# ---- design 1 ----
### Gate-type map, design 1

(2 px per um)
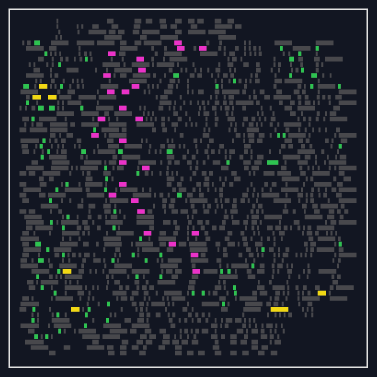
### I/O nets highlighted, design 1

(3 px per um)
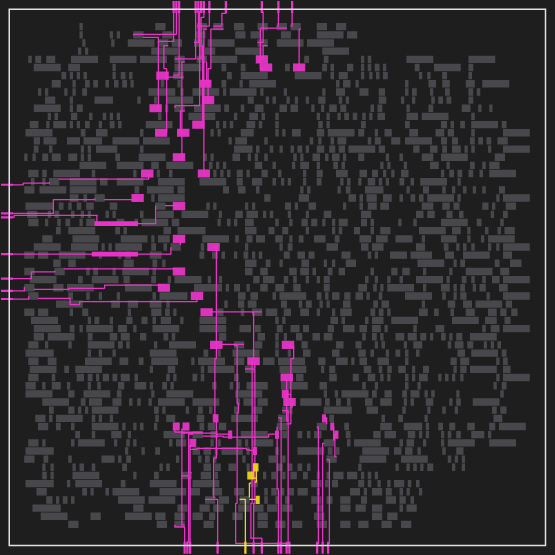
### Where the registers sit, design 1

(1.5 px per um) Other sequential cells in the stronger gray, the rest of the logic in the fainter gray.
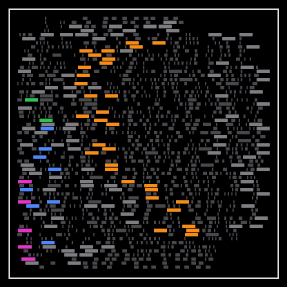
**src/rtl/project_switch_ctrl_pkg.sv**
```systemverilog
// Shared definitions for the project switch controller: register map,
// STATUS layout and switch sequencer states.
package project_switch_ctrl_pkg;

   localparam logic [3:0] OFF_SELECT   = 4'h0;
   localparam logic [3:0] OFF_STATUS   = 4'h4;
   localparam logic [3:0] OFF_ROTATE   = 4'h8;
   localparam logic [3:0] OFF_RESERVED = 4'hC;

   localparam int unsigned STAT_PEND_TGT_LSB = 8;
   localparam int unsigned STAT_PEND_VALID   = 16;
   localparam int unsigned STAT_BUSY         = 17;
   localparam int unsigned STAT_ERROR        = 18;

   typedef enum logic [1:0] {
      ST_IDLE    = 2'd0,
      ST_ISOLATE = 2'd1,
      ST_RESET   = 2'd2
   } switch_state_t;

   function automatic logic [31:0] pack_status(input logic [7:0] active,
                                               input logic [7:0] pend_tgt,
                                               input logic       pend_valid,
                                               input logic       busy,
                                               input logic       error);
      logic [31:0] s;
      s = '0;
      s[7:0]                       = active;
      s[STAT_PEND_TGT_LSB +: 8]    = pend_tgt;
      s[STAT_PEND_VALID]           = pend_valid;
      s[STAT_BUSY]                 = busy;
      s[STAT_ERROR]                = error;
      return s;
   endfunction

endpackage

```
**src/rtl/switch_timer.sv**
```systemverilog
// Loadable down-counter; done is high during the last counted cycle and the
// counter parks at zero instead of wrapping.
module switch_timer
   import project_switch_ctrl_pkg::*;
#(
   parameter int unsigned WIDTH = 8
) (
   input  logic             clk,
   input  logic             reset_n,
   input  logic             load,
   input  logic [WIDTH-1:0] load_val,
   output logic             done
);

   logic [WIDTH-1:0] count;

   always_ff @(posedge clk or negedge reset_n) begin
      if (!reset_n) begin
         count <= '0;
      end else if (load) begin
         count <= load_val;
      end else if (count != '0) begin
         count <= count - WIDTH'(1);
      end
   end

   assign done = (count == WIDTH'(1));

endmodule

```
**src/rtl/project_switch_ctrl.sv**
```systemverilog
// Wishbone-configured project selector: isolates pads, holds the incoming
// project in reset, commits the selection and releases, with optional rotation.
module project_switch_ctrl
   import project_switch_ctrl_pkg::*;
#(
   parameter logic [31:0] ADDR_BASE    = 32'h3000_0000,
   parameter int unsigned NUM_PROJECTS = 5,
   parameter int unsigned SAFE_CYCLES  = 16,
   parameter int unsigned RESET_CYCLES = 8
) (
   input  logic                    clk,
   input  logic                    reset_n,
   input  logic                    wb_valid,
   input  logic                    wb_we,
   input  logic [3:0]              wb_sel,
   input  logic [31:0]             wb_adr,
   input  logic [31:0]             wb_dat_i,
   output logic                    wb_ack,
   output logic [31:0]             wb_dat_o,
   output logic [7:0]              active_project,
   output logic [NUM_PROJECTS-1:0] proj_reset,
   output logic                    pads_safe,
   output logic                    switch_busy
);

   localparam logic [7:0] NUM_P8   = 8'(NUM_PROJECTS);
   localparam logic [7:0] LAST_P8  = 8'(NUM_PROJECTS - 1);
   localparam logic [7:0] SAFE_LD  = 8'(SAFE_CYCLES);
   localparam logic [7:0] RESET_LD = 8'(RESET_CYCLES);
   localparam logic [NUM_PROJECTS-1:0] PROJ_RESET_INIT = {NUM_PROJECTS{1'b1}} << 1;

   switch_state_t           state;
   logic [7:0]              target;
   logic [7:0]              pend_target;
   logic                    pend_valid;
   logic                    error;
   logic [31:0]             rot_period;
   logic [31:0]             rot_cnt;
   logic [NUM_PROJECTS-1:0] tgt_onehot;
   logic [31:0]             rdata;
   logic [3:0]              reg_off;
   logic                    in_window, accept, wr, rd;
   logic                    sel_wr, sel_ok, sel_bad, rot_wr, rot_load, stat_clr;
   logic                    take, timer_load, timer_done, rot_expire;
   logic [7:0]              timer_val, rot_next;
   logic                    unused_adr;

   assign unused_adr = ^wb_adr[1:0];
   assign in_window  = (wb_adr[31:4] == ADDR_BASE[31:4]);
   assign reg_off    = {wb_adr[3:2], 2'b00};
   assign accept     = wb_valid & in_window & ~wb_ack;
   assign wr         = accept & wb_we;
   assign rd         = accept & ~wb_we;

   assign sel_wr   = wr && (reg_off == OFF_SELECT) && wb_sel[0];
   assign sel_ok   = sel_wr && (wb_dat_i[7:0] < NUM_P8);
   assign sel_bad  = sel_wr && !(wb_dat_i[7:0] < NUM_P8);
   assign rot_wr   = wr && (reg_off == OFF_ROTATE);
   assign rot_load = rot_wr && (wb_sel == 4'hF);
   assign stat_clr = wr && (reg_off == OFF_STATUS) && wb_dat_i[STAT_ERROR];

   assign switch_busy = (state != ST_IDLE);
   assign take        = (state == ST_IDLE) && pend_valid;
   assign timer_load  = take || ((state == ST_ISOLATE) && timer_done);
   assign timer_val   = take ? SAFE_LD : RESET_LD;

   // Expiry is only honoured with an empty slot, so a post never overlaps a
   // switch already being taken this cycle.
   assign rot_expire = (state == ST_IDLE) && !pend_valid && (rot_period != '0) &&
                       (rot_cnt == rot_period - 32'd1);
   assign rot_next   = (active_project == LAST_P8) ? 8'd0 : active_project + 8'd1;

   always_comb begin
      tgt_onehot = '0;
      for (int unsigned i = 0; i < NUM_PROJECTS; i++) begin
         tgt_onehot[i] = (target == 8'(i));
      end
   end

   always_comb begin
      rdata = '0;
      case (reg_off)
         OFF_SELECT:   rdata = {24'h0, active_project};
         OFF_STATUS:   rdata = pack_status(active_project, pend_target, pend_valid,
                                           switch_busy, error);
         OFF_ROTATE:   rdata = rot_period;
         OFF_RESERVED: rdata = '0;
         default:      rdata = '0;
      endcase
   end

   switch_timer #(.WIDTH(8)) u_timer (
      .clk      (clk),
      .reset_n  (reset_n),
      .load     (timer_load),
      .load_val (timer_val),
      .done     (timer_done)
   );

   always_ff @(posedge clk or negedge reset_n) begin
      if (!reset_n) begin
         wb_ack     <= 1'b0;
         wb_dat_o   <= '0;
         error      <= 1'b0;
         rot_period <= '0;
      end else begin
         wb_ack   <= accept;
         wb_dat_o <= rd ? rdata : '0;
         if (sel_bad) begin
            error <= 1'b1;
         end else if (stat_clr) begin
            error <= 1'b0;
         end
         if (rot_load) begin
            rot_period <= wb_dat_i;
         end
      end
   end

   // Host write is applied last so it overrides both the take-clear and a rotate post.
   always_ff @(posedge clk or negedge reset_n) begin
      if (!reset_n) begin
         pend_valid  <= 1'b0;
         pend_target <= '0;
      end else begin
         if (take) begin
            pend_valid <= 1'b0;
         end
         if (rot_expire && !sel_ok) begin
            pend_valid  <= 1'b1;
            pend_target <= rot_next;
         end
         if (sel_ok) begin
            pend_valid  <= 1'b1;
            pend_target <= wb_dat_i[7:0];
         end
      end
   end

   always_ff @(posedge clk or negedge reset_n) begin
      if (!reset_n) begin
         rot_cnt <= '0;
      end else if (rot_wr || (state != ST_IDLE) || pend_valid || (rot_period == '0)) begin
         rot_cnt <= '0;
      end else if (rot_cnt == rot_period - 32'd1) begin
         rot_cnt <= '0;
      end else begin
         rot_cnt <= rot_cnt + 32'd1;
      end
   end

   always_ff @(posedge clk or negedge reset_n) begin
      if (!reset_n) begin
         state          <= ST_IDLE;
         target         <= '0;
         active_project <= '0;
         pads_safe      <= 1'b1;
         proj_reset     <= PROJ_RESET_INIT;
      end else begin
         case (state)
            ST_IDLE: begin
               if (pend_valid) begin
                  state     <= ST_ISOLATE;
                  target    <= pend_target;
                  pads_safe <= 1'b1;
               end else begin
                  pads_safe <= 1'b0;
               end
            end
            ST_ISOLATE: begin
               if (timer_done) begin
                  state          <= ST_RESET;
                  active_project <= target;
                  proj_reset     <= '1;
               end
            end
            ST_RESET: begin
               if (timer_done) begin
                  state      <= ST_IDLE;
                  pads_safe  <= 1'b0;
                  proj_reset <= ~tgt_onehot;
               end
            end
            default: state <= ST_IDLE;
         endcase
      end
   end

endmodule

```
**config.mk**
```make
export PLATFORM = sky130hd
export DESIGN_NAME = project_switch_ctrl
export DESIGN_NICKNAME = d
export VERILOG_FILES = /design/src/rtl/project_switch_ctrl_pkg.sv /design/src/rtl/switch_timer.sv /design/src/rtl/project_switch_ctrl.sv
export SDC_FILE = /design/constraint.sdc
export NUM_CORES = 1
export LEC_CHECK = 0
export ABC_AREA = 1
export CAP_MARGIN = 20
export CELL_PAD_IN_SITES_DETAIL_PLACEMENT = 1
export CELL_PAD_IN_SITES_GLOBAL_PLACEMENT = 2
export CORE_MARGIN = 4
export CORE_UTILIZATION = 29
export DETAILED_ROUTE_END_ITERATION = 8
export HOLD_SLACK_MARGIN = 0.06
export PLACE_DENSITY_LB_ADDON = 0.08
export SETUP_SLACK_MARGIN = 0.02
export SLEW_MARGIN = 20
export SYNTH_ARGS = -nofsm -noshare
export SYNTH_HDL_FRONTEND = slang
export SYNTH_HIERARCHICAL = 1
export SYNTH_SLANG_ARGS = --single-unit
```
**constraint.sdc**
```tcl
create_clock -name clk -period 2.6 [get_ports clk]
set_clock_uncertainty 0.15 [all_clocks]
set_input_delay 0.39 -clock clk [delete_from_list [all_inputs] [get_ports clk]]
set_output_delay 0.39 -clock clk [all_outputs]
set_load 0.02 [all_outputs]
```
==> impl_results.html <==
<!-- implementation run metrics -->
<table>
<tr><th>Metric</th><th>Value</th></tr>
<tr><th colspan="2">Outcome</th></tr>
<tr><td>Status</td><td>finished with violations</td></tr>
<tr><td>Failing checks</td><td>setup timing</td></tr>
<tr><th colspan="2">Drt</th></tr>
<tr><td>Wire length per cell</td><td>17.0 um</td></tr>
<tr><td>Top sig layer</td><td>met5</td></tr>
<tr><td>Number of vias in the routed layout</td><td>7926</td></tr>
<tr><td>DRC violation count after routing</td><td>0</td></tr>
<tr><td>Post-DR vias/cell</td><td>4.60</td></tr>
<tr><td>Overall routed net length</td><td>29200 um</td></tr>
<tr><td>Met2 Routed Length</td><td>14100 um</td></tr>
<tr><th colspan="2">Yosys</th></tr>
<tr><td>Cell types with the largest area share after synthesis</td><td>sky130_fd_sc_hd__dfrtp_1, sky130_fd_sc_hd__nand2_1, sky130_fd_sc_hd__nor2_1, sky130_fd_sc_hd__inv_1, sky130_fd_sc_hd__nand3_1</td></tr>
<tr><td>Main logic family</td><td>simple AND/OR/NAND/NOR gates</td></tr>
<tr><td>Simple logic cell fraction of the synthesized area</td><td>35.9%</td></tr>
<tr><td>Area leader, netlist</td><td>sky130_fd_sc_hd__dfrtp_1</td></tr>
<tr><td>AND-OR/OR-AND share of the synthesized area</td><td>5.60%</td></tr>
<tr><td>Avg Inst Size Synth</td><td>7.59 um2</td></tr>
<tr><td>Post-synthesis share of cell area spent on full adders, half adders and majority gates</td><td>1.04%</td></tr>
<tr><td>Top area contributor share</td><td>39.9%</td></tr>
<tr><td>Synth warnings</td><td>6</td></tr>
<tr><td>Count of instantiated cells in the yosys netlist</td><td>1108</td></tr>
<tr><th colspan="2">Timing</th></tr>
<tr><td>Final worst slack</td><td>-45.0 ps</td></tr>
<tr><td>Post-route fraction of the period consumed by the critical path</td><td>102%</td></tr>
<tr><td>Upper clock frequency limit</td><td>378 MHz</td></tr>
<tr><td>Number of setup violations in the final report</td><td>10</td></tr>
<tr><td>Final Critical Period</td><td>2640 ps</td></tr>
<tr><th colspan="2">Setup path</th></tr>
<tr><td>Worst R2R Start</td><td>rot_period[1]</td></tr>
<tr><td>Endpoint required time on the critical path</td><td>2830 ps</td></tr>
<tr><td>Slowest cell on the critical path</td><td>sky130_fd_sc_hd__dfrtp_1</td></tr>
<tr><td>Maximum cell stage delay along the critical path</td><td>400 ps</td></tr>
<tr><td>Cell repeated most along the worst path</td><td>sky130_fd_sc_hd__nand2_1</td></tr>
<tr><td>Depth of the most critical reg-to-reg path</td><td>15</td></tr>
<tr><th colspan="2">Final layout</th></tr>
<tr><td>Antenna diode instance count</td><td>0</td></tr>
<tr><td>Signed area change from the synthesized netlist to the final layout</td><td>38.5%</td></tr>
<tr><td>Repair and plain buffers</td><td>215</td></tr>
<tr><td>Logic inverters</td><td>124</td></tr>
<tr><td>Largest cell class by area</td><td>logic gates</td></tr>
<tr><td>Register share of the cell area</td><td>30.0%</td></tr>
<tr><td>Layout clock area frac</td><td>4.77%</td></tr>
<tr><td>Non-clk buf share</td><td>17.4%</td></tr>
<tr><th colspan="2">Run</th></tr>
<tr><td>Number of logged tool warnings</td><td>33</td></tr>
<tr><th colspan="2">Clocking</th></tr>
<tr><td>Number of H-tree levels</td><td>4</td></tr>
<tr><td>Clk pin slew, worst setup/hold paths</td><td>70 ps</td></tr>
<tr><td>Clock Latency Late Sink</td><td>440 ps</td></tr>
<tr><td>Hold bufs inserted after CTS</td><td>1</td></tr>
<tr><td>Post-CTS Setup Bufs</td><td>2</td></tr>
<tr><td>Number of buffers inserted during clock tree synthesis</td><td>17</td></tr>
<tr><th colspan="2">Hold path</th></tr>
<tr><td>Worst min-delay path startpoint</td><td>target[2]</td></tr>
<tr><td>Hold Path Class</td><td>flop to flop</td></tr>
<tr><td>End point of the worst hold path</td><td>proj_reset[4]</td></tr>
<tr><th colspan="2">Placement</th></tr>
<tr><td>Detail Placement HPWL</td><td>23500 um</td></tr>
<tr><td>Port bufs</td><td>117</td></tr>
<tr><td>Dpl cell area</td><td>0.0107 mm2</td></tr>
<tr><th colspan="2">Global routing</th></tr>
<tr><td>Global route total overflow</td><td>0</td></tr>
<tr><td>Most used routing layer</td><td>met2</td></tr>
<tr><td>Overall track demand over capacity in global routing</td><td>19.4%</td></tr>
<tr><td>Met2 GRT Util</td><td>32.0%</td></tr>
<tr><td>Via count of the first global-routing pass</td><td>8517</td></tr>
<tr><td>Largest net degree at the start of global routing</td><td>53</td></tr>
<tr><th colspan="2">Floorplan</th></tr>
<tr><td>Core Rows</td><td>62</td></tr>
<tr><td>Horizontal die size</td><td>178 um</td></tr>
<tr><td>DIE HEIGHT</td><td>178 um</td></tr>
<tr><td>I/O pin cnt</td><td>120</td></tr>
<tr><th colspan="2">Power and ir drop</th></tr>
<tr><td>Clock net power</td><td>2.39 mW</td></tr>
<tr><td>Logic power comb</td><td>0.853 mW</td></tr>
<tr><td>Power attributed to sequential cells</td><td>2.40 mW</td></tr>
</table>
About 'Gate-type map' of design 1:
legend:
  adder and majority cells:
    color: yellow
    cells: 7
    most_used: ha_1
    where: widely spread
  inverting AOI/OAI gates:
    color: green
    cells: 85
    most_used: a21oi_1
    where: widely spread
  multiplexers:
    color: magenta
    cells: 26
    most_used: mux2_2

About 'I/O nets highlighted' of design 1:
legend:
  wb_dat_i:
    color: magenta
    bits: 32
    direction: input
    edge: 13 south, 12 north, 7 west
    end_cells: 37
    buffers: 32
    wire: 1690 um
  wb_valid:
    color: yellow
    bits: 1
    direction: input
    edge: south
    end_cells: 3
    buffers: 2
    wire: 31.5 um

About 'Where the registers sit' of design 1:
legend:
  state:
    color: green
    flops: 2
  proj_reset:
    color: magenta
    flops: 5
    where: south-west
  rot_period:
    color: orange
    flops: 32
  target:
    color: blue
    flops: 8


# ---- design 2 ----
$ cat src/rtl/cond_flag_sequencer.sv
`default_nettype none
// ============================================================================
// Module   : cond_flag_sequencer
// Brief    : NZCV status owner, ARM condition evaluation for ID, and flag
//            hazard sequencing (EXE forward/stall, multi-cycle flag wait).
// Revision : 1.0 - initial release
// ============================================================================
module cond_flag_sequencer #(
    parameter bit FWD        = 1'b1,
    parameter int MC_TIMEOUT = 16,
    parameter int CNT_W      = 5
) (
    input  logic       clk,
    input  logic       rst,
    input  logic       id_valid,
    input  logic [3:0] id_cond,
    input  logic       id_s,
    output logic       id_cond_pass,
    output logic       id_stall,
    input  logic       mc_issue,
    input  logic       exe_wr_en,
    input  logic [3:0] exe_flags,
    input  logic       mc_done,
    input  logic [3:0] mc_flags,
    input  logic       flush,
    output logic [3:0] status,
    output logic       mc_err
);

    typedef enum logic [0:0] {
        ST_RUN     = 1'b0,
        ST_MC_WAIT = 1'b1
    } state_t;

    localparam logic [CNT_W-1:0] c_last_cnt = CNT_W'(MC_TIMEOUT - 1);
    localparam logic [3:0]       c_cond_al  = 4'b1110;

    state_t           r_state, w_state_nxt;
    logic [CNT_W-1:0] r_cnt, w_cnt_nxt;
    logic [3:0]       r_status, w_status_nxt;
    logic             r_mc_err, w_mc_err_nxt;
    logic [3:0]       w_eval_flags;

    // flags = {N,Z,C,V}
    function automatic logic f_cond_true(input logic [3:0] cond, input logic [3:0] flags);
        logic n, z, c, v;
        n = flags[3];
        z = flags[2];
        c = flags[1];
        v = flags[0];
        case (cond)
            4'b0000: f_cond_true = z;
            4'b0001: f_cond_true = ~z;
            4'b0010: f_cond_true = c;
            4'b0011: f_cond_true = ~c;
            4'b0100: f_cond_true = n;
            4'b0101: f_cond_true = ~n;
            4'b0110: f_cond_true = v;
            4'b0111: f_cond_true = ~v;
            4'b1000: f_cond_true = c & ~z;
            4'b1001: f_cond_true = ~c | z;
            4'b1010: f_cond_true = (n == v);
            4'b1011: f_cond_true = (n != v);
            4'b1100: f_cond_true = ~z & (n == v);
            4'b1101: f_cond_true = z | (n != v);
            default: f_cond_true = 1'b1;
        endcase
    endfunction

    assign w_eval_flags = (FWD && exe_wr_en) ? exe_flags : r_status;

    always_comb begin
        id_stall     = 1'b0;
        id_cond_pass = 1'b0;
        if (!flush) begin
            id_cond_pass = f_cond_true(id_cond, w_eval_flags);
            if (r_state == ST_MC_WAIT)
                // AL writers are held too, so the late mc write cannot clobber them
                id_stall = id_valid & ((id_cond != c_cond_al) | id_s);
            else
                id_stall = id_valid & ~FWD & exe_wr_en & (id_cond != c_cond_al);
        end
    end

    always_comb begin
        w_state_nxt  = r_state;
        w_cnt_nxt    = r_cnt;
        w_status_nxt = r_status;
        w_mc_err_nxt = r_mc_err;

        if (exe_wr_en)
            w_status_nxt = exe_flags;
        else if ((r_state == ST_MC_WAIT) && mc_done)
            w_status_nxt = mc_flags;

        case (r_state)
            ST_RUN: begin
                if (mc_issue) begin
                    w_state_nxt = ST_MC_WAIT;
                    w_cnt_nxt   = '0;
                end
            end
            ST_MC_WAIT: begin
                w_cnt_nxt = r_cnt + 1'b1;
                if (mc_done) begin
                    w_state_nxt = ST_RUN;
                end else if (r_cnt == c_last_cnt) begin
                    w_state_nxt  = ST_RUN;
                    w_mc_err_nxt = 1'b1;
                end
            end
            default: w_state_nxt = ST_RUN;
        endcase
    end

    always_ff @(posedge clk or negedge rst) begin
        if (!rst) begin
            r_state  <= ST_RUN;
            r_cnt    <= '0;
            r_status <= 4'b0000;
            r_mc_err <= 1'b0;
        end else begin
            r_state  <= w_state_nxt;
            r_cnt    <= w_cnt_nxt;
            r_status <= w_status_nxt;
            r_mc_err <= w_mc_err_nxt;
        end
    end

    assign status = r_status;
    assign mc_err = r_mc_err;

endmodule
`default_nettype wire
$ cat config.mk
export PLATFORM = sky130hd
export DESIGN_NAME = cond_flag_sequencer
export DESIGN_NICKNAME = d
export VERILOG_FILES = /design/src/rtl/cond_flag_sequencer.sv
export SDC_FILE = /design/constraint.sdc
export NUM_CORES = 1
export LEC_CHECK = 0
export CORE_MARGIN = 2
export CORE_UTILIZATION = 44
export CTS_CLUSTER_DIAMETER = 200
export DETAILED_ROUTE_END_ITERATION = 6
export GPL_ROUTABILITY_DRIVEN = 0
export PLACE_DENSITY = 0.86
export REMOVE_ABC_BUFFERS = 1
export SLEW_MARGIN = 20
export SYNTH_ARGS = -nofsm -noshare
export SYNTH_HDL_FRONTEND = slang
export SYNTH_SLANG_ARGS = --single-unit
export TNS_END_PERCENT = 20
$ cat constraint.sdc
create_clock -name clk -period 2.1 [get_ports clk]
set_input_delay 0.42 -clock clk [delete_from_list [all_inputs] [get_ports clk]]
set_output_delay 0.42 -clock clk [all_outputs]
set_load 0.03 [all_outputs]
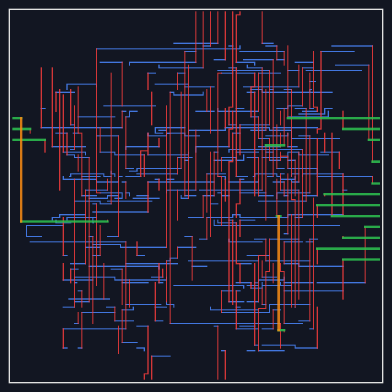
*Wiring by layer, design 2*
(8 px per um)
legend:
  metal 3:
    color: green
    wire_length: 78.2 um
  metal 2:
    color: red
    wire_length: 1030 um
  metal 1:
    color: blue
    wire_length: 808 um
  metal 4:
    color: orange
    wire_length: 27.2 um

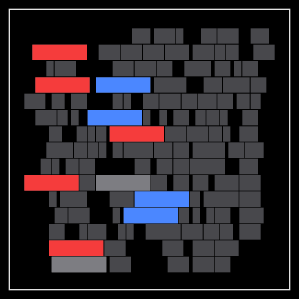
*Where the registers sit, design 2*
(6 px per um) Other sequential cells in the stronger gray, the rest of the logic in the fainter gray.
legend:
  r_cnt:
    color: red
    flops: 5
  status:
    color: blue
    flops: 4
not colored: 2

==> impl_results.html <==
<!-- implementation run metrics -->
<table>
<tr><th>Metric</th><th>Value</th></tr>
<tr><th colspan="2">Yosys</th></tr>
<tr><td>Top_reg_cell synth</td><td>sky130_fd_sc_hd__dfrtp_1</td></tr>
<tr><td>Post-synthesis share of cell area spent on full adders, half adders and majority gates</td><td>3.15%</td></tr>
<tr><th colspan="2">Floorplan</th></tr>
<tr><td>Init Core Util</td><td>46.5%</td></tr>
<tr><td>Die area</td><td>0.00216 mm2</td></tr>
<tr><th colspan="2">Final layout</th></tr>
<tr><td>Final non-filler cell total</td><td>152</td></tr>
<tr><td>Combined area of the multi-input logic cells</td><td>505 um2</td></tr>
<tr><td>Register with the most flip-flops</td><td>r_cnt</td></tr>
<tr><td>Post-route design area</td><td>0.00123 mm2</td></tr>
<tr><th colspan="2">Setup path</th></tr>
<tr><td>Worst R2R Start</td><td>r_cnt[0]</td></tr>
<tr><td>Maximum cell stage delay along the critical path</td><td>320 ps</td></tr>
<tr><td>Arrival time at the worst endpoint</td><td>1850 ps</td></tr>
<tr><th colspan="2">Outcome</th></tr>
<tr><td>Status</td><td>finished with violations</td></tr>
<tr><td>Failing checks</td><td>setup timing</td></tr>
<tr><th colspan="2">Placement</th></tr>
<tr><td>Placed insts</td><td>144</td></tr>
<tr><td>Dpl cell area</td><td>0.00115 mm2</td></tr>
<tr><th colspan="2">Timing</th></tr>
<tr><td>Final-layout worst hold slack</td><td>477 ps</td></tr>
<tr><td>Final worst slack</td><td>-173 ps</td></tr>
<tr><td>Number of setup violations in the final report</td><td>1</td></tr>
<tr><th colspan="2">Drt</th></tr>
<tr><td>Number of vias in the routed layout</td><td>774</td></tr>
<tr><th colspan="2">Clocking</th></tr>
<tr><td>Clock tree from TritonCTS</td><td>yes</td></tr>
<tr><th colspan="2">Global routing</th></tr>
<tr><td>GR Layer Usage met1</td><td>22.6%</td></tr>
</table>

# ---- design 3 ----
### The clock network, design 3

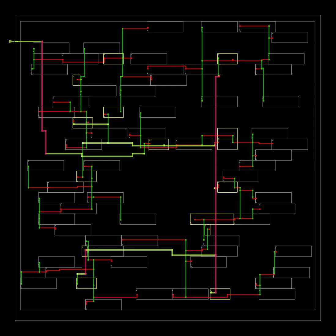
### Where the registers sit, design 3

(4 px per um) Other sequential cells in the stronger gray, the rest of the logic in the fainter gray.
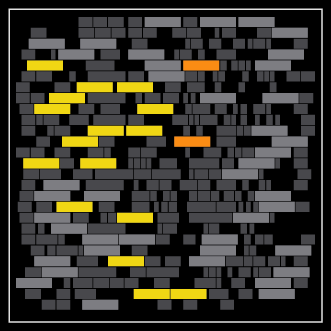
### Wiring by layer, design 3

(4 px per um)
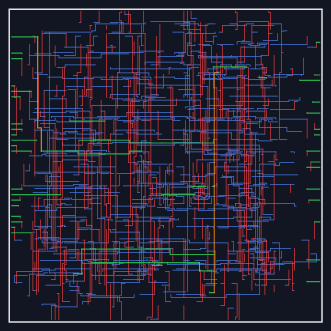
--- src/rtl/bcd_pkg.sv ---
// Shared BCD definitions: digit width/constants, sequencer state encoding,
// and digit-level helpers (nine's complement, validity).
package bcd_pkg;

    localparam int unsigned BCD_W    = 4;
    localparam logic [3:0]  BCD_MAX  = 4'd9;
    localparam logic [3:0]  BCD_CORR = 4'd6;

    typedef enum logic [1:0] {
        ST_IDLE = 2'd0,
        ST_ADD  = 2'd1,
        ST_DONE = 2'd2
    } state_t;

    // Nine's complement of a valid BCD digit.
    function automatic logic [3:0] nines_comp(input logic [3:0] d);
        return 4'(BCD_MAX - d);
    endfunction

    // A nibble is a legal BCD digit when it is 0..9.
    function automatic logic digit_valid(input logic [3:0] d);
        return (d <= BCD_MAX);
    endfunction

endpackage

--- src/rtl/bcd_digit_add.sv ---
// Combinational single-digit BCD adder with decimal correction.
// Ports: a, b  - BCD digits (0..9)
//        cin   - incoming decimal carry
//        sum   - corrected BCD digit
//        cout  - outgoing decimal carry
module bcd_digit_add
    import bcd_pkg::*;
(
    input  logic [3:0] a,
    input  logic [3:0] b,
    input  logic       cin,
    output logic [3:0] sum,
    output logic       cout
);

    logic [4:0] raw;

    // Binary sum peaks at 19; anything above 9 wraps into the next decade.
    always_comb begin
        raw  = 5'(a) + 5'(b) + 5'(cin);
        sum  = raw[3:0];
        cout = 1'b0;
        if (raw > 5'(BCD_MAX)) begin
            sum  = 4'(raw[3:0] + BCD_CORR);
            cout = 1'b1;
        end
    end

endmodule

--- src/rtl/bcd_serial_addsub_ctrl.sv ---
// Serial packed-BCD add/subtract sequencer: one shared digit adder,
// least-significant digit first, one digit per clock.
// Ports: clk, rst            - clock, async active-high reset
//        start, op_sub       - request (sampled in IDLE), 0=A+B / 1=A-B
//        a_in, b_in          - packed BCD operands, digit 0 in [3:0]
//        busy, done          - in-progress level, one-cycle completion pulse
//        result              - packed BCD result (tens complement if borrow)
//        carry_out, borrow   - final carry, negative-result flag (sub only)
//        err                 - invalid digit in a captured operand
module bcd_serial_addsub_ctrl
    import bcd_pkg::*;
#(
    parameter int unsigned NDIG = 4
) (
    input  logic                  clk,
    input  logic                  rst,
    input  logic                  start,
    input  logic                  op_sub,
    input  logic [BCD_W*NDIG-1:0] a_in,
    input  logic [BCD_W*NDIG-1:0] b_in,
    output logic                  busy,
    output logic                  done,
    output logic [BCD_W*NDIG-1:0] result,
    output logic                  carry_out,
    output logic                  borrow,
    output logic                  err
);

    localparam int unsigned W     = BCD_W * NDIG;
    localparam int unsigned IDX_W = (NDIG > 1) ? $clog2(NDIG) : 1;

    state_t             state_q, state_d;
    logic [IDX_W-1:0]   idx_q, idx_d;
    logic               carry_q, carry_d;
    logic               sub_q, sub_d;
    logic [W-1:0]       a_q, a_d, b_q, b_d;
    logic [W-1:0]       result_d;
    logic               busy_d, done_d, carry_out_d, borrow_d, err_d;

    logic               ops_valid;
    logic               last_digit;
    logic [3:0]         a_dig, b_raw, b_dig, sum_dig;
    logic               cout_dig;

    // Both incoming operands must be all-BCD before the operation starts.
    always_comb begin
        ops_valid = 1'b1;
        for (int i = 0; i < int'(NDIG); i++) begin
            if (!digit_valid(a_in[i*BCD_W +: BCD_W]) ||
                !digit_valid(b_in[i*BCD_W +: BCD_W]))
                ops_valid = 1'b0;
        end
    end

    // Current digit pair; subtraction adds the nine's complement of B.
    always_comb begin
        a_dig      = 4'(a_q >> (BCD_W * 32'(idx_q)));
        b_raw      = 4'(b_q >> (BCD_W * 32'(idx_q)));
        b_dig      = sub_q ? nines_comp(b_raw) : b_raw;
        last_digit = (idx_q == IDX_W'(NDIG - 1));
    end

    bcd_digit_add u_digit_add (
        .a    (a_dig),
        .b    (b_dig),
        .cin  (carry_q),
        .sum  (sum_dig),
        .cout (cout_dig)
    );

    // State register.
    always_ff @(posedge clk or posedge rst) begin
        if (rst) state_q <= ST_IDLE;
        else     state_q <= state_d;
    end

    // Next-state logic.
    always_comb begin
        state_d = state_q;
        case (state_q)
            ST_IDLE: if (start) state_d = ops_valid ? ST_ADD : ST_DONE;
            ST_ADD:  if (last_digit) state_d = ST_DONE;
            ST_DONE: state_d = ST_IDLE;
            default: state_d = ST_IDLE;
        endcase
    end

    // Next values for datapath and registered outputs.
    always_comb begin
        idx_d       = idx_q;
        carry_d     = carry_q;
        sub_d       = sub_q;
        a_d         = a_q;
        b_d         = b_q;
        result_d    = result;
        carry_out_d = carry_out;
        borrow_d    = borrow;
        err_d       = err;
        busy_d      = (state_d != ST_IDLE);
        done_d      = (state_d == ST_DONE);

        case (state_q)
            ST_IDLE: begin
                if (start) begin
                    a_d         = a_in;
                    b_d         = b_in;
                    sub_d       = op_sub;
                    carry_d     = op_sub;   // +1 completes the tens complement
                    idx_d       = '0;
                    err_d       = ~ops_valid;
                    carry_out_d = 1'b0;
                    borrow_d    = 1'b0;
                    if (!ops_valid) result_d = '0;
                end
            end
            ST_ADD: begin
                for (int i = 0; i < int'(NDIG); i++) begin
                    if (idx_q == IDX_W'(i)) result_d[i*BCD_W +: BCD_W] = sum_dig;
                end
                idx_d   = IDX_W'(idx_q + 1'b1);
                carry_d = cout_dig;
                if (last_digit) begin
                    carry_out_d = cout_dig;
                    borrow_d    = sub_q & ~cout_dig;
                end
            end
            default: ;
        endcase
    end

    // Datapath and output registers.
    always_ff @(posedge clk or posedge rst) begin
        if (rst) begin
            idx_q     <= '0;
            carry_q   <= 1'b0;
            sub_q     <= 1'b0;
            a_q       <= '0;
            b_q       <= '0;
            result    <= '0;
            carry_out <= 1'b0;
            borrow    <= 1'b0;
            err       <= 1'b0;
            busy      <= 1'b0;
            done      <= 1'b0;
        end else begin
            idx_q     <= idx_d;
            carry_q   <= carry_d;
            sub_q     <= sub_d;
            a_q       <= a_d;
            b_q       <= b_d;
            result    <= result_d;
            carry_out <= carry_out_d;
            borrow    <= borrow_d;
            err       <= err_d;
            busy      <= busy_d;
            done      <= done_d;
        end
    end

endmodule

--- config.mk ---
export PLATFORM = sky130hd
export DESIGN_NAME = bcd_serial_addsub_ctrl
export DESIGN_NICKNAME = d
export VERILOG_FILES = /design/src/rtl/bcd_pkg.sv /design/src/rtl/bcd_digit_add.sv /design/src/rtl/bcd_serial_addsub_ctrl.sv
export SDC_FILE = /design/constraint.sdc
export NUM_CORES = 1
export LEC_CHECK = 0
export ABC_CLOCK_PERIOD_IN_PS = 4700
export CAP_MARGIN = 20
export CORE_UTILIZATION = 52
export DETAILED_ROUTE_END_ITERATION = 12
export GPL_TIMING_DRIVEN = 0
export PLACE_DENSITY_LB_ADDON = 0.05
export SYNTH_ARGS = -nofsm -noshare
export SYNTH_HDL_FRONTEND = slang
export SYNTH_HIERARCHICAL = 1
export SYNTH_SLANG_ARGS = --single-unit
--- constraint.sdc ---
create_clock -name clk -period 4.7 [get_ports clk]
set_input_delay 0.705 -clock clk [delete_from_list [all_inputs] [get_ports clk]]
set_output_delay 0.705 -clock clk [all_outputs]
set_load 0.005 [all_outputs]
==> impl_results.html <==
<!-- implementation run metrics -->
<table>
<tr><th>Metric</th><th>Value</th></tr>
<tr><th colspan="2">Clocking</th></tr>
<tr><td>Clock tree from TritonCTS</td><td>yes</td></tr>
<tr><td>TritonCTS Sinks</td><td>59</td></tr>
<tr><td>Clk pin slew, worst setup/hold paths</td><td>60 ps</td></tr>
<tr><td>Number of buffers inserted during clock tree synthesis</td><td>9</td></tr>
<tr><td>Count of cells resized by post-cts repair</td><td>0</td></tr>
<tr><td>Clock Latency Late Sink</td><td>330 ps</td></tr>
<tr><td>Clk Tree Root Cell</td><td>sky130_fd_sc_hd__clkbuf_8</td></tr>
<tr><th colspan="2">Final layout</th></tr>
<tr><td>Share of cell area taken by multi-input logic gates</td><td>35.8%</td></tr>
<tr><td>Register share of the cell area</td><td>38.3%</td></tr>
<tr><td># nets final</td><td>353</td></tr>
<tr><td>Share of final-layout standard cells stronger than drive strength 1</td><td>24.2%</td></tr>
<tr><td>Antenna diode instance count</td><td>0</td></tr>
<tr><td>Number of fill cells in the layout</td><td>413</td></tr>
<tr><td>Signed area change from the synthesized netlist to the final layout</td><td>28.9%</td></tr>
<tr><td>Final non-filler cell total</td><td>382</td></tr>
<tr><td>FF+latch count</td><td>59</td></tr>
<tr><td>Multi-input combinational cell count</td><td>158</td></tr>
<tr><th colspan="2">Timing</th></tr>
<tr><td>Final Critical Period</td><td>3980 ps</td></tr>
<tr><td>Count of final hold-check violations</td><td>0</td></tr>
<tr><td>Total negative setup slack</td><td>0 ps</td></tr>
<tr><td>Max-slew violation count</td><td>0</td></tr>
<tr><td>Upper clock frequency limit</td><td>251 MHz</td></tr>
<tr><th colspan="2">Yosys</th></tr>
<tr><td>Cell types with the largest area share after synthesis</td><td>sky130_fd_sc_hd__dfrtp_1, sky130_fd_sc_hd__mux2_2, sky130_fd_sc_hd__mux4_1, sky130_fd_sc_hd__ha_1, sky130_fd_sc_hd__nand2_1</td></tr>
<tr><td>Fraction of synthesized cell area in xor and xnor cells</td><td>1.17%</td></tr>
<tr><td>Main logic family</td><td>multiplexers</td></tr>
<tr><td>Post-synth regs</td><td>59</td></tr>
<tr><td>Post-synth design cell area</td><td>0.00299 mm2</td></tr>
<tr><td>Area leader, netlist</td><td>sky130_fd_sc_hd__dfrtp_1</td></tr>
<tr><td>Post-synth EDFFs</td><td>0</td></tr>
<tr><td>Cell Type Count</td><td>39</td></tr>
<tr><td>Multiplexer area fraction after synthesis</td><td>19.9%</td></tr>
<tr><td>Top cell types by occurrence after synthesis</td><td>sky130_fd_sc_hd__dfrtp_1, sky130_fd_sc_hd__mux2_2, sky130_fd_sc_hd__nand2_1, sky130_fd_sc_hd__nand3_1, sky130_fd_sc_hd__o21ai_0</td></tr>
<tr><td>AND-OR/OR-AND share of the synthesized area</td><td>10.4%</td></tr>
<tr><th colspan="2">Setup path</th></tr>
<tr><td>Top Family by Delay on Critical Path</td><td>adder cells</td></tr>
<tr><td>Depth of the most critical reg-to-reg path</td><td>12</td></tr>
<tr><td>Maximum cell stage delay along the critical path</td><td>520 ps</td></tr>
<tr><td>Capturing point of the worst reg2reg path</td><td>result[14]</td></tr>
<tr><td>Critical Path Stages</td><td>12</td></tr>
<tr><td>Worst setup path category</td><td>flop to flop</td></tr>
<tr><td>Worst setup path start</td><td>idx_q[0]</td></tr>
<tr><td>Series of cell instances along the critical path</td><td>buf_6, mux4_2, xor2_1, fa_1, fa_1, xnor2_1, ha_1, a31o_1, o31ai_4, mux2i_1, nand3_1, o21ai_2</td></tr>
<tr><td>Cell repeated most along the worst path</td><td>sky130_fd_sc_hd__fa_1</td></tr>
<tr><td>Slack of the worst reg-to-reg path</td><td>720 ps</td></tr>
<tr><td>Arrival time at the worst endpoint</td><td>4250 ps</td></tr>
<tr><td>Largest fanout of any net on the critical path</td><td>10</td></tr>
<tr><th colspan="2">Hold path</th></tr>
<tr><td>Hold Path Class</td><td>flop to flop</td></tr>
<tr><th colspan="2">Power and ir drop</th></tr>
<tr><td>Flop pwr share</td><td>32.9%</td></tr>
<tr><td>Peak VDD IR</td><td>0.000323 V</td></tr>
<tr><td>Cell-internal power</td><td>1.20 mW</td></tr>
<tr><td>Power density relative to cell area</td><td>485 mW/mm2</td></tr>
<tr><th colspan="2">Drt</th></tr>
<tr><td>Top sig layer</td><td>met4</td></tr>
<tr><td>Detailed-routed wire length on met3</td><td>263 um</td></tr>
<tr><td>Detailed-routing wirelength on met1</td><td>2630 um</td></tr>
<tr><td>Met2 Routed Length</td><td>2910 um</td></tr>
<tr><td>Initial DRT Pass Iterations</td><td>5</td></tr>
<tr><th colspan="2">Global routing</th></tr>
<tr><td>Most used routing layer</td><td>met2</td></tr>
<tr><td>Number of antenna violations at the first check in global routing</td><td>0</td></tr>
<tr><td>Via count of the first global-routing pass</td><td>2058</td></tr>
<tr><td>Met2 GRT Util</td><td>35.8%</td></tr>
<tr><td>Global routing met3 resource utilization</td><td>3.88%</td></tr>
<tr><td>Global-route wire length before repair</td><td>9970 um</td></tr>
<tr><th colspan="2">Placement</th></tr>
<tr><td>Dpl cell area</td><td>0.00366 mm2</td></tr>
<tr><td>Detail Placement HPWL</td><td>4560 um</td></tr>
<tr><td>GPL Wtd Cong</td><td>0.796</td></tr>
<tr><td>Placed insts</td><td>367</td></tr>
<tr><th colspan="2">Floorplan</th></tr>
<tr><td>Horizontal die size</td><td>77.8 um</td></tr>
<tr><td>Die area</td><td>0.00605 mm2</td></tr>
<tr><th colspan="2">Run</th></tr>
<tr><td>Number of logged tool warnings</td><td>29</td></tr>
<tr><th colspan="2">Outcome</th></tr>
<tr><td>Status</td><td>completed</td></tr>
</table>
## Picture notes: 'The clock network' of design 3
Clock Skew: 7.66 ps
number of clock buffer instances in the layout: 13
Clock net power: 0.457 mW

## Picture notes: 'Where the registers sit' of design 3
legend:
  b_q:
    color: yellow
    flops: 16
  idx_q:
    color: orange
    flops: 2

## Picture notes: 'Wiring by layer' of design 3
legend:
  metal 2:
    color: red
    wire_length: 2910 um
  metal 1:
    color: blue
    wire_length: 2630 um
  metal 3:
    color: green
    wire_length: 264 um
  metal 4:
    color: orange
    wire_length: 93.6 um


# ---- design 4 ----
### Gate-type map, design 4

(4 px per um)
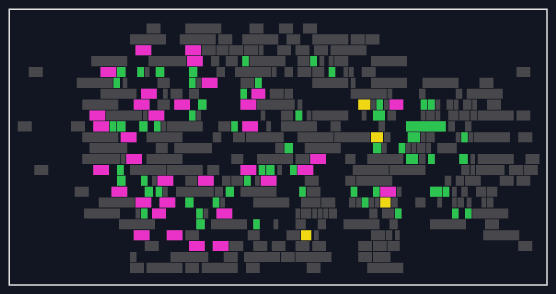
### Where the registers sit, design 4

(3 px per um) Other sequential cells in the stronger gray, the rest of the logic in the fainter gray.
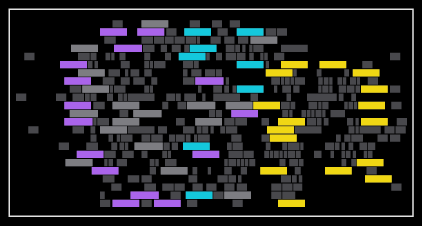
File: config.mk
export PLATFORM = sky130hd
export DESIGN_NAME = parallel_randomizer
export DESIGN_NICKNAME = d
export VERILOG_FILES = /design/src/rtl/randomizer_pkg.sv /design/src/rtl/lfsr_advance.sv /design/src/rtl/parallel_randomizer.sv
export SDC_FILE = /design/constraint.sdc
export NUM_CORES = 1
export LEC_CHECK = 0
export CAP_MARGIN = 20
export CORE_ASPECT_RATIO = 0.5
export CORE_MARGIN = 1.5
export CORE_UTILIZATION = 35
export DETAILED_ROUTE_END_ITERATION = 16
export GPL_ROUTABILITY_DRIVEN = 0
export SKIP_CTS_REPAIR_TIMING = 1
export SLEW_MARGIN = 10
export SYNTH_ARGS = -nofsm -noshare
export SYNTH_HDL_FRONTEND = slang
export SYNTH_HIERARCHICAL = 1
export SYNTH_SLANG_ARGS = --single-unit
File: constraint.sdc
create_clock -name clk -period 3 [get_ports clk]
set_clock_uncertainty 0.2 [all_clocks]
set_input_delay 0.45 -clock clk [delete_from_list [all_inputs] [get_ports clk]]
set_output_delay 0.45 -clock clk [all_outputs]
set_load 0.02 [all_outputs]
File: src/rtl/randomizer_pkg.sv
// Shared constants for the parallel scrambler: default LFSR geometry,
// the IEEE 802.16 randomizer polynomial and the reset seed.
package randomizer_pkg;

  localparam int          N_DEFAULT        = 15;
  localparam int          COUNT_W          = 16;

  // x^15 + x^14 + 1 expressed as a mask over state bits [14] and [13]
  localparam logic [14:0] POLY_IEEE_802_16 = 15'h6000;
  localparam logic [14:0] TAPS_DEFAULT     = POLY_IEEE_802_16;
  localparam logic [14:0] SEED_RST_DEFAULT = 15'h4A80;

endpackage

File: src/rtl/lfsr_advance.sv
// Combinational W-step advance of a Fibonacci LFSR. The first generated
// bit lands in prbs_o[W-1] so it lines up with the earliest data bit.
module lfsr_advance
  import randomizer_pkg::*;
#(
  parameter int           W    = 8,
  parameter int           N    = N_DEFAULT,
  parameter logic [N-1:0] TAPS = N'(TAPS_DEFAULT)
) (
  input  logic [N-1:0] state_i,
  output logic [W-1:0] prbs_o,
  output logic [N-1:0] next_o
);

  // Unrolled bit-serial walk: feedback bit is both the PRBS output and the new LSB.
  always_comb begin
    logic [N-1:0] walk;
    logic         fb;
    prbs_o = '0;
    walk   = state_i;
    fb     = 1'b0;
    for (int k = 0; k < W; k++) begin
      fb               = ^(walk & TAPS);
      prbs_o[W-1-k]    = fb;
      walk             = {walk[N-2:0], fb};
    end
    next_o = walk;
  end

endmodule

File: src/rtl/parallel_randomizer.sv
// Beat-parallel LFSR data scrambler with a one-deep output register,
// valid/ready handshake, frame restart from a programmable seed and a
// saturating per-frame beat counter.
module parallel_randomizer
  import randomizer_pkg::*;
#(
  parameter int           W        = 8,
  parameter int           N        = N_DEFAULT,
  parameter logic [N-1:0] TAPS     = N'(TAPS_DEFAULT),
  parameter logic [N-1:0] SEED_RST = N'(SEED_RST_DEFAULT)
) (
  input  logic               clk,
  input  logic               reset,
  input  logic               enable,
  input  logic               load,
  input  logic [N-1:0]       seed_in,
  input  logic               bypass,
  input  logic               in_valid,
  output logic               in_ready,
  input  logic               in_sof,
  input  logic [W-1:0]       data_in,
  output logic               out_valid,
  input  logic               out_ready,
  output logic               out_sof,
  output logic [W-1:0]       data_out,
  output logic [COUNT_W-1:0] beat_count
);

  localparam logic [COUNT_W-1:0] COUNT_MAX = '1;

  logic [N-1:0]       seed_q, seed_d;
  logic [N-1:0]       lfsr_q, lfsr_d;
  logic               out_valid_q, out_valid_d;
  logic               out_sof_q, out_sof_d;
  logic [W-1:0]       data_q, data_d;
  logic [COUNT_W-1:0] count_q, count_d;

  logic [N-1:0]       adv_start;
  logic [N-1:0]       adv_next;
  logic [W-1:0]       prbs_word;
  logic               accept;

  // Ready whenever the output slot is free or being drained this cycle; a
  // load cycle never takes a beat so seed and state updates cannot collide.
  assign in_ready  = enable & ~load & (~out_valid_q | out_ready);
  assign accept    = in_valid & in_ready;
  // A start-of-frame beat scrambles from the seed, not from the running state.
  assign adv_start = in_sof ? seed_q : lfsr_q;

  lfsr_advance #(
    .W    (W),
    .N    (N),
    .TAPS (TAPS)
  ) u_advance (
    .state_i (adv_start),
    .prbs_o  (prbs_word),
    .next_o  (adv_next)
  );

  // Next-state: seed load, beat acceptance, output drain, beat counting.
  always_comb begin
    seed_d      = seed_q;
    lfsr_d      = lfsr_q;
    out_valid_d = out_valid_q;
    out_sof_d   = out_sof_q;
    data_d      = data_q;
    count_d     = count_q;
    if (enable) begin
      if (load) begin
        seed_d = seed_in;
        lfsr_d = seed_in;
      end
      if (accept) begin
        lfsr_d      = adv_next;
        out_valid_d = 1'b1;
        out_sof_d   = in_sof;
        data_d      = bypass ? data_in : (data_in ^ prbs_word);
        if (in_sof) begin
          count_d = {{(COUNT_W-1){1'b0}}, 1'b1};
        end else if (count_q != COUNT_MAX) begin
          count_d = count_q + 1'b1;
        end
      end else if (out_ready) begin
        out_valid_d = 1'b0;
      end
    end
  end

  // State registers; reset drops any pending beat outright.
  always_ff @(posedge clk or negedge reset) begin
    if (!reset) begin
      seed_q      <= SEED_RST;
      lfsr_q      <= SEED_RST;
      out_valid_q <= 1'b0;
      out_sof_q   <= 1'b0;
      data_q      <= '0;
      count_q     <= '0;
    end else begin
      seed_q      <= seed_d;
      lfsr_q      <= lfsr_d;
      out_valid_q <= out_valid_d;
      out_sof_q   <= out_sof_d;
      data_q      <= data_d;
      count_q     <= count_d;
    end
  end

  assign out_valid  = out_valid_q;
  assign out_sof    = out_sof_q;
  assign data_out   = data_q;
  assign beat_count = count_q;

endmodule

==> impl_results.html <==
<!-- implementation run metrics -->
<table>
<tr><th>Metric</th><th>Value</th></tr>
<tr><th colspan="2">Timing</th></tr>
<tr><td>Max-slew violation count</td><td>0</td></tr>
<tr><td>Upper clock frequency limit</td><td>405 MHz</td></tr>
<tr><td>Unrepaired setup endpoints after global routing</td><td>false</td></tr>
<tr><th colspan="2">Hold path</th></tr>
<tr><td>Hold depth</td><td>2</td></tr>
<tr><td>Hold Path Class</td><td>flop to flop</td></tr>
<tr><th colspan="2">Yosys</th></tr>
<tr><td>Multiplexer area fraction after synthesis</td><td>12.6%</td></tr>
<tr><td>Proportion of synthesized chip area in sequential cells</td><td>46.9%</td></tr>
<tr><td>Simple logic cell fraction of the synthesized area</td><td>16.3%</td></tr>
<tr><td>Post-synthesis share of cell area spent on full adders, half adders and majority gates</td><td>0.416%</td></tr>
<tr><td>Synth warnings</td><td>6</td></tr>
<tr><td>Cell Type Count</td><td>41</td></tr>
<tr><td>Synthesized net count</td><td>333</td></tr>
<tr><td>Post-synth EDFFs</td><td>0</td></tr>
<tr><td>Top_reg_cell synth</td><td>sky130_fd_sc_hd__dfrtp_1</td></tr>
<tr><td>Count of instantiated cells in the yosys netlist</td><td>301</td></tr>
<tr><td>Avg Inst Size Synth</td><td>9.99 um2</td></tr>
<tr><th colspan="2">Power and ir drop</th></tr>
<tr><td>Reported net switching power</td><td>0.740 mW</td></tr>
<tr><td>Combinational Power Share</td><td>31.4%</td></tr>
<tr><td>Total design power</td><td>2.31 mW</td></tr>
<tr><th colspan="2">Outcome</th></tr>
<tr><td>Status</td><td>completed</td></tr>
<tr><th colspan="2">Final layout</th></tr>
<tr><td>Share of cell area taken by multi-input logic gates</td><td>37.2%</td></tr>
<tr><td>Logic inverters</td><td>4</td></tr>
<tr><td>Repair and plain buffers</td><td>66</td></tr>
<tr><td>Most common library cell in the layout ignoring fill and taps</td><td>sky130_fd_sc_hd__clkdlybuf4s50_1</td></tr>
<tr><td>Share of final-layout standard cells stronger than drive strength 1</td><td>17.4%</td></tr>
<tr><td>Combined area of the multi-input logic cells</td><td>0.00140 mm2</td></tr>
<tr><td>Final non-filler cell total</td><td>456</td></tr>
<tr><td># nets final</td><td>375</td></tr>
<tr><td>Largest cell class by area</td><td>flip-flops and latches</td></tr>
<tr><td>Number of flip-flops in the largest register</td><td>16</td></tr>
<tr><td>Layout Utilization</td><td>45.9%</td></tr>
<tr><td>Post-route design area</td><td>0.00375 mm2</td></tr>
<tr><td>Register share of the cell area</td><td>37.6%</td></tr>
<tr><th colspan="2">Floorplan</th></tr>
<tr><td>I/O pin cnt</td><td>58</td></tr>
<tr><td>Core Rows</td><td>23</td></tr>
<tr><td>Number of tap cells inserted</td><td>112</td></tr>
<tr><td>Die area</td><td>0.00919 mm2</td></tr>
<tr><td>Horizontal die size</td><td>134 um</td></tr>
<tr><th colspan="2">Setup path</th></tr>
<tr><td>Slowest cell on the critical path</td><td>sky130_fd_sc_hd__clkdlybuf4s50_1</td></tr>
<tr><td>Depth of the most critical reg-to-reg path</td><td>7</td></tr>
<tr><td>Capturing point of the worst reg2reg path</td><td>beat_count[2]</td></tr>
<tr><td>Crit. End Element</td><td>output port</td></tr>
<tr><td>Worst setup path start</td><td>enable</td></tr>
<tr><td>Endpoint of the most critical setup path</td><td>in_ready</td></tr>
<tr><th colspan="2">Placement</th></tr>
<tr><td>Port bufs</td><td>57</td></tr>
<tr><td>Worst setup timing slack at the placement stage</td><td>426 ps</td></tr>
<tr><th colspan="2">Drt</th></tr>
<tr><td>Number of vias in the routed layout</td><td>2260</td></tr>
<tr><td>Final ANT Viol Nets</td><td>0</td></tr>
<tr><td>Met2 Routed Length</td><td>3310 um</td></tr>
<tr><td>Wire length per cell</td><td>15.0 um</td></tr>
<tr><th colspan="2">Global routing</th></tr>
<tr><td>Global route total overflow</td><td>0</td></tr>
<tr><td>Largest net degree at the start of global routing</td><td>34</td></tr>
<tr><td>Met2 GRT Util</td><td>29.6%</td></tr>
<tr><td>Number of antenna violations at the first check in global routing</td><td>0</td></tr>
<tr><td>Most used routing layer</td><td>met2</td></tr>
<tr><th colspan="2">Clocking</th></tr>
<tr><td>TritonCTS Sinks</td><td>56</td></tr>
<tr><td>Number of H-tree levels</td><td>2</td></tr>
<tr><td>Number of buffers inserted during clock tree synthesis</td><td>5</td></tr>
<tr><td>Maximum root-to-sink buffer count</td><td>2</td></tr>
</table>
About 'Gate-type map' of design 4:
legend:
  multiplexers:
    color: magenta
    cells: 34
    most_used: mux2_2
  AND-OR and OR-AND gates:
    color: yellow
    cells: 4
  inverting AOI/OAI gates:
    color: green
    cells: 57
    most_used: o21ai_0

About 'Where the registers sit' of design 4:
legend:
  data_out:
    color: cyan
    flops: 8
  seed_q:
    color: purple
    flops: 15
  beat_count:
    color: yellow
    flops: 16
not colored: 17


# ---- design 5 ----
`src/rtl/hazard_ctrl.sv`:
```
// hazard_ctrl: stall/flush/bubble control for load-use, branch, fetch-miss and MUL/DIV hazards
module hazard_ctrl #(
  parameter int MDU_LAT = 4,
  parameter int CNT_W   = 16
) (
  input  logic             clk_i,
  input  logic             rst_i,
  input  logic [4:0]       id_rs_i,
  input  logic [4:0]       id_rt_i,
  input  logic             id_uses_rt_i,
  input  logic             ex_memread_i,
  input  logic [4:0]       ex_rt_i,
  input  logic             branch_taken_i,
  input  logic             imem_ready_i,
  input  logic             mdu_start_i,
  output logic             pc_write_o,
  output logic             if_id_stall_o,
  output logic             if_id_flush_o,
  output logic             id_ex_stall_o,
  output logic             id_ex_bubble_o,
  output logic [CNT_W-1:0] stall_cnt_o,
  output logic [CNT_W-1:0] flush_cnt_o
);
  typedef enum logic {RUN, MDU_WAIT} state_t;
  state_t           r_state, w_next_state;
  logic [7:0]       r_mdu_cnt, w_next_mdu_cnt;
  logic [CNT_W-1:0] r_stall_cnt, r_flush_cnt;
  logic             w_luh, w_freeze;
  always_ff @(posedge clk_i) begin
    if (!rst_i) begin
      r_state     <= RUN;
      r_mdu_cnt   <= '0;
      r_stall_cnt <= '0;
      r_flush_cnt <= '0;
    end else begin
      r_state     <= w_next_state;
      r_mdu_cnt   <= w_next_mdu_cnt;
      r_stall_cnt <= (!pc_write_o && !(&r_stall_cnt)) ? r_stall_cnt + CNT_W'(1) : r_stall_cnt;
      r_flush_cnt <= (if_id_flush_o && !(&r_flush_cnt)) ? r_flush_cnt + CNT_W'(1) : r_flush_cnt;
    end
  end
  // MDU_LAT=2 needs only the start cycle frozen, so the wait state is skipped
  always_comb begin
    w_next_state   = r_state;
    w_next_mdu_cnt = r_mdu_cnt;
    if (r_state == RUN) begin
      if (mdu_start_i && MDU_LAT > 2) begin
        w_next_state   = MDU_WAIT;
        w_next_mdu_cnt = 8'(MDU_LAT - 2);
      end
    end else begin
      w_next_mdu_cnt = r_mdu_cnt - 8'd1;
      w_next_state   = (r_mdu_cnt == 8'd1) ? RUN : MDU_WAIT;
    end
  end
  always_comb begin
    w_freeze       = (r_state == MDU_WAIT) || mdu_start_i;
    w_luh          = ex_memread_i && (ex_rt_i != 5'd0) &&
                     ((ex_rt_i == id_rs_i) || (id_uses_rt_i && ex_rt_i == id_rt_i));
    pc_write_o     = rst_i && !w_freeze && !w_luh && (branch_taken_i || imem_ready_i);
    if_id_stall_o  = rst_i && (w_freeze || w_luh);
    if_id_flush_o  = !rst_i || (!w_freeze && !w_luh && (branch_taken_i || !imem_ready_i));
    id_ex_stall_o  = rst_i && w_freeze;
    id_ex_bubble_o = !rst_i || (!w_freeze && w_luh);
  end
  assign stall_cnt_o = r_stall_cnt;
  assign flush_cnt_o = r_flush_cnt;
endmodule

```
`config.mk`:
```
export PLATFORM = sky130hd
export DESIGN_NAME = hazard_ctrl
export DESIGN_NICKNAME = d
export VERILOG_FILES = /design/src/rtl/hazard_ctrl.sv
export SDC_FILE = /design/constraint.sdc
export NUM_CORES = 1
export LEC_CHECK = 0
export ABC_AREA = 1
export CAP_MARGIN = 20
export CELL_PAD_IN_SITES_DETAIL_PLACEMENT = 1
export CELL_PAD_IN_SITES_GLOBAL_PLACEMENT = 2
export CORE_MARGIN = 3
export CORE_UTILIZATION = 26
export DETAILED_ROUTE_END_ITERATION = 6
export PLACE_DENSITY = 0.86
export REMOVE_ABC_BUFFERS = 1
export SYNTH_ARGS = -nofsm -noshare
export SYNTH_HDL_FRONTEND = slang
export SYNTH_SLANG_ARGS = --single-unit
```
`constraint.sdc`:
```
create_clock -name clk_i -period 2.4 [get_ports clk_i]
set_clock_uncertainty 0.2 [all_clocks]
set_input_delay 0.6 -clock clk_i [delete_from_list [all_inputs] [get_ports clk_i]]
set_output_delay 0.6 -clock clk_i [all_outputs]
set_load 0.02 [all_outputs]
```
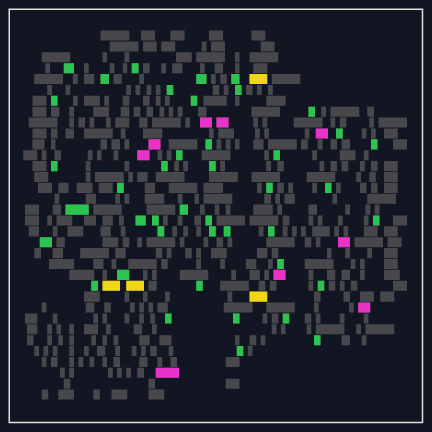
*Gate-type map, design 5*
(4 px per um)
legend:
  inverting AOI/OAI gates:
    color: green
    cells: 42
    most_used: a21oi_1
  adder and majority cells:
    color: yellow
    cells: 4
    most_used: ha_1
  XOR/XNOR gates:
    color: magenta
    cells: 9

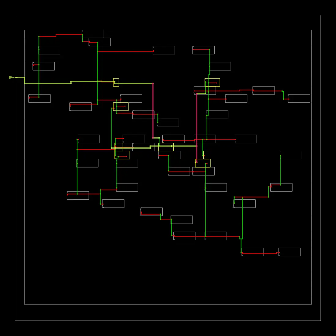
*The clock network, design 5*
TritonCTS Sinks: 41
FF+latch count: 41
Clock net power: 0.458 mW
Clock Latency Late Sink: 300 ps

==> impl_results.html <==
<!-- implementation run metrics -->
<table>
<tr><th>Metric</th><th>Value</th></tr>
<tr><th colspan="2">Global routing</th></tr>
<tr><td>Global routing met3 resource utilization</td><td>2.84%</td></tr>
<tr><td>Global-route wire length before repair</td><td>11700 um</td></tr>
<tr><td>GR Layer Usage met1</td><td>17.2%</td></tr>
<tr><td>Via count of the first global-routing pass</td><td>2605</td></tr>
<tr><th colspan="2">Floorplan</th></tr>
<tr><td>Init Core Util</td><td>27.4%</td></tr>
<tr><td>DIE HEIGHT</td><td>103 um</td></tr>
<tr><td>Horizontal die size</td><td>103 um</td></tr>
<tr><th colspan="2">Setup path</th></tr>
<tr><td>Arrival time at the worst endpoint</td><td>1550 ps</td></tr>
<tr><td>Crit. End Element</td><td>output port</td></tr>
<tr><th colspan="2">Clocking</th></tr>
<tr><td>Clk pin slew, worst setup/hold paths</td><td>80 ps</td></tr>
<tr><td>Number of H-tree levels</td><td>2</td></tr>
<tr><th colspan="2">Timing</th></tr>
<tr><td>Number of setup violations in the final report</td><td>0</td></tr>
<tr><td>Final worst slack</td><td>49.0 ps</td></tr>
<tr><td>Worst slew margin relative to its limit</td><td>77.3%</td></tr>
<tr><th colspan="2">Yosys</th></tr>
<tr><td>Post-synth area from yosys stat</td><td>0.00244 mm2</td></tr>
<tr><td>Top_reg_cell synth</td><td>sky130_fd_sc_hd__dfxtp_1</td></tr>
<tr><td>Post-synth regs</td><td>41</td></tr>
<tr><td>Synth warnings</td><td>0</td></tr>
<tr><th colspan="2">Placement</th></tr>
<tr><td>Port bufs</td><td>58</td></tr>
<tr><td>Worst setup timing slack at the placement stage</td><td>-897 ps</td></tr>
<tr><td>Detail Placement HPWL</td><td>5410 um</td></tr>
<tr><th colspan="2">Drt</th></tr>
<tr><td>Wire length per cell</td><td>12.4 um</td></tr>
<tr><td>Met2 Routed Length</td><td>3330 um</td></tr>
<tr><th colspan="2">Final layout</th></tr>
<tr><td>Share of cell area taken by multi-input logic gates</td><td>44.8%</td></tr>
<tr><td>Logic inverters</td><td>45</td></tr>
<tr><th colspan="2">Outcome</th></tr>
<tr><td>Status</td><td>completed</td></tr>
<tr><th colspan="2">Power and ir drop</th></tr>
<tr><td>Power density relative to cell area</td><td>454 mW/mm2</td></tr>
<tr><td>Flop pwr share</td><td>48.9%</td></tr>
<tr><th colspan="2">Hold path</th></tr>
<tr><td>Worst min-delay path startpoint</td><td>r_mdu_cnt[7]</td></tr>
</table>

# ---- design 6 ----
### I/O nets highlighted, design 6

(4 px per um)
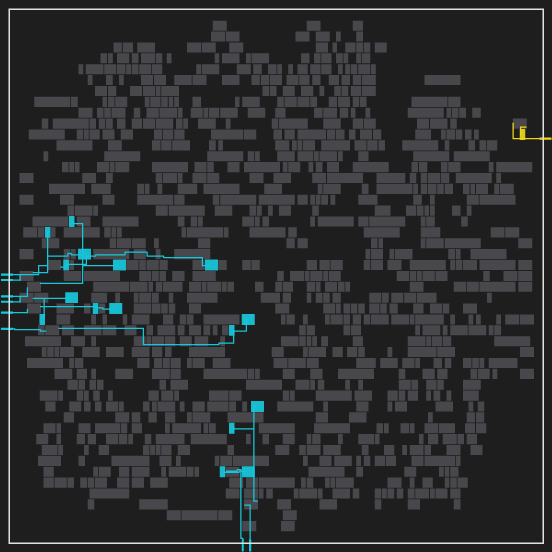
### Gate-type map, design 6

(3 px per um)
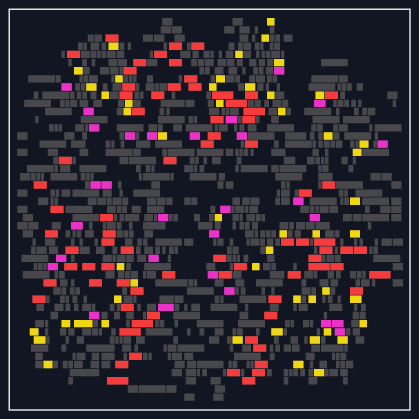
<file path="src/rtl/fade_sequencer.sv">
// Three-channel level fader: on enable, ramps each level toward its latched
// target by at most STEP every PRESCALE clocks, then pulses done.
module fade_sequencer #(
    parameter int WIDTH    = 8,
    parameter int PRESCALE = 1024,
    parameter int STEP     = 1
) (
    input  logic             clk,
    input  logic             reset,
    input  logic             enable,
    input  logic [WIDTH-1:0] target0,
    input  logic [WIDTH-1:0] target1,
    input  logic [WIDTH-1:0] target2,
    output logic [WIDTH-1:0] level0,
    output logic [WIDTH-1:0] level1,
    output logic [WIDTH-1:0] level2,
    output logic             busy,
    output logic             done
);

    localparam int               PW      = $clog2(PRESCALE);
    localparam logic [PW-1:0]    PRE_MAX = PW'(PRESCALE - 1);
    localparam logic [WIDTH:0]   STEP_W  = (WIDTH + 1)'(STEP);

    typedef enum logic {
        IDLE = 1'b0,
        RAMP = 1'b1
    } state_t;

    state_t           state_q, state_d;
    logic [PW-1:0]    pre_q, pre_d;
    logic [WIDTH-1:0] level_q [3];
    logic [WIDTH-1:0] level_d [3];
    logic [WIDTH-1:0] tgt_q   [3];
    logic [WIDTH-1:0] tgt_d   [3];
    logic             done_q, done_d;
    logic             mismatch;
    logic             tick;
    logic             settled;

    // One extra bit keeps the distance and the stepped value from wrapping
    // past either end of the level range.
    function automatic logic [WIDTH-1:0] step_toward(input logic [WIDTH-1:0] cur,
                                                     input logic [WIDTH-1:0] tgt);
        logic [WIDTH:0] cur_w;
        logic [WIDTH:0] tgt_w;
        logic [WIDTH:0] diff;
        cur_w = {1'b0, cur};
        tgt_w = {1'b0, tgt};
        diff  = (tgt_w >= cur_w) ? (tgt_w - cur_w) : (cur_w - tgt_w);
        if (diff <= STEP_W)
            return tgt;
        else if (tgt_w > cur_w)
            return WIDTH'(cur_w + STEP_W);
        else
            return WIDTH'(cur_w - STEP_W);
    endfunction

    assign mismatch = (target0 != level_q[0]) || (target1 != level_q[1]) ||
                      (target2 != level_q[2]);
    assign tick     = (pre_q == PRE_MAX) && enable;

    always_comb begin
        // NOTE: every variable gets a default before any branch so no path
        // leaves it unassigned and no latch is inferred.
        state_d = state_q;
        pre_d   = pre_q;
        done_d  = 1'b0;
        settled = 1'b1;
        for (int i = 0; i < 3; i++) begin
            level_d[i] = level_q[i];
            tgt_d[i]   = tgt_q[i];
        end

        unique case (state_q)
            IDLE: begin
                if (enable && mismatch) begin
                    state_d  = RAMP;
                    pre_d    = '0;
                    tgt_d[0] = target0;
                    tgt_d[1] = target1;
                    tgt_d[2] = target2;
                end
            end
            RAMP: begin
                if (tick) begin
                    pre_d = '0;
                    for (int i = 0; i < 3; i++) begin
                        level_d[i] = step_toward(level_q[i], tgt_q[i]);
                        settled    = settled && (level_d[i] == tgt_q[i]);
                    end
                    if (settled) begin
                        state_d = IDLE;
                        done_d  = 1'b1;
                    end
                end else if (enable) begin
                    pre_d = pre_q + 1'b1;
                end
            end
            default: state_d = IDLE;
        endcase
    end

    always_ff @(posedge clk or posedge reset) begin
        if (reset) begin
            state_q <= IDLE;
            pre_q   <= '0;
            done_q  <= 1'b0;
            for (int i = 0; i < 3; i++) begin
                level_q[i] <= '0;
                tgt_q[i]   <= '0;
            end
        end else begin
            // NOTE: state uses non-blocking assignment so every register
            // samples the pre-edge values computed by the comb block.
            state_q <= state_d;
            pre_q   <= pre_d;
            done_q  <= done_d;
            for (int i = 0; i < 3; i++) begin
                level_q[i] <= level_d[i];
                tgt_q[i]   <= tgt_d[i];
            end
        end
    end

    assign level0 = level_q[0];
    assign level1 = level_q[1];
    assign level2 = level_q[2];
    assign busy   = (state_q == RAMP);
    assign done   = done_q;

endmodule

</file>
<file path="config.mk">
export PLATFORM = sky130hd
export DESIGN_NAME = fade_sequencer
export DESIGN_NICKNAME = d
export VERILOG_FILES = /design/src/rtl/fade_sequencer.sv
export SDC_FILE = /design/constraint.sdc
export NUM_CORES = 1
export LEC_CHECK = 0
export CAP_MARGIN = 20
export CORE_MARGIN = 2
export CORE_UTILIZATION = 41
export CTS_BUF_LIST = sky130_fd_sc_hd__clkbuf_4 sky130_fd_sc_hd__clkbuf_8
export DETAILED_ROUTE_END_ITERATION = 12
export PLACE_DENSITY = 0.56
export SLEW_MARGIN = 10
export SYNTH_ARGS = -nofsm -noshare
export SYNTH_HDL_FRONTEND = slang
export SYNTH_SLANG_ARGS = --single-unit
</file>
<file path="constraint.sdc">
create_clock -name clk -period 7 [get_ports clk]
set_input_delay 1.4 -clock clk [delete_from_list [all_inputs] [get_ports clk]]
set_output_delay 1.4 -clock clk [all_outputs]
set_load 0.1 [all_outputs]
</file>
==> impl_results.html <==
<!-- implementation run metrics -->
<table>
<tr><th>Metric</th><th>Value</th></tr>
<tr><th colspan="2">Outcome</th></tr>
<tr><td>Status</td><td>completed</td></tr>
<tr><th colspan="2">Drt</th></tr>
<tr><td>Final ANT Viol Nets</td><td>0</td></tr>
<tr><td>Detailed-routing wirelength on met1</td><td>8860 um</td></tr>
<tr><td>Post-DR vias/cell</td><td>5.71</td></tr>
<tr><td>Wire length per cell</td><td>17.7 um</td></tr>
<tr><td>Number of vias in the routed layout</td><td>6239</td></tr>
<tr><td>Initial DRT Pass Iterations</td><td>6</td></tr>
<tr><td>DRC violation count after routing</td><td>0</td></tr>
<tr><th colspan="2">Yosys</th></tr>
<tr><td>Synth warnings</td><td>0</td></tr>
<tr><td>Cell Type Count</td><td>88</td></tr>
<tr><td>Main logic family</td><td>AND-OR/OR-AND gates</td></tr>
<tr><td>Multiplexer area fraction after synthesis</td><td>4.39%</td></tr>
<tr><td>Synthesized net count</td><td>943</td></tr>
<tr><td>Proportion of register bits with asynchronous set or reset after synthesis</td><td>100%</td></tr>
<tr><td>Top cell types by occurrence after synthesis</td><td>sky130_fd_sc_hd__nand2_1, sky130_fd_sc_hd__inv_1, sky130_fd_sc_hd__ha_1, sky130_fd_sc_hd__dfrtp_1, sky130_fd_sc_hd__o21ai_1</td></tr>
<tr><td>Top area contributor share</td><td>22.0%</td></tr>
<tr><td>Library cell with the highest instance count after synthesis</td><td>sky130_fd_sc_hd__nand2_1</td></tr>
<tr><th colspan="2">Timing</th></tr>
<tr><td>Final Critical Period</td><td>4530 ps</td></tr>
<tr><td>Final worst slack</td><td>2470 ps</td></tr>
<tr><td>Slew at the pin closest to its max-slew limit</td><td>1130 ps</td></tr>
<tr><td>Count of final hold-check violations</td><td>0</td></tr>
<tr><td>Worst slew margin relative to its limit</td><td>24.8%</td></tr>
<tr><td>Max-slew violation count</td><td>0</td></tr>
<tr><td>Unrepaired setup endpoints after global routing</td><td>false</td></tr>
<tr><td>Final-layout worst hold slack</td><td>537 ps</td></tr>
<tr><th colspan="2">Setup path</th></tr>
<tr><td>Series of cell instances along the critical path</td><td>inv_1, ha_1, a211o_1, a31o_4, o21a_1, o22ai_1, ha_1, a211oi_1, o21bai_1, a21oi_1, o21ai_1, xnor2_1, xnor2_2, a31oi_4, o31a_1</td></tr>
<tr><td>Worst setup path start</td><td>level2[4]</td></tr>
<tr><td>Slack of the worst reg-to-reg path</td><td>2470 ps</td></tr>
<tr><td>Worst R2R Start</td><td>level2[4]</td></tr>
<tr><th colspan="2">Power and ir drop</th></tr>
<tr><td>Cell-internal power</td><td>0.667 mW</td></tr>
<tr><td>Leakage component of the power</td><td>3.23 nW</td></tr>
<tr><td>Dominant power group</td><td>registers</td></tr>
<tr><td>Clock net power</td><td>0.329 mW</td></tr>
<tr><td>Peak VDD IR</td><td>0.000113 V</td></tr>
<tr><td>Power density relative to cell area</td><td>134 mW/mm2</td></tr>
<tr><td>Total design power</td><td>1.03 mW</td></tr>
<tr><td>Logic power comb</td><td>0.305 mW</td></tr>
<tr><th colspan="2">Global routing</th></tr>
<tr><td>Most used routing layer</td><td>met2</td></tr>
<tr><td>Global routing met3 resource utilization</td><td>4.30%</td></tr>
<tr><td>Largest net degree at the start of global routing</td><td>49</td></tr>
<tr><th colspan="2">Final layout</th></tr>
<tr><td>Register share of the cell area</td><td>19.5%</td></tr>
<tr><td>Logic inverters</td><td>76</td></tr>
<tr><td>Non-clk buf share</td><td>7.30%</td></tr>
<tr><td>Antenna diode instance count</td><td>0</td></tr>
<tr><td>Most common library cell in the layout ignoring fill and taps</td><td>sky130_fd_sc_hd__nand2_1</td></tr>
<tr><td>Share of cell area taken by multi-input logic gates</td><td>63.4%</td></tr>
<tr><td>Combined area of the multi-input logic cells</td><td>0.00489 mm2</td></tr>
<tr><th colspan="2">Placement</th></tr>
<tr><td>Placed insts</td><td>1076</td></tr>
<tr><td>Port bufs</td><td>52</td></tr>
<tr><td>Worst setup timing slack at the placement stage</td><td>2500 ps</td></tr>
<tr><td>Dpl cell area</td><td>0.00749 mm2</td></tr>
<tr><td>GPL Wtd Cong</td><td>0.938</td></tr>
<tr><th colspan="2">Floorplan</th></tr>
<tr><td>Core Rows</td><td>47</td></tr>
<tr><td>I/O pin cnt</td><td>53</td></tr>
<tr><th colspan="2">Clocking</th></tr>
<tr><td>Clk pin slew, worst setup/hold paths</td><td>80 ps</td></tr>
<tr><td>Clk Tree Root Cell</td><td>sky130_fd_sc_hd__clkbuf_8</td></tr>
<tr><td>Number of H-tree levels</td><td>3</td></tr>
<tr><th colspan="2">Hold path</th></tr>
<tr><td>Hold Path Class</td><td>flop to flop</td></tr>
</table>
## Picture notes: 'I/O nets highlighted' of design 6
legend:
  target2:
    color: cyan
    bits: 8
    direction: input
    edge: 6 west, 2 south
    end_cells: 16
    buffers: 8
    wire: 304 um
  reset:
    color: yellow
    bits: 1
    direction: input
    edge: east
    end_cells: 1
    buffers: 1
    wire: 14.5 um

## Picture notes: 'Gate-type map' of design 6
legend:
  AND-OR and OR-AND gates:
    color: yellow
    cells: 50
    most_used: a21o_1
    where: widely spread
  adder and majority cells:
    color: red
    cells: 76
    most_used: ha_1
    where: widely spread
  multiplexers:
    color: magenta
    cells: 29
    most_used: mux2i_1


# ---- design 7 ----
--- src/rtl/audio_pkg.sv ---
// Shared audio definitions: framing mode codes, word-select polarity, stereo pair type.
// Latency: n/a (constants and types only).
// Backpressure: n/a.
package audio_pkg;

  // Framing selection sampled at each frame boundary
  localparam logic MODE_LJ  = 1'b0;  // MSB in the first bit of the slot
  localparam logic MODE_I2S = 1'b1;  // MSB one BCK after the WS edge

  // Word-select level for each channel slot
  localparam logic WS_RIGHT = 1'b0;
  localparam logic WS_LEFT  = 1'b1;

  // Canonical 16-bit stereo sample pair as produced by the tone/music generators
  typedef struct packed {
    logic [15:0] left;
    logic [15:0] right;
  } stereo16_t;

endpackage

--- src/rtl/i2s_tx_param_if.sv ---
// Sample-pair stream into the serializer: one left/right pair per valid/ready beat.
// Latency: n/a (wires only).
// Backpressure: s_ready low holds the producer; data must stay stable while s_valid is high.
// Ports: s_valid (producer), s_ready (consumer), s_left/s_right (producer, two's complement).
interface i2s_tx_param_if #(
  parameter int SAMPLE_W = 16
);

  logic                s_valid;
  logic                s_ready;
  logic [SAMPLE_W-1:0] s_left;
  logic [SAMPLE_W-1:0] s_right;

  modport master (output s_valid, s_left, s_right, input s_ready);
  modport slave  (input s_valid, s_left, s_right, output s_ready);

endinterface

--- src/rtl/sync_fifo.sv ---
// Single-clock FIFO with valid/ready push side and a pop strobe on the read side.
// Latency: a pushed word is visible on o_pop_dat the cycle after the push.
// Backpressure: o_push_rdy low when full; a pop in the same cycle does not open the push.
// Ports: clk/rst_n, i_push_vld/o_push_rdy/i_push_dat, i_pop/o_pop_dat, o_empty, o_level.
module sync_fifo #(
  parameter int WIDTH = 32,
  parameter int DEPTH = 4
) (
  input  logic                     clk,
  input  logic                     rst_n,
  input  logic                     i_push_vld,
  output logic                     o_push_rdy,
  input  logic [WIDTH-1:0]         i_push_dat,
  input  logic                     i_pop,
  output logic [WIDTH-1:0]         o_pop_dat,
  output logic                     o_empty,
  output logic [$clog2(DEPTH):0]   o_level
);

  localparam int PTR_W = $clog2(DEPTH);
  localparam int LVL_W = $clog2(DEPTH) + 1;
  localparam logic [PTR_W-1:0] PTR_ONE  = PTR_W'(1);
  localparam logic [LVL_W-1:0] LVL_ONE  = LVL_W'(1);
  localparam logic [LVL_W-1:0] LVL_FULL = LVL_W'(DEPTH);

  logic [WIDTH-1:0] r_mem [DEPTH];
  logic [PTR_W-1:0] r_wr_ptr;
  logic [PTR_W-1:0] r_rd_ptr;
  logic [LVL_W-1:0] r_level;
  logic             w_push;
  logic             w_pop;

  // Full is judged on the registered level only, so no same-cycle bypass
  assign o_push_rdy = (r_level != LVL_FULL);
  assign o_empty    = (r_level == '0);
  assign o_level    = r_level;
  assign o_pop_dat  = r_mem[r_rd_ptr];
  assign w_push     = i_push_vld && o_push_rdy;
  assign w_pop      = i_pop && !o_empty;

  // DEPTH is a power of two, so the pointers wrap by plain overflow
  always_ff @(posedge clk or negedge rst_n) begin
    if (!rst_n) begin
      for (int i = 0; i < DEPTH; i++) begin
        r_mem[i] <= '0;
      end
      r_wr_ptr <= '0;
      r_rd_ptr <= '0;
      r_level  <= '0;
    end else begin
      if (w_push) begin
        r_mem[r_wr_ptr] <= i_push_dat;
        r_wr_ptr        <= r_wr_ptr + PTR_ONE;
      end
      if (w_pop) begin
        r_rd_ptr <= r_rd_ptr + PTR_ONE;
      end
      case ({w_push, w_pop})
        2'b10:   r_level <= r_level + LVL_ONE;
        2'b01:   r_level <= r_level - LVL_ONE;
        default: r_level <= r_level;
      endcase
    end
  end

endmodule

--- src/rtl/i2s_tx_param.sv ---
// Stereo audio serializer: FIFO-buffered sample pairs out as LJ or I2S frames to the DAC.
// Latency: a pair pushed into an empty FIFO goes out from the first BCK of the next frame.
// Backpressure: s_ready = FIFO not full; one pair drains per frame (also while muted).
// Ports: clk, rst_n, s_if (slave pair stream), mode, mute, audio_APPSEL/SYSCLK/BCK/WS/DATA,
//        underrun (1-clk pulse when a frame starts empty), fifo_level (occupancy).
module i2s_tx_param
  import audio_pkg::*;
#(
  parameter int SAMPLE_W   = 16,
  parameter int SLOT_W     = 16,
  parameter int BCK_DIV    = 4,
  parameter int FIFO_DEPTH = 4
) (
  input  logic                          clk,
  input  logic                          rst_n,
  i2s_tx_param_if.slave                 s_if,
  input  logic                          mode,
  input  logic                          mute,
  output logic                          audio_APPSEL,
  output logic                          audio_SYSCLK,
  output logic                          audio_BCK,
  output logic                          audio_WS,
  output logic                          audio_DATA,
  output logic                          underrun,
  output logic [$clog2(FIFO_DEPTH):0]   fifo_level
);

  localparam int DIV_W = $clog2(BCK_DIV);
  localparam int BIT_W = (SLOT_W > 1) ? $clog2(2 * SLOT_W) : 1;
  localparam logic [DIV_W-1:0] DIV_LAST = DIV_W'(BCK_DIV - 1);
  localparam logic [DIV_W-1:0] DIV_HALF = DIV_W'(BCK_DIV / 2);
  localparam logic [DIV_W-1:0] DIV_ONE  = DIV_W'(1);
  localparam logic [BIT_W-1:0] BIT_LAST = BIT_W'(2 * SLOT_W - 1);
  localparam logic [BIT_W-1:0] BIT_ONE  = BIT_W'(1);
  localparam logic [BIT_W-1:0] SLOT_B   = BIT_W'(SLOT_W);

  typedef struct packed {
    logic [SAMPLE_W-1:0] left;
    logic [SAMPLE_W-1:0] right;
  } pair_t;

  logic [DIV_W-1:0]    r_div_cnt;
  logic [BIT_W-1:0]    r_bit_cnt;
  pair_t               r_shadow;
  logic                r_mode;
  logic                r_bck;
  logic                r_ws;
  logic                r_data;
  logic                r_underrun;

  logic [DIV_W-1:0]    w_div_nxt;
  logic [BIT_W-1:0]    w_bit_nxt;
  logic                w_div_wrap;
  logic                w_frame_end;
  pair_t               w_push_pair;
  pair_t               w_fifo_pair;
  logic                w_fifo_empty;
  logic                w_pop;
  pair_t               w_shadow_nxt;
  logic                w_mode_nxt;
  logic                w_left_slot;
  logic [BIT_W-1:0]    w_pos;
  logic [SAMPLE_W-1:0] w_word;
  logic [SAMPLE_W-1:0] w_shifted;
  logic [BIT_W-1:0]    w_ws_idx;
  logic                w_ws_nxt;
  logic                w_data_nxt;

  assign w_push_pair = '{left: s_if.s_left, right: s_if.s_right};

  sync_fifo #(
    .WIDTH (2 * SAMPLE_W),
    .DEPTH (FIFO_DEPTH)
  ) u_fifo (
    .clk        (clk),
    .rst_n      (rst_n),
    .i_push_vld (s_if.s_valid),
    .o_push_rdy (s_if.s_ready),
    .i_push_dat (w_push_pair),
    .i_pop      (w_pop),
    .o_pop_dat  (w_fifo_pair),
    .o_empty    (w_fifo_empty),
    .o_level    (fifo_level)
  );

  // Bit timing: div_cnt paces one BCK, bit_cnt walks the right slot then the left slot
  assign w_div_wrap  = (r_div_cnt == DIV_LAST);
  assign w_div_nxt   = w_div_wrap ? '0 : r_div_cnt + DIV_ONE;
  assign w_frame_end = w_div_wrap && (r_bit_cnt == BIT_LAST);
  assign w_bit_nxt   = w_frame_end ? '0 : (w_div_wrap ? r_bit_cnt + BIT_ONE : r_bit_cnt);
  assign w_pop       = w_frame_end && !w_fifo_empty;

  // Frame boundary: latch the next pair (zeros if muted or starved) plus the framing mode.
  // Muting still pops so the drain rate never depends on mute.
  always_comb begin
    w_shadow_nxt = r_shadow;
    w_mode_nxt   = r_mode;
    if (w_frame_end) begin
      w_mode_nxt   = mode;
      w_shadow_nxt = (w_fifo_empty || mute) ? '0 : w_fifo_pair;
    end
  end

  // Next serial bit and WS, evaluated for the bit that starts on this BCK falling edge.
  // Uses the post-boundary shadow/mode so bit 0 of a frame already carries the new pair.
  always_comb begin
    w_left_slot = (w_bit_nxt >= SLOT_B);
    w_pos       = w_left_slot ? (w_bit_nxt - SLOT_B) : w_bit_nxt;
    w_word      = w_left_slot ? w_shadow_nxt.left : w_shadow_nxt.right;
    // Shifting past the sample width yields the zero padding for free
    w_shifted   = w_word << w_pos;
    w_data_nxt  = w_shifted[SAMPLE_W-1];
    // I2S leads WS by one bit so the MSB follows the WS edge by one BCK
    if (w_mode_nxt == MODE_I2S) begin
      w_ws_idx = (w_bit_nxt == BIT_LAST) ? '0 : w_bit_nxt + BIT_ONE;
    end else begin
      w_ws_idx = w_bit_nxt;
    end
    w_ws_nxt = (w_ws_idx >= SLOT_B) ? WS_LEFT : WS_RIGHT;
  end

  always_ff @(posedge clk or negedge rst_n) begin
    if (!rst_n) begin
      r_div_cnt  <= '0;
      r_bit_cnt  <= '0;
      r_shadow   <= '0;
      r_mode     <= MODE_LJ;
      r_bck      <= 1'b0;
      r_ws       <= WS_RIGHT;
      r_data     <= 1'b0;
      r_underrun <= 1'b0;
    end else begin
      r_div_cnt  <= w_div_nxt;
      r_bit_cnt  <= w_bit_nxt;
      r_shadow   <= w_shadow_nxt;
      r_mode     <= w_mode_nxt;
      r_bck      <= (w_div_nxt >= DIV_HALF);
      r_underrun <= w_frame_end && w_fifo_empty;
      // WS/DATA move only with the BCK falling edge, stable across the rising edge
      if (w_div_wrap) begin
        r_ws   <= w_ws_nxt;
        r_data <= w_data_nxt;
      end
    end
  end

  assign audio_APPSEL = 1'b0;
  assign audio_SYSCLK = clk;
  assign audio_BCK    = r_bck;
  assign audio_WS     = r_ws;
  assign audio_DATA   = r_data;
  assign underrun     = r_underrun;

endmodule
--- src/flat_wrapper.sv ---
// flat-port wrapper written by rule: the top's interface ports become plain ports
module i2s_tx_param_flat import audio_pkg::*;
#(
  parameter int SAMPLE_W   = 16,
  parameter int SLOT_W     = 16,
  parameter int BCK_DIV    = 4,
  parameter int FIFO_DEPTH = 4
)
  (clk, rst_n, mode, mute, audio_APPSEL, audio_SYSCLK, audio_BCK, audio_WS, audio_DATA, underrun, fifo_level, s_if_s_valid, s_if_s_left, s_if_s_right, s_if_s_ready);
  i2s_tx_param_if #(.SAMPLE_W(SAMPLE_W)) s_if_i ();
  input  logic clk;
  input  logic rst_n;
  input  logic mode;
  input  logic mute;
  output logic audio_APPSEL;
  output logic audio_SYSCLK;
  output logic audio_BCK;
  output logic audio_WS;
  output logic audio_DATA;
  output logic underrun;
  output logic [$clog2(FIFO_DEPTH):0] fifo_level;
  input wire logic [$bits(s_if_i.s_valid)-1:0] s_if_s_valid;
  input wire logic [$bits(s_if_i.s_left)-1:0] s_if_s_left;
  input wire logic [$bits(s_if_i.s_right)-1:0] s_if_s_right;
  output wire logic [$bits(s_if_i.s_ready)-1:0] s_if_s_ready;
  assign s_if_i.s_valid = s_if_s_valid;
  assign s_if_i.s_left = s_if_s_left;
  assign s_if_i.s_right = s_if_s_right;
  assign s_if_s_ready = s_if_i.s_ready;
  i2s_tx_param #(.SAMPLE_W(SAMPLE_W), .SLOT_W(SLOT_W), .BCK_DIV(BCK_DIV), .FIFO_DEPTH(FIFO_DEPTH)) u_core (.clk(clk), .rst_n(rst_n), .s_if(s_if_i), .mode(mode), .mute(mute), .audio_APPSEL(audio_APPSEL), .audio_SYSCLK(audio_SYSCLK), .audio_BCK(audio_BCK), .audio_WS(audio_WS), .audio_DATA(audio_DATA), .underrun(underrun), .fifo_level(fifo_level));
endmodule
--- config.mk ---
export PLATFORM = sky130hd
export DESIGN_NAME = i2s_tx_param_flat
export DESIGN_NICKNAME = d
export VERILOG_FILES = /design/src/rtl/audio_pkg.sv /design/src/rtl/i2s_tx_param_if.sv /design/src/rtl/sync_fifo.sv /design/src/rtl/i2s_tx_param.sv /design/src/flat_wrapper.sv
export SDC_FILE = /design/constraint.sdc
export NUM_CORES = 1
export LEC_CHECK = 0
export ABC_AREA = 1
export CORE_MARGIN = 10
export CORE_UTILIZATION = 29
export CTS_BUF_LIST = sky130_fd_sc_hd__clkbuf_4 sky130_fd_sc_hd__clkbuf_8 sky130_fd_sc_hd__clkbuf_16
export DETAILED_ROUTE_END_ITERATION = 7
export PLACE_DENSITY = 0.51
export SYNTH_ARGS = -nofsm -noshare
export SYNTH_HDL_FRONTEND = slang
export SYNTH_HIERARCHICAL = 1
export SYNTH_SLANG_ARGS = --single-unit
--- constraint.sdc ---
create_clock -name clk -period 3.4 [get_ports clk]
set_input_delay 0.34 -clock clk [delete_from_list [all_inputs] [get_ports clk]]
set_output_delay 0.34 -clock clk [all_outputs]
set_load 0.01 [all_outputs]
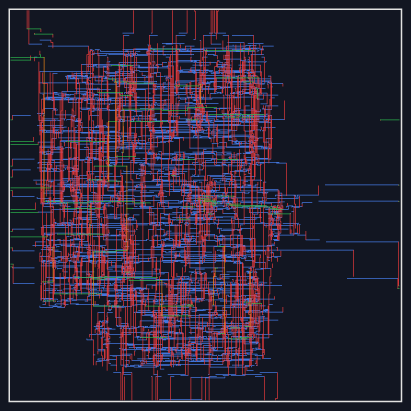
*Wiring by layer, design 7*
(2 px per um)
legend:
  metal 4:
    color: orange
    wire_length: 387 um
  metal 3:
    color: green
    wire_length: 928 um
  metal 1:
    color: blue
    wire_length: 12100 um
  metal 2:
    color: red
    wire_length: 12300 um

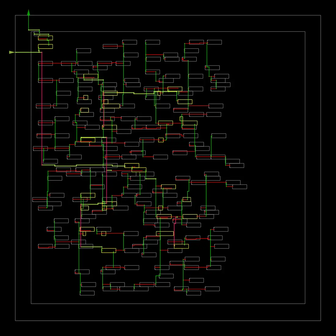
*The clock network, design 7*
Clock net power: 2.18 mW
Clock Skew: 10.4 ps
Clock Latency Late Sink: 540 ps
number of clock buffer instances in the layout: 26

==> impl_results.html <==
<!-- implementation run metrics -->
<table>
<tr><th>Metric</th><th>Value</th></tr>
<tr><th colspan="2">Outcome</th></tr>
<tr><td>Status</td><td>completed</td></tr>
<tr><th colspan="2">Floorplan</th></tr>
<tr><td>I/O pin cnt</td><td>47</td></tr>
<tr><td>Init Core Util</td><td>29.2%</td></tr>
<tr><td>Horizontal die size</td><td>195 um</td></tr>
<tr><td>DIE HEIGHT</td><td>195 um</td></tr>
<tr><th colspan="2">Setup path</th></tr>
<tr><td>Buffers plus inverters on the worst setup path</td><td>3</td></tr>
<tr><td>Slowest cell on the critical path</td><td>sky130_fd_sc_hd__clkdlybuf4s50_1</td></tr>
<tr><td>Endpoint of the most critical setup path</td><td>audio_SYSCLK</td></tr>
<tr><td>Worst setup path category</td><td>clock port to output port</td></tr>
<tr><td>Series of cell instances along the critical path</td><td>clkbuf_16, clkbuf_16, clkdlybuf4s50_1</td></tr>
<tr><td>Worst R2R Start</td><td>u_core/r_bit_cnt[1]</td></tr>
<tr><td>Depth of the most critical reg-to-reg path</td><td>15</td></tr>
<tr><th colspan="2">Yosys</th></tr>
<tr><td>Post-synth regs</td><td>178</td></tr>
<tr><td>Count of instantiated cells in the yosys netlist</td><td>1111</td></tr>
<tr><td>Library cell with the highest instance count after synthesis</td><td>sky130_fd_sc_hd__nand2_1</td></tr>
<tr><td>Area leader, netlist</td><td>sky130_fd_sc_hd__dfrtp_1</td></tr>
<tr><td>Top_reg_cell synth</td><td>sky130_fd_sc_hd__dfrtp_1</td></tr>
<tr><td>Post-synthesis share of cell area spent on full adders, half adders and majority gates</td><td>1.35%</td></tr>
<tr><th colspan="2">Timing</th></tr>
<tr><td>Total negative setup slack</td><td>0 ps</td></tr>
<tr><td>Number of setup violations in the final report</td><td>0</td></tr>
<tr><td>Final-layout worst hold slack</td><td>346 ps</td></tr>
<tr><th colspan="2">Drt</th></tr>
<tr><td>DRC violation count after routing</td><td>0</td></tr>
<tr><td>Detailed-routed wire length on met3</td><td>928 um</td></tr>
<tr><td>Detailed-routing wirelength on met1</td><td>12100 um</td></tr>
<tr><td>Number of vias in the routed layout</td><td>7585</td></tr>
<tr><td>Post-DR vias/cell</td><td>5.01</td></tr>
<tr><td>Detailed router's first-iteration violation count</td><td>556</td></tr>
<tr><th colspan="2">Final layout</th></tr>
<tr><td>Final non-filler cell total</td><td>1513</td></tr>
<tr><td>FF+latch count</td><td>178</td></tr>
<tr><td>Combined area of the multi-input logic cells</td><td>0.00380 mm2</td></tr>
<tr><td>Register share of the cell area</td><td>43.7%</td></tr>
<tr><td>Non-clk buf share</td><td>6.54%</td></tr>
<tr><td>Number of fill cells in the layout</td><td>3233</td></tr>
<tr><th colspan="2">Hold path</th></tr>
<tr><td>Hold Path Class</td><td>input pin to flop</td></tr>
<tr><th colspan="2">Clocking</th></tr>
<tr><td>Clk pin slew, worst setup/hold paths</td><td>60 ps</td></tr>
<tr><th colspan="2">Placement</th></tr>
<tr><td>Placed insts</td><td>1478</td></tr>
<tr><td>Dpl cell area</td><td>0.00953 mm2</td></tr>
<tr><th colspan="2">Global routing</th></tr>
<tr><td>Number of antenna violations at the first check in global routing</td><td>0</td></tr>
<tr><td>Global routing met3 resource utilization</td><td>2.23%</td></tr>
<tr><td>Via count of the first global-routing pass</td><td>7595</td></tr>
<tr><th colspan="2">Power and ir drop</th></tr>
<tr><td>Leakage component of the power</td><td>4.89 nW</td></tr>
</table>

# ---- design 8 ----
### Gate-type map, design 8

(4 px per um)
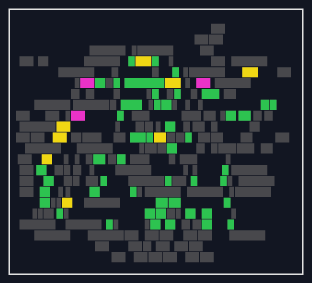
### Wiring by layer, design 8

(4 px per um)
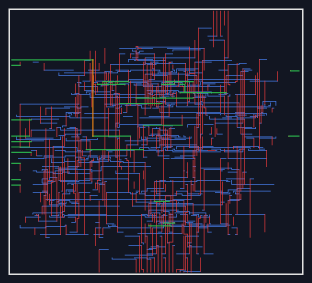
$ cat config.mk
export PLATFORM = sky130hd
export DESIGN_NAME = counter_arbiter
export DESIGN_NICKNAME = d
export VERILOG_FILES = /design/src/rtl/counter_arbiter_pkg.sv /design/src/rtl/counter_arbiter_rr_pick.sv /design/src/rtl/counter_arbiter.sv
export SDC_FILE = /design/constraint.sdc
export NUM_CORES = 1
export LEC_CHECK = 0
export CORE_ASPECT_RATIO = 0.9
export CORE_MARGIN = 1
export CORE_UTILIZATION = 35
export DETAILED_ROUTE_END_ITERATION = 12
export PLACE_DENSITY = 0.68
export SYNTH_ARGS = -nofsm -noshare
export SYNTH_HDL_FRONTEND = slang
export SYNTH_SLANG_ARGS = --single-unit
$ cat constraint.sdc
create_clock -name clk -period 5.35 [get_ports clk]
set_clock_uncertainty 0.1 [all_clocks]
set_input_delay 1.07 -clock clk [delete_from_list [all_inputs] [get_ports clk]]
set_output_delay 1.07 -clock clk [all_outputs]
set_load 0.005 [all_outputs]
$ cat src/rtl/counter_arbiter_pkg.sv
// Shared types and helpers for the counter_arbiter block.
package counter_arbiter_pkg;

    typedef enum logic [1:0] {
        IDLE = 2'd0,
        RUN  = 2'd1,
        DONE = 2'd2
    } state_t;

    localparam int unsigned NREQ_DEF  = 2;
    localparam int unsigned WIDTH_DEF = 8;

    // Index width for n requesters; never narrower than one bit.
    function automatic int unsigned idx_width(input int unsigned n);
        return (n > 1) ? $clog2(n) : 1;
    endfunction

endpackage

$ cat src/rtl/counter_arbiter_rr_pick.sv
// Combinational round-robin selector: first set request at or after ptr,
// wrapping modulo NREQ.
module rr_pick
    import counter_arbiter_pkg::*;
#(
    parameter int unsigned NREQ = NREQ_DEF,
    parameter int unsigned IDXW = idx_width(NREQ)
) (
    input  logic [NREQ-1:0] req,
    input  logic [IDXW-1:0] ptr,
    output logic [NREQ-1:0] sel,
    output logic [IDXW-1:0] idx,
    output logic            any
);

    // Two passes: indices at/after ptr first, then the wrapped lower indices.
    always_comb begin
        sel = '0;
        idx = '0;
        any = 1'b0;
        for (int unsigned j = 0; j < NREQ; j++) begin
            if (!any && req[j] && (IDXW'(j) >= ptr)) begin
                any    = 1'b1;
                sel[j] = 1'b1;
                idx    = IDXW'(j);
            end
        end
        for (int unsigned j = 0; j < NREQ; j++) begin
            if (!any && req[j]) begin
                any    = 1'b1;
                sel[j] = 1'b1;
                idx    = IDXW'(j);
            end
        end
    end

endmodule

$ cat src/rtl/counter_arbiter.sv
// Round-robin sharing of one up-counter between NREQ requesters. Each grant
// runs the counter 0..len-1, pulses done, then releases.
module counter_arbiter
    import counter_arbiter_pkg::*;
#(
    parameter int unsigned WIDTH = WIDTH_DEF,
    parameter int unsigned NREQ  = NREQ_DEF
) (
    input  logic                  clk,
    input  logic                  reset,
    input  logic [NREQ-1:0]       req,
    input  logic [NREQ*WIDTH-1:0] len,
    input  logic                  abort,
    output logic [NREQ-1:0]       gnt,
    output logic                  busy,
    output logic [WIDTH-1:0]      count,
    output logic [NREQ-1:0]       done
);

    localparam int unsigned IDXW = idx_width(NREQ);

    state_t           state_q, state_d;
    logic [IDXW-1:0]  ptr_q, ptr_d;
    logic [IDXW-1:0]  idx_q, idx_d;
    logic [WIDTH-1:0] len_q, len_d;
    logic [NREQ-1:0]  gnt_d, done_d;
    logic             cnt_clr, cnt_en;

    logic [NREQ-1:0]  pick_sel;
    logic [IDXW-1:0]  pick_idx;
    logic             pick_any;
    logic [WIDTH-1:0] len_sel;
    logic [IDXW-1:0]  ptr_after;
    logic             held;

    rr_pick #(
        .NREQ (NREQ),
        .IDXW (IDXW)
    ) u_pick (
        .req (req),
        .ptr (ptr_q),
        .sel (pick_sel),
        .idx (pick_idx),
        .any (pick_any)
    );

    // Length slice of the requester being picked this cycle.
    always_comb begin
        len_sel = '0;
        for (int unsigned j = 0; j < NREQ; j++) begin
            if (pick_sel[j]) len_sel = len[j*WIDTH +: WIDTH];
        end
    end

    assign ptr_after = (idx_q == IDXW'(NREQ-1)) ? '0 : idx_q + IDXW'(1);
    assign held      = |(req & gnt);

    // Next-state, grant, done and counter-control decisions.
    always_comb begin
        state_d = state_q;
        ptr_d   = ptr_q;
        idx_d   = idx_q;
        len_d   = len_q;
        gnt_d   = gnt;
        done_d  = '0;
        cnt_clr = 1'b0;
        cnt_en  = 1'b0;
        case (state_q)
            IDLE: begin
                cnt_clr = 1'b1;
                if (!abort && pick_any) begin
                    gnt_d = pick_sel;
                    idx_d = pick_idx;
                    len_d = len_sel;
                    if (len_sel == '0) begin
                        state_d = DONE;
                        done_d  = pick_sel;
                    end else begin
                        state_d = RUN;
                    end
                end
            end
            RUN: begin
                // abort outranks both early release and normal completion
                if (abort || !held) begin
                    state_d = IDLE;
                    gnt_d   = '0;
                    ptr_d   = ptr_after;
                    cnt_clr = 1'b1;
                end else if (count == len_q - WIDTH'(1)) begin
                    state_d = DONE;
                    done_d  = gnt;
                end else begin
                    cnt_en = 1'b1;
                end
            end
            DONE: begin
                state_d = IDLE;
                gnt_d   = '0;
                ptr_d   = ptr_after;
                cnt_clr = 1'b1;
            end
            default: begin
                state_d = IDLE;
                gnt_d   = '0;
                cnt_clr = 1'b1;
            end
        endcase
    end

    // Control registers and registered outputs.
    always_ff @(posedge clk or negedge reset) begin
        if (!reset) begin
            state_q <= IDLE;
            ptr_q   <= '0;
            idx_q   <= '0;
            len_q   <= '0;
            gnt     <= '0;
            busy    <= 1'b0;
            done    <= '0;
        end else begin
            state_q <= state_d;
            ptr_q   <= ptr_d;
            idx_q   <= idx_d;
            len_q   <= len_d;
            gnt     <= gnt_d;
            busy    <= |gnt_d;
            done    <= done_d;
        end
    end

    // Shared counter datapath with clear and enable.
    always_ff @(posedge clk or negedge reset) begin
        if (!reset) begin
            count <= '0;
        end else if (cnt_clr) begin
            count <= '0;
        end else if (cnt_en) begin
            count <= count + WIDTH'(1);
        end
    end

endmodule

==> impl_results.html <==
<!-- implementation run metrics -->
<table>
<tr><th>Metric</th><th>Value</th></tr>
<tr><th colspan="2">Hold path</th></tr>
<tr><td>Worst min-delay path startpoint</td><td>idx_q</td></tr>
<tr><td>End point of the worst hold path</td><td>ptr_q</td></tr>
<tr><td>Hold Path Class</td><td>flop to flop</td></tr>
<tr><th colspan="2">Drt</th></tr>
<tr><td>Initial DRT Pass Iterations</td><td>4</td></tr>
<tr><td>DRC violation count after routing</td><td>0</td></tr>
<tr><td>Wire length per cell</td><td>14.2 um</td></tr>
<tr><td>Top sig layer</td><td>met4</td></tr>
<tr><th colspan="2">Power and ir drop</th></tr>
<tr><td>Clk network pwr share</td><td>17.6%</td></tr>
<tr><td>Sw frac</td><td>39.6%</td></tr>
<tr><td>Cell-internal power</td><td>0.395 mW</td></tr>
<tr><th colspan="2">Placement</th></tr>
<tr><td>Detail Placement HPWL</td><td>2890 um</td></tr>
<tr><th colspan="2">Yosys</th></tr>
<tr><td>Top_reg_cell synth</td><td>sky130_fd_sc_hd__dfrtp_1</td></tr>
<tr><td>Number of instances in the synthesized netlist</td><td>174</td></tr>
<tr><td>Cell types with the largest area share after synthesis</td><td>sky130_fd_sc_hd__dfrtp_1, sky130_fd_sc_hd__nand2_1, sky130_fd_sc_hd__xnor2_1, sky130_fd_sc_hd__a22oi_1, sky130_fd_sc_hd__a21oi_1</td></tr>
<tr><td>Library cell with the highest instance count after synthesis</td><td>sky130_fd_sc_hd__dfrtp_1</td></tr>
<tr><td>Proportion of synthesized chip area in sequential cells</td><td>39.4%</td></tr>
<tr><td>AND-OR/OR-AND share of the synthesized area</td><td>26.7%</td></tr>
<tr><td>Post-synth regs</td><td>25</td></tr>
<tr><th colspan="2">Setup path</th></tr>
<tr><td>Capturing point of the worst reg2reg path</td><td>count[7]</td></tr>
<tr><td>Endpoint of the most critical setup path</td><td>count[4]</td></tr>
<tr><td>Crit path launch type</td><td>input pin</td></tr>
<tr><td>Top Family by Delay on Critical Path</td><td>simple AND/OR/NAND/NOR gates</td></tr>
<tr><td>Buffers plus inverters on the worst setup path</td><td>1</td></tr>
<tr><td>Maximum cell stage delay along the critical path</td><td>520 ps</td></tr>
<tr><td>Depth of the most critical reg-to-reg path</td><td>8</td></tr>
<tr><th colspan="2">Outcome</th></tr>
<tr><td>Status</td><td>completed</td></tr>
<tr><th colspan="2">Run</th></tr>
<tr><td>Max-cap violations</td><td>0</td></tr>
<tr><th colspan="2">Global routing</th></tr>
<tr><td>GR Layer Usage met1</td><td>24.5%</td></tr>
<tr><td>Largest net degree at the start of global routing</td><td>26</td></tr>
<tr><th colspan="2">Clocking</th></tr>
<tr><td>Count of cells resized by post-cts repair</td><td>0</td></tr>
<tr><td>Maximum root-to-sink buffer count</td><td>2</td></tr>
<tr><td>TritonCTS Sinks</td><td>25</td></tr>
<tr><th colspan="2">Floorplan</th></tr>
<tr><td>Number of tap cells inserted</td><td>60</td></tr>
<tr><td>Die area</td><td>0.00481 mm2</td></tr>
<tr><th colspan="2">Final layout</th></tr>
<tr><td>Number of fill cells in the layout</td><td>420</td></tr>
<tr><td># nets final</td><td>229</td></tr>
<tr><td>Multi-input combinational cell count</td><td>133</td></tr>
<tr><th colspan="2">Timing</th></tr>
<tr><td>Worst slew margin relative to its limit</td><td>55.6%</td></tr>
<tr><td>Post-route fraction of the period consumed by the critical path</td><td>51.3%</td></tr>
<tr><td>Upper clock frequency limit</td><td>364 MHz</td></tr>
</table>
## Picture notes: 'Gate-type map' of design 8
legend:
  multiplexers:
    color: magenta
    cells: 3
    most_used: mux2i_1
  inverting AOI/OAI gates:
    color: green
    cells: 48
    most_used: a21oi_1
  AND-OR and OR-AND gates:
    color: yellow
    cells: 8

## Picture notes: 'Wiring by layer' of design 8
legend:
  metal 1:
    color: blue
    wire_length: 1850 um
  metal 2:
    color: red
    wire_length: 1720 um
  metal 4:
    color: orange
    wire_length: 19.0 um
  metal 3:
    color: green
    wire_length: 165 um


# ---- design 9 ----
### Where the registers sit, design 9

(2 px per um) Other sequential cells in the stronger gray, the rest of the logic in the fainter gray.
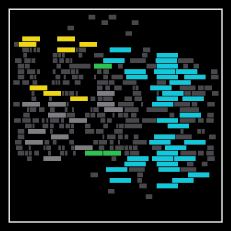
### I/O nets highlighted, design 9

(4 px per um)
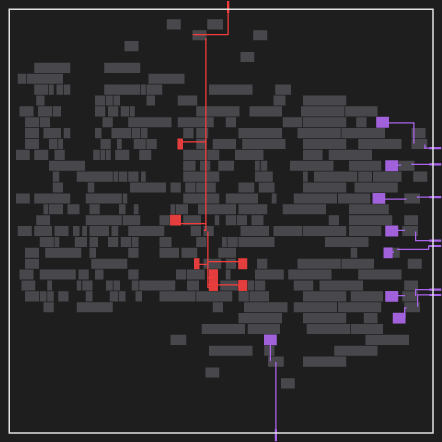
File: config.mk
export PLATFORM = sky130hd
export DESIGN_NAME = sum_capture_fifo_flat
export DESIGN_NICKNAME = d
export VERILOG_FILES = /design/src/rtl/sum_capture_fifo_if.sv /design/src/rtl/sum_capture_fifo.sv /design/src/flat_wrapper.sv
export SDC_FILE = /design/constraint.sdc
export NUM_CORES = 1
export LEC_CHECK = 0
export CORE_UTILIZATION = 25
export CTS_CLUSTER_DIAMETER = 150
export DETAILED_ROUTE_END_ITERATION = 6
export PLACE_DENSITY = 0.49
export SYNTH_ARGS = -nofsm -noshare
export SYNTH_HDL_FRONTEND = slang
export SYNTH_SLANG_ARGS = --single-unit
File: constraint.sdc
create_clock -name clk -period 2.25 [get_ports clk]
set_input_delay 0.45 -clock clk [delete_from_list [all_inputs] [get_ports clk]]
set_output_delay 0.45 -clock clk [all_outputs]
set_load 0.01 [all_outputs]
File: src/rtl/sum_capture_fifo_if.sv
// Handshake and statistics bundle between the adder result producer/consumer and sum_capture_fifo.
// slave: the FIFO's view (takes in_*, out_ready and clr; drives the rest).
// master: the environment's view (the mirror image).
interface sum_capture_fifo_if #(
  parameter int Width = 8,
  parameter int DEPTH = 4,
  parameter int CNT_W = 8
);

  // Producer side: one adder result per accepted beat
  logic                     in_valid;
  logic                     in_ready;
  logic [Width-1:0]         in_sum;
  logic                     in_cout;

  // Consumer side: show-ahead head entry
  logic                     out_valid;
  logic                     out_ready;
  logic [Width-1:0]         out_sum;
  logic                     out_cout;

  // Occupancy and debug statistics
  logic [$clog2(DEPTH):0]   level;
  logic [CNT_W-1:0]         carry_cnt;
  logic [CNT_W-1:0]         drop_cnt;
  logic                     overflow;
  logic                     clr;

  modport slave (
    input  in_valid, in_sum, in_cout, out_ready, clr,
    output in_ready, out_valid, out_sum, out_cout, level, carry_cnt, drop_cnt, overflow
  );

  modport master (
    output in_valid, in_sum, in_cout, out_ready, clr,
    input  in_ready, out_valid, out_sum, out_cout, level, carry_cnt, drop_cnt, overflow
  );

endinterface

File: src/rtl/sum_capture_fifo.sv
// Buffers {cout, sum} adder results in a DEPTH-entry FIFO and tracks carry/drop statistics.
// Latency: push to out_valid is 1 cycle; the head entry is presented combinationally (show-ahead).
// Backpressure: in_ready = ~full (no pass-through when full); pushes while full are dropped and counted.
module sum_capture_fifo #(
  parameter int Width = 8,
  parameter int DEPTH = 4,
  parameter int CNT_W = 8
) (
  input  logic               clk,
  input  logic               rst_n,
  sum_capture_fifo_if.slave  io_fifo
);

  // Index bits address the storage; one extra MSB distinguishes full from empty.
  localparam int AW = $clog2(DEPTH);
  localparam int PW = AW + 1;

  localparam logic [PW-1:0]    PtrOne = PW'(1);
  localparam logic [CNT_W-1:0] CntOne = CNT_W'(1);
  localparam logic [CNT_W-1:0] CntMax = '1;

  // Storage: each entry is {cout, sum}; contents are deliberately not reset.
  logic [Width:0]    r_mem [DEPTH];

  logic [PW-1:0]     r_wr_ptr;
  logic [PW-1:0]     r_rd_ptr;
  logic [CNT_W-1:0]  r_carry_cnt;
  logic [CNT_W-1:0]  r_drop_cnt;
  logic              r_overflow;

  logic [AW-1:0]     w_wr_idx;
  logic [AW-1:0]     w_rd_idx;
  logic              w_empty;
  logic              w_full;
  logic              w_push;
  logic              w_pop;
  logic              w_drop;
  logic              w_carry_evt;
  logic [Width:0]    w_head;

  assign w_wr_idx = r_wr_ptr[AW-1:0];
  assign w_rd_idx = r_rd_ptr[AW-1:0];

  // Equal pointers mean empty; equal index with opposite wrap bit means full.
  assign w_empty = (r_wr_ptr == r_rd_ptr);
  assign w_full  = (w_wr_idx == w_rd_idx) && (r_wr_ptr[AW] != r_rd_ptr[AW]);

  // Full blocks the push even when a pop happens in the same cycle; empty ignores out_ready.
  assign w_push      = io_fifo.in_valid & ~w_full;
  assign w_pop       = io_fifo.out_ready & ~w_empty;
  assign w_drop      = io_fifo.in_valid & w_full;
  assign w_carry_evt = w_push & io_fifo.in_cout;

  assign w_head = r_mem[w_rd_idx];

  assign io_fifo.in_ready  = ~w_full;
  assign io_fifo.out_valid = ~w_empty;
  // Stale storage is masked so an empty FIFO always shows zero.
  assign io_fifo.out_sum   = w_empty ? '0   : w_head[Width-1:0];
  assign io_fifo.out_cout  = w_empty ? 1'b0 : w_head[Width];
  // Modulo difference of the wrap-extended pointers gives 0..DEPTH directly.
  assign io_fifo.level     = r_wr_ptr - r_rd_ptr;
  assign io_fifo.carry_cnt = r_carry_cnt;
  assign io_fifo.drop_cnt  = r_drop_cnt;
  assign io_fifo.overflow  = r_overflow;

  // Write the accepted result into the slot at the write pointer.
  always_ff @(posedge clk) begin
    if (w_push) begin
      r_mem[w_wr_idx] <= {io_fifo.in_cout, io_fifo.in_sum};
    end
  end

  // Advance write/read pointers on accepted push/pop; reset discards all entries.
  always_ff @(posedge clk or negedge rst_n) begin
    if (!rst_n) begin
      r_wr_ptr <= '0;
      r_rd_ptr <= '0;
    end else begin
      if (w_push) begin
        r_wr_ptr <= r_wr_ptr + PtrOne;
      end
      if (w_pop) begin
        r_rd_ptr <= r_rd_ptr + PtrOne;
      end
    end
  end

  // Count accepted carry-out results, saturating; clr takes priority over a count event.
  always_ff @(posedge clk or negedge rst_n) begin
    if (!rst_n) begin
      r_carry_cnt <= '0;
    end else if (io_fifo.clr) begin
      r_carry_cnt <= '0;
    end else if (w_carry_evt && (r_carry_cnt != CntMax)) begin
      r_carry_cnt <= r_carry_cnt + CntOne;
    end
  end

  // Count rejected pushes, saturating; clr takes priority over a drop in the same cycle.
  always_ff @(posedge clk or negedge rst_n) begin
    if (!rst_n) begin
      r_drop_cnt <= '0;
    end else if (io_fifo.clr) begin
      r_drop_cnt <= '0;
    end else if (w_drop && (r_drop_cnt != CntMax)) begin
      r_drop_cnt <= r_drop_cnt + CntOne;
    end
  end

  // Sticky overflow flag: set by any drop, cleared only by clr or reset.
  always_ff @(posedge clk or negedge rst_n) begin
    if (!rst_n) begin
      r_overflow <= 1'b0;
    end else if (io_fifo.clr) begin
      r_overflow <= 1'b0;
    end else if (w_drop) begin
      r_overflow <= 1'b1;
    end
  end

endmodule

File: src/flat_wrapper.sv
// flat-port wrapper written by rule: the top's interface ports become plain ports
module sum_capture_fifo_flat 
#(
  parameter int Width = 8,
  parameter int DEPTH = 4,
  parameter int CNT_W = 8
)
  (clk, rst_n, io_fifo_in_valid, io_fifo_in_sum, io_fifo_in_cout, io_fifo_out_ready, io_fifo_clr, io_fifo_in_ready, io_fifo_out_valid, io_fifo_out_sum, io_fifo_out_cout, io_fifo_level, io_fifo_carry_cnt, io_fifo_drop_cnt, io_fifo_overflow);
  sum_capture_fifo_if #(.Width(Width), .DEPTH(DEPTH), .CNT_W(CNT_W)) io_fifo_i ();
  input  logic clk;
  input  logic rst_n;
  input wire logic [$bits(io_fifo_i.in_valid)-1:0] io_fifo_in_valid;
  input wire logic [$bits(io_fifo_i.in_sum)-1:0] io_fifo_in_sum;
  input wire logic [$bits(io_fifo_i.in_cout)-1:0] io_fifo_in_cout;
  input wire logic [$bits(io_fifo_i.out_ready)-1:0] io_fifo_out_ready;
  input wire logic [$bits(io_fifo_i.clr)-1:0] io_fifo_clr;
  output wire logic [$bits(io_fifo_i.in_ready)-1:0] io_fifo_in_ready;
  output wire logic [$bits(io_fifo_i.out_valid)-1:0] io_fifo_out_valid;
  output wire logic [$bits(io_fifo_i.out_sum)-1:0] io_fifo_out_sum;
  output wire logic [$bits(io_fifo_i.out_cout)-1:0] io_fifo_out_cout;
  output wire logic [$bits(io_fifo_i.level)-1:0] io_fifo_level;
  output wire logic [$bits(io_fifo_i.carry_cnt)-1:0] io_fifo_carry_cnt;
  output wire logic [$bits(io_fifo_i.drop_cnt)-1:0] io_fifo_drop_cnt;
  output wire logic [$bits(io_fifo_i.overflow)-1:0] io_fifo_overflow;
  assign io_fifo_i.in_valid = io_fifo_in_valid;
  assign io_fifo_i.in_sum = io_fifo_in_sum;
  assign io_fifo_i.in_cout = io_fifo_in_cout;
  assign io_fifo_i.out_ready = io_fifo_out_ready;
  assign io_fifo_i.clr = io_fifo_clr;
  assign io_fifo_in_ready = io_fifo_i.in_ready;
  assign io_fifo_out_valid = io_fifo_i.out_valid;
  assign io_fifo_out_sum = io_fifo_i.out_sum;
  assign io_fifo_out_cout = io_fifo_i.out_cout;
  assign io_fifo_level = io_fifo_i.level;
  assign io_fifo_carry_cnt = io_fifo_i.carry_cnt;
  assign io_fifo_drop_cnt = io_fifo_i.drop_cnt;
  assign io_fifo_overflow = io_fifo_i.overflow;
  sum_capture_fifo #(.Width(Width), .DEPTH(DEPTH), .CNT_W(CNT_W)) u_core (.clk(clk), .rst_n(rst_n), .io_fifo(io_fifo_i));
endmodule
==> impl_results.html <==
<!-- implementation run metrics -->
<table>
<tr><th>Metric</th><th>Value</th></tr>
<tr><th colspan="2">Yosys</th></tr>
<tr><td>Post-synth EDFFs</td><td>36</td></tr>
<tr><td>Area leader, netlist</td><td>sky130_fd_sc_hd__edfxtp_1</td></tr>
<tr><td>Top area contributor share</td><td>40.3%</td></tr>
<tr><td>Post-synthesis share of cell area spent on full adders, half adders and majority gates</td><td>4.94%</td></tr>
<tr><td>Synth warnings</td><td>0</td></tr>
<tr><td>Main logic family</td><td>simple AND/OR/NAND/NOR gates</td></tr>
<tr><td>Multiplexer area fraction after synthesis</td><td>9.93%</td></tr>
<tr><td>Proportion of synthesized chip area in sequential cells</td><td>61.8%</td></tr>
<tr><td>Top_reg_cell synth</td><td>sky130_fd_sc_hd__edfxtp_1</td></tr>
<tr><td>Avg Inst Size Synth</td><td>14.0 um2</td></tr>
<tr><th colspan="2">Clocking</th></tr>
<tr><td>Post-CTS Setup Bufs</td><td>4</td></tr>
<tr><td>Count of cells resized by post-cts repair</td><td>55</td></tr>
<tr><td>Clock tree from TritonCTS</td><td>yes</td></tr>
<tr><td>TritonCTS Sinks</td><td>59</td></tr>
<tr><th colspan="2">Power and ir drop</th></tr>
<tr><td>Dominant power group</td><td>combinational logic</td></tr>
<tr><td>Clk network pwr share</td><td>19.7%</td></tr>
<tr><td>Power attributed to sequential cells</td><td>1.49 mW</td></tr>
<tr><td>Peak VDD IR</td><td>0.000581 V</td></tr>
<tr><td>Flop pwr share</td><td>27.8%</td></tr>
<tr><td>Leakage component of the power</td><td>1.50 nW</td></tr>
<tr><td>Reported net switching power</td><td>1.67 mW</td></tr>
<tr><td>Total design power</td><td>5.35 mW</td></tr>
<tr><td>Cell-internal power</td><td>3.68 mW</td></tr>
<tr><th colspan="2">Run</th></tr>
<tr><td>Max-cap violations</td><td>0</td></tr>
<tr><th colspan="2">Drt</th></tr>
<tr><td>Post-DR vias/cell</td><td>4.38</td></tr>
<tr><td>Wire length per cell</td><td>14.4 um</td></tr>
<tr><td>Initial DRT Pass Iterations</td><td>5</td></tr>
<tr><td>Final ANT Viol Nets</td><td>0</td></tr>
<tr><td>Detailed-routed wire length on met3</td><td>298 um</td></tr>
<tr><th colspan="2">Outcome</th></tr>
<tr><td>Failing checks</td><td>setup timing</td></tr>
<tr><td>Status</td><td>finished with violations</td></tr>
<tr><th colspan="2">Timing</th></tr>
<tr><td>Upper clock frequency limit</td><td>434 MHz</td></tr>
<tr><td>Worst slew margin relative to its limit</td><td>62.3%</td></tr>
<tr><td>Max-slew violation count</td><td>0</td></tr>
<tr><td>Final worst slack</td><td>-53.5 ps</td></tr>
<tr><td>Number of setup violations in the final report</td><td>4</td></tr>
<tr><td>Final Critical Period</td><td>2300 ps</td></tr>
<tr><td>Final-layout worst hold slack</td><td>464 ps</td></tr>
<tr><th colspan="2">Setup path</th></tr>
<tr><td>Top Family by Delay on Critical Path</td><td>buffers and inverters</td></tr>
<tr><td>Slowest cell on the critical path</td><td>sky130_fd_sc_hd__dfrtp_2</td></tr>
<tr><td>Capturing point of the worst reg2reg path</td><td>u_core.io_fifo.carry_cnt[5]</td></tr>
<tr><td>Worst setup path start</td><td>u_core.r_rd_ptr[0]</td></tr>
<tr><td>Buffers plus inverters on the worst setup path</td><td>4</td></tr>
<tr><td>Worst R2R Start</td><td>u_core.r_wr_ptr[1]</td></tr>
<tr><th colspan="2">Final layout</th></tr>
<tr><td>Final non-filler cell total</td><td>413</td></tr>
<tr><td>Number of fill cells in the layout</td><td>1043</td></tr>
<tr><td>Repair and plain buffers</td><td>77</td></tr>
<tr><td>Register with the most flip-flops</td><td>u_core.r_mem</td></tr>
<tr><td>Layout Utilization</td><td>37.4%</td></tr>
<tr><td>Register share of the cell area</td><td>42.8%</td></tr>
<tr><td>Register area</td><td>0.00166 mm2</td></tr>
<tr><td>Number of flip-flops in the largest register</td><td>36</td></tr>
<tr><td>FF+latch count</td><td>59</td></tr>
<tr><th colspan="2">Placement</th></tr>
<tr><td>Port bufs</td><td>44</td></tr>
<tr><td>Dpl cell area</td><td>0.00345 mm2</td></tr>
<tr><th colspan="2">Floorplan</th></tr>
<tr><td>Die area</td><td>0.0111 mm2</td></tr>
<tr><td>Core Rows</td><td>37</td></tr>
<tr><td>Area of the core</td><td>0.0104 mm2</td></tr>
<tr><td>Number of tap cells inserted</td><td>136</td></tr>
</table>
## Picture notes: 'Where the registers sit' of design 9
legend:
  u_core.r_mem:
    color: cyan
    flops: 36
  u_core.io_fifo.carry_cnt:
    color: yellow
    flops: 8
    where: north-west
  u_core.r_wr_ptr:
    color: green
    flops: 3
not colored: 12

## Picture notes: 'I/O nets highlighted' of design 9
legend:
  io_fifo_in_valid:
    color: red
    bits: 1
    direction: input
    edge: north
    end_cells: 7
    buffers: 2
    wire: 113 um
  io_fifo_out_sum:
    color: purple
    bits: 8
    direction: output
    edge: 7 east, 1 south
    end_cells: 8
    buffers: 8
    wire: 84.9 um


# ---- design 10 ----
### Drive-strength map, design 10

(10 px per um)
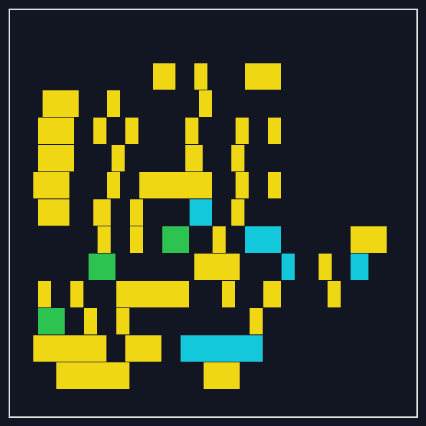
[src/rtl/step_counter.sv]
// Registered up/down counter with configurable width and step, wrap or
// saturate on crossing a bound, synchronous load, and overflow/zero flags.
module step_counter #(
    parameter int WIDTH     = 2,
    parameter int STEP      = 1,
    parameter int RESET_VAL = 0
) (
    input  logic             clk,
    input  logic             rst,
    input  logic             load,
    input  logic [WIDTH-1:0] d,
    input  logic             en,
    input  logic             up,
    input  logic             sat,
    output logic [WIDTH-1:0] q,
    output logic             ovf,
    output logic             zero
);

    localparam logic [WIDTH:0]   STEP_EXT = (WIDTH + 1)'(STEP);
    localparam logic [WIDTH-1:0] RESET_Q  = WIDTH'(RESET_VAL);

    logic [WIDTH:0]   sum;
    logic [WIDTH-1:0] q_next;
    logic             ovf_next;

    // Bit WIDTH of the extended sum is the carry (up) or borrow (down).
    always_comb begin
        sum = up ? ({1'b0, q} + STEP_EXT) : ({1'b0, q} - STEP_EXT);
    end

    always_comb begin
        // NOTE: defaults first so every path assigns every output; no latches.
        q_next   = q;
        ovf_next = 1'b0;
        if (load) begin
            q_next = d;
        end else if (en) begin
            ovf_next = sum[WIDTH];
            if (sat && sum[WIDTH]) begin
                q_next = up ? {WIDTH{1'b1}} : {WIDTH{1'b0}};
            end else begin
                q_next = sum[WIDTH-1:0];
            end
        end
    end

    // NOTE: non-blocking assignments for all state so every register samples
    // pre-edge values regardless of statement order.
    always_ff @(posedge clk) begin
        if (rst) begin
            q    <= RESET_Q;
            ovf  <= 1'b0;
            zero <= (RESET_Q == '0);
        end else begin
            q    <= q_next;
            ovf  <= ovf_next;
            zero <= (q_next == '0);
        end
    end

endmodule

[config.mk]
export PLATFORM = sky130hd
export DESIGN_NAME = step_counter
export DESIGN_NICKNAME = d
export VERILOG_FILES = /design/src/rtl/step_counter.sv
export SDC_FILE = /design/constraint.sdc
export NUM_CORES = 1
export LEC_CHECK = 0
export ABC_AREA = 1
export CELL_PAD_IN_SITES_DETAIL_PLACEMENT = 2
export CELL_PAD_IN_SITES_GLOBAL_PLACEMENT = 2
export CORE_UTILIZATION = 16
export CTS_CLUSTER_DIAMETER = 40
export DETAILED_ROUTE_END_ITERATION = 6
export GPL_TIMING_DRIVEN = 0
export PLACE_DENSITY = 0.79
export SETUP_SLACK_MARGIN = 0.2
export SYNTH_ARGS = -nofsm -noshare
export SYNTH_HDL_FRONTEND = slang
export SYNTH_SLANG_ARGS = --single-unit
[constraint.sdc]
create_clock -name clk -period 1.8 [get_ports clk]
set_input_delay 0.36 -clock clk [delete_from_list [all_inputs] [get_ports clk]]
set_output_delay 0.36 -clock clk [all_outputs]
set_load 0.02 [all_outputs]
==> impl_results.html <==
<!-- implementation run metrics -->
<table>
<tr><th>Metric</th><th>Value</th></tr>
<tr><th colspan="2">Setup path</th></tr>
<tr><td>Critical Path Stages</td><td>1</td></tr>
<tr><td>Depth of the most critical reg-to-reg path</td><td>11</td></tr>
<tr><td>Crit path launch type</td><td>flop</td></tr>
<tr><td>Worst R2R Start</td><td>q[0]</td></tr>
<tr><td>Worst setup path start</td><td>ovf</td></tr>
<tr><td>Largest fanout of any net on the critical path</td><td>1</td></tr>
<tr><td>Slack of the worst reg-to-reg path</td><td>400 ps</td></tr>
<tr><td>Arrival time at the worst endpoint</td><td>1140 ps</td></tr>
<tr><td>Series of cell instances along the critical path</td><td>clkdlybuf4s50_1</td></tr>
<tr><th colspan="2">Timing</th></tr>
<tr><td>Total negative setup slack</td><td>0 ps</td></tr>
<tr><td>Unrepaired setup endpoints after global routing</td><td>false</td></tr>
<tr><td>Post-route fraction of the period consumed by the critical path</td><td>83.1%</td></tr>
<tr><td>Final-layout worst hold slack</td><td>511 ps</td></tr>
<tr><td>Slew at the pin closest to its max-slew limit</td><td>242 ps</td></tr>
<tr><td>Upper clock frequency limit</td><td>669 MHz</td></tr>
<tr><th colspan="2">Yosys</th></tr>
<tr><td>Count of instantiated cells in the yosys netlist</td><td>38</td></tr>
<tr><td>Top_reg_cell synth</td><td>sky130_fd_sc_hd__dfxtp_1</td></tr>
<tr><td>Avg Inst Size Synth</td><td>6.29 um2</td></tr>
<tr><td>Synthesized net count</td><td>47</td></tr>
<tr><td>Proportion of synthesized chip area in sequential cells</td><td>33.5%</td></tr>
<tr><td>Top area contributor share</td><td>33.5%</td></tr>
<tr><td>Post-synth regs</td><td>4</td></tr>
<tr><td>Library cell with the highest instance count after synthesis</td><td>sky130_fd_sc_hd__nand2_1</td></tr>
<tr><td>Main logic family</td><td>simple AND/OR/NAND/NOR gates</td></tr>
<tr><td>Post-synth EDFFs</td><td>0</td></tr>
<tr><th colspan="2">Final layout</th></tr>
<tr><td>Share of cell area taken by multi-input logic gates</td><td>30.9%</td></tr>
<tr><td>Largest cell class by area</td><td>logic gates</td></tr>
<tr><td>Number of clock buffer instances in the layout</td><td>3</td></tr>
<tr><td>Multi-input combinational cell count</td><td>23</td></tr>
<tr><td># nets final</td><td>63</td></tr>
<tr><td>Combined area of the multi-input logic cells</td><td>120 um2</td></tr>
<tr><td>Number of flip-flops in the largest register</td><td>2</td></tr>
<tr><td>Register area</td><td>80.1 um2</td></tr>
<tr><td>Regs by FF count</td><td>q (2), ovf (1), zero (1)</td></tr>
<tr><th colspan="2">Power and ir drop</th></tr>
<tr><td>Combinational Power Share</td><td>27.8%</td></tr>
<tr><td>Sw frac</td><td>27.0%</td></tr>
<tr><td>Dominant power group</td><td>the clock network</td></tr>
<tr><td>Clock net power</td><td>0.106 mW</td></tr>
<tr><td>Clk network pwr share</td><td>36.9%</td></tr>
<tr><td>Power attributed to sequential cells</td><td>0.101 mW</td></tr>
<tr><td>Flop pwr share</td><td>35.3%</td></tr>
<tr><th colspan="2">Clocking</th></tr>
<tr><td>Clock Latency Late Sink</td><td>230 ps</td></tr>
<tr><td>Post-CTS Setup Bufs</td><td>0</td></tr>
<tr><td>Maximum root-to-sink buffer count</td><td>2</td></tr>
<tr><td>Number of buffers inserted during clock tree synthesis</td><td>3</td></tr>
<tr><td>Count of cells resized by post-cts repair</td><td>3</td></tr>
<tr><td>Clk Tree Root Cell</td><td>sky130_fd_sc_hd__clkbuf_4</td></tr>
<tr><td>Clock tree from TritonCTS</td><td>yes</td></tr>
<tr><td>Clk pin slew, worst setup/hold paths</td><td>40 ps</td></tr>
<tr><th colspan="2">Drt</th></tr>
<tr><td>Final ANT Viol Nets</td><td>0</td></tr>
<tr><td>Detailed router's first-iteration violation count</td><td>1</td></tr>
<tr><td>Post-DR vias/cell</td><td>3.93</td></tr>
<tr><th colspan="2">Global routing</th></tr>
<tr><td>Global routing met3 resource utilization</td><td>4.89%</td></tr>
<tr><td>Largest net degree at the start of global routing</td><td>5</td></tr>
<tr><td>Global-route wire length before repair</td><td>1190 um</td></tr>
<tr><td>Most used routing layer</td><td>met2</td></tr>
<tr><th colspan="2">Floorplan</th></tr>
<tr><td>Core Rows</td><td>13</td></tr>
<tr><td>Die area</td><td>0.00165 mm2</td></tr>
<tr><td>DIE HEIGHT</td><td>40.6 um</td></tr>
<tr><td>Area of the core</td><td>0.00135 mm2</td></tr>
<tr><td>Number of tap cells inserted</td><td>15</td></tr>
<tr><td>I/O pin cnt</td><td>12</td></tr>
<tr><td>Init Core Util</td><td>17.7%</td></tr>
<tr><th colspan="2">Placement</th></tr>
<tr><td>Dpl cell area</td><td>368 um2</td></tr>
<tr><td>Detail Placement HPWL</td><td>583 um</td></tr>
<tr><td>Worst setup timing slack at the placement stage</td><td>-330 ps</td></tr>
<tr><td>GPL Wtd Cong</td><td>0.615</td></tr>
<tr><th colspan="2">Hold path</th></tr>
<tr><td>Hold Path Class</td><td>input pin to flop</td></tr>
<tr><td>Worst min-delay path startpoint</td><td>up</td></tr>
<tr><th colspan="2">Outcome</th></tr>
<tr><td>Status</td><td>completed</td></tr>
</table>
Notes on 'Drive-strength map' of design 10 above:
legend:
  _3 and _4 cells:
    color: green
    cells: 3
    most_used: clkbuf_4
  _2 cells:
    color: cyan
    cells: 5
  _0 and _1 cells:
    color: yellow
    cells: 44
    most_used: nand2_1



==> screenshots <==
Wiring by layer.
panel A
(10 px per um)
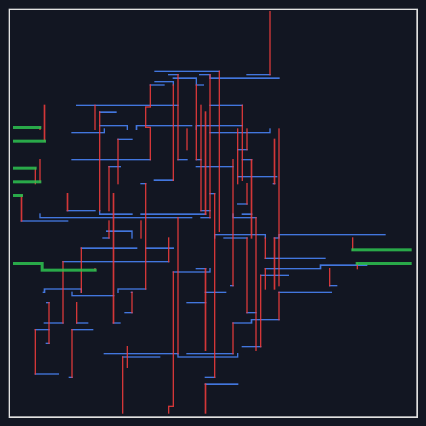
panel B
(4 px per um)
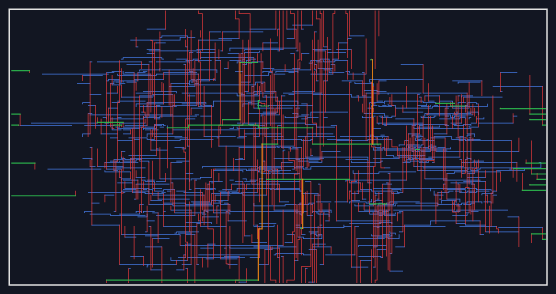
panel C
(3 px per um)
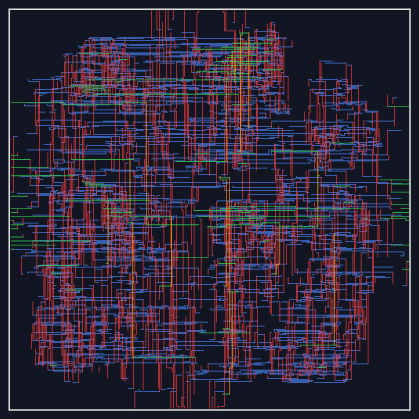
panel D
(4 px per um)
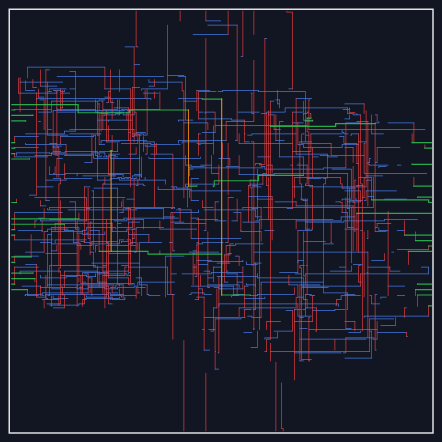
panel E
(4 px per um)
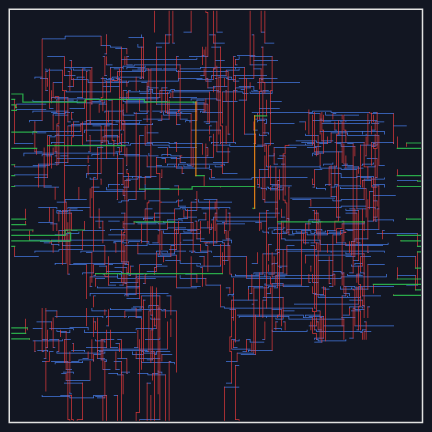
panel F
(2 px per um)
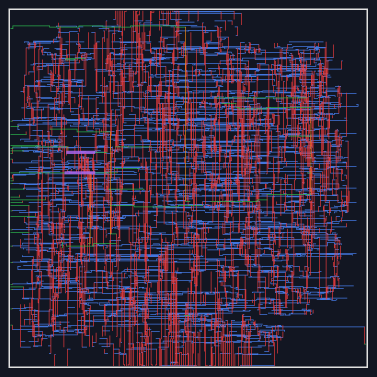
| picture | from |
|---|---|
| panel C | design 6 |
| panel E | design 5 |
| panel B | design 4 |
| panel D | design 9 |
| panel A | design 10 |
| panel F | design 1 |
- largest die: panel F

Key to panel C:
legend:
  metal 4:
    color: orange
    wire_length: 459 um
  metal 2:
    color: red
    wire_length: 9000 um
  metal 3:
    color: green
    wire_length: 1030 um
  metal 1:
    color: blue
    wire_length: 8860 um


==> screenshots <==
The clock network.
image #1
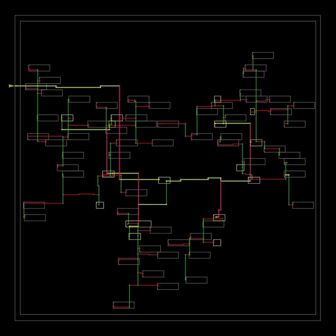
image #2
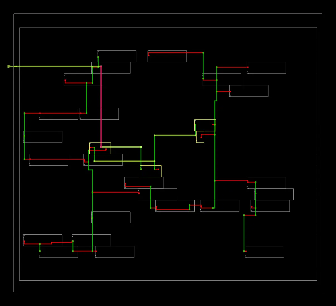
image #3
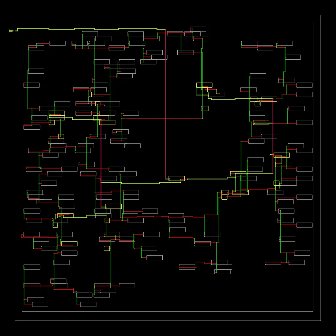
image #4
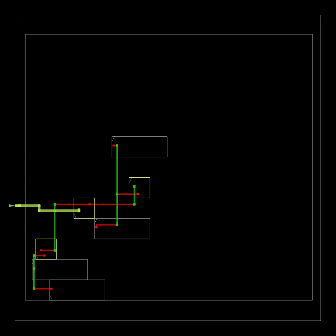
image #5
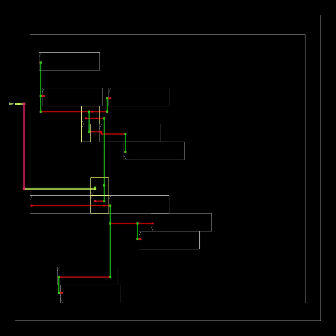
image #6
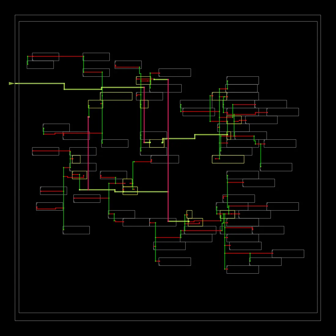
design 6: image #1
design 8: image #2
design 2: image #5
design 9: image #6
design 10: image #4
design 1: image #3

Power figures rest on the tool's default switching activity, not on a simulated workload.
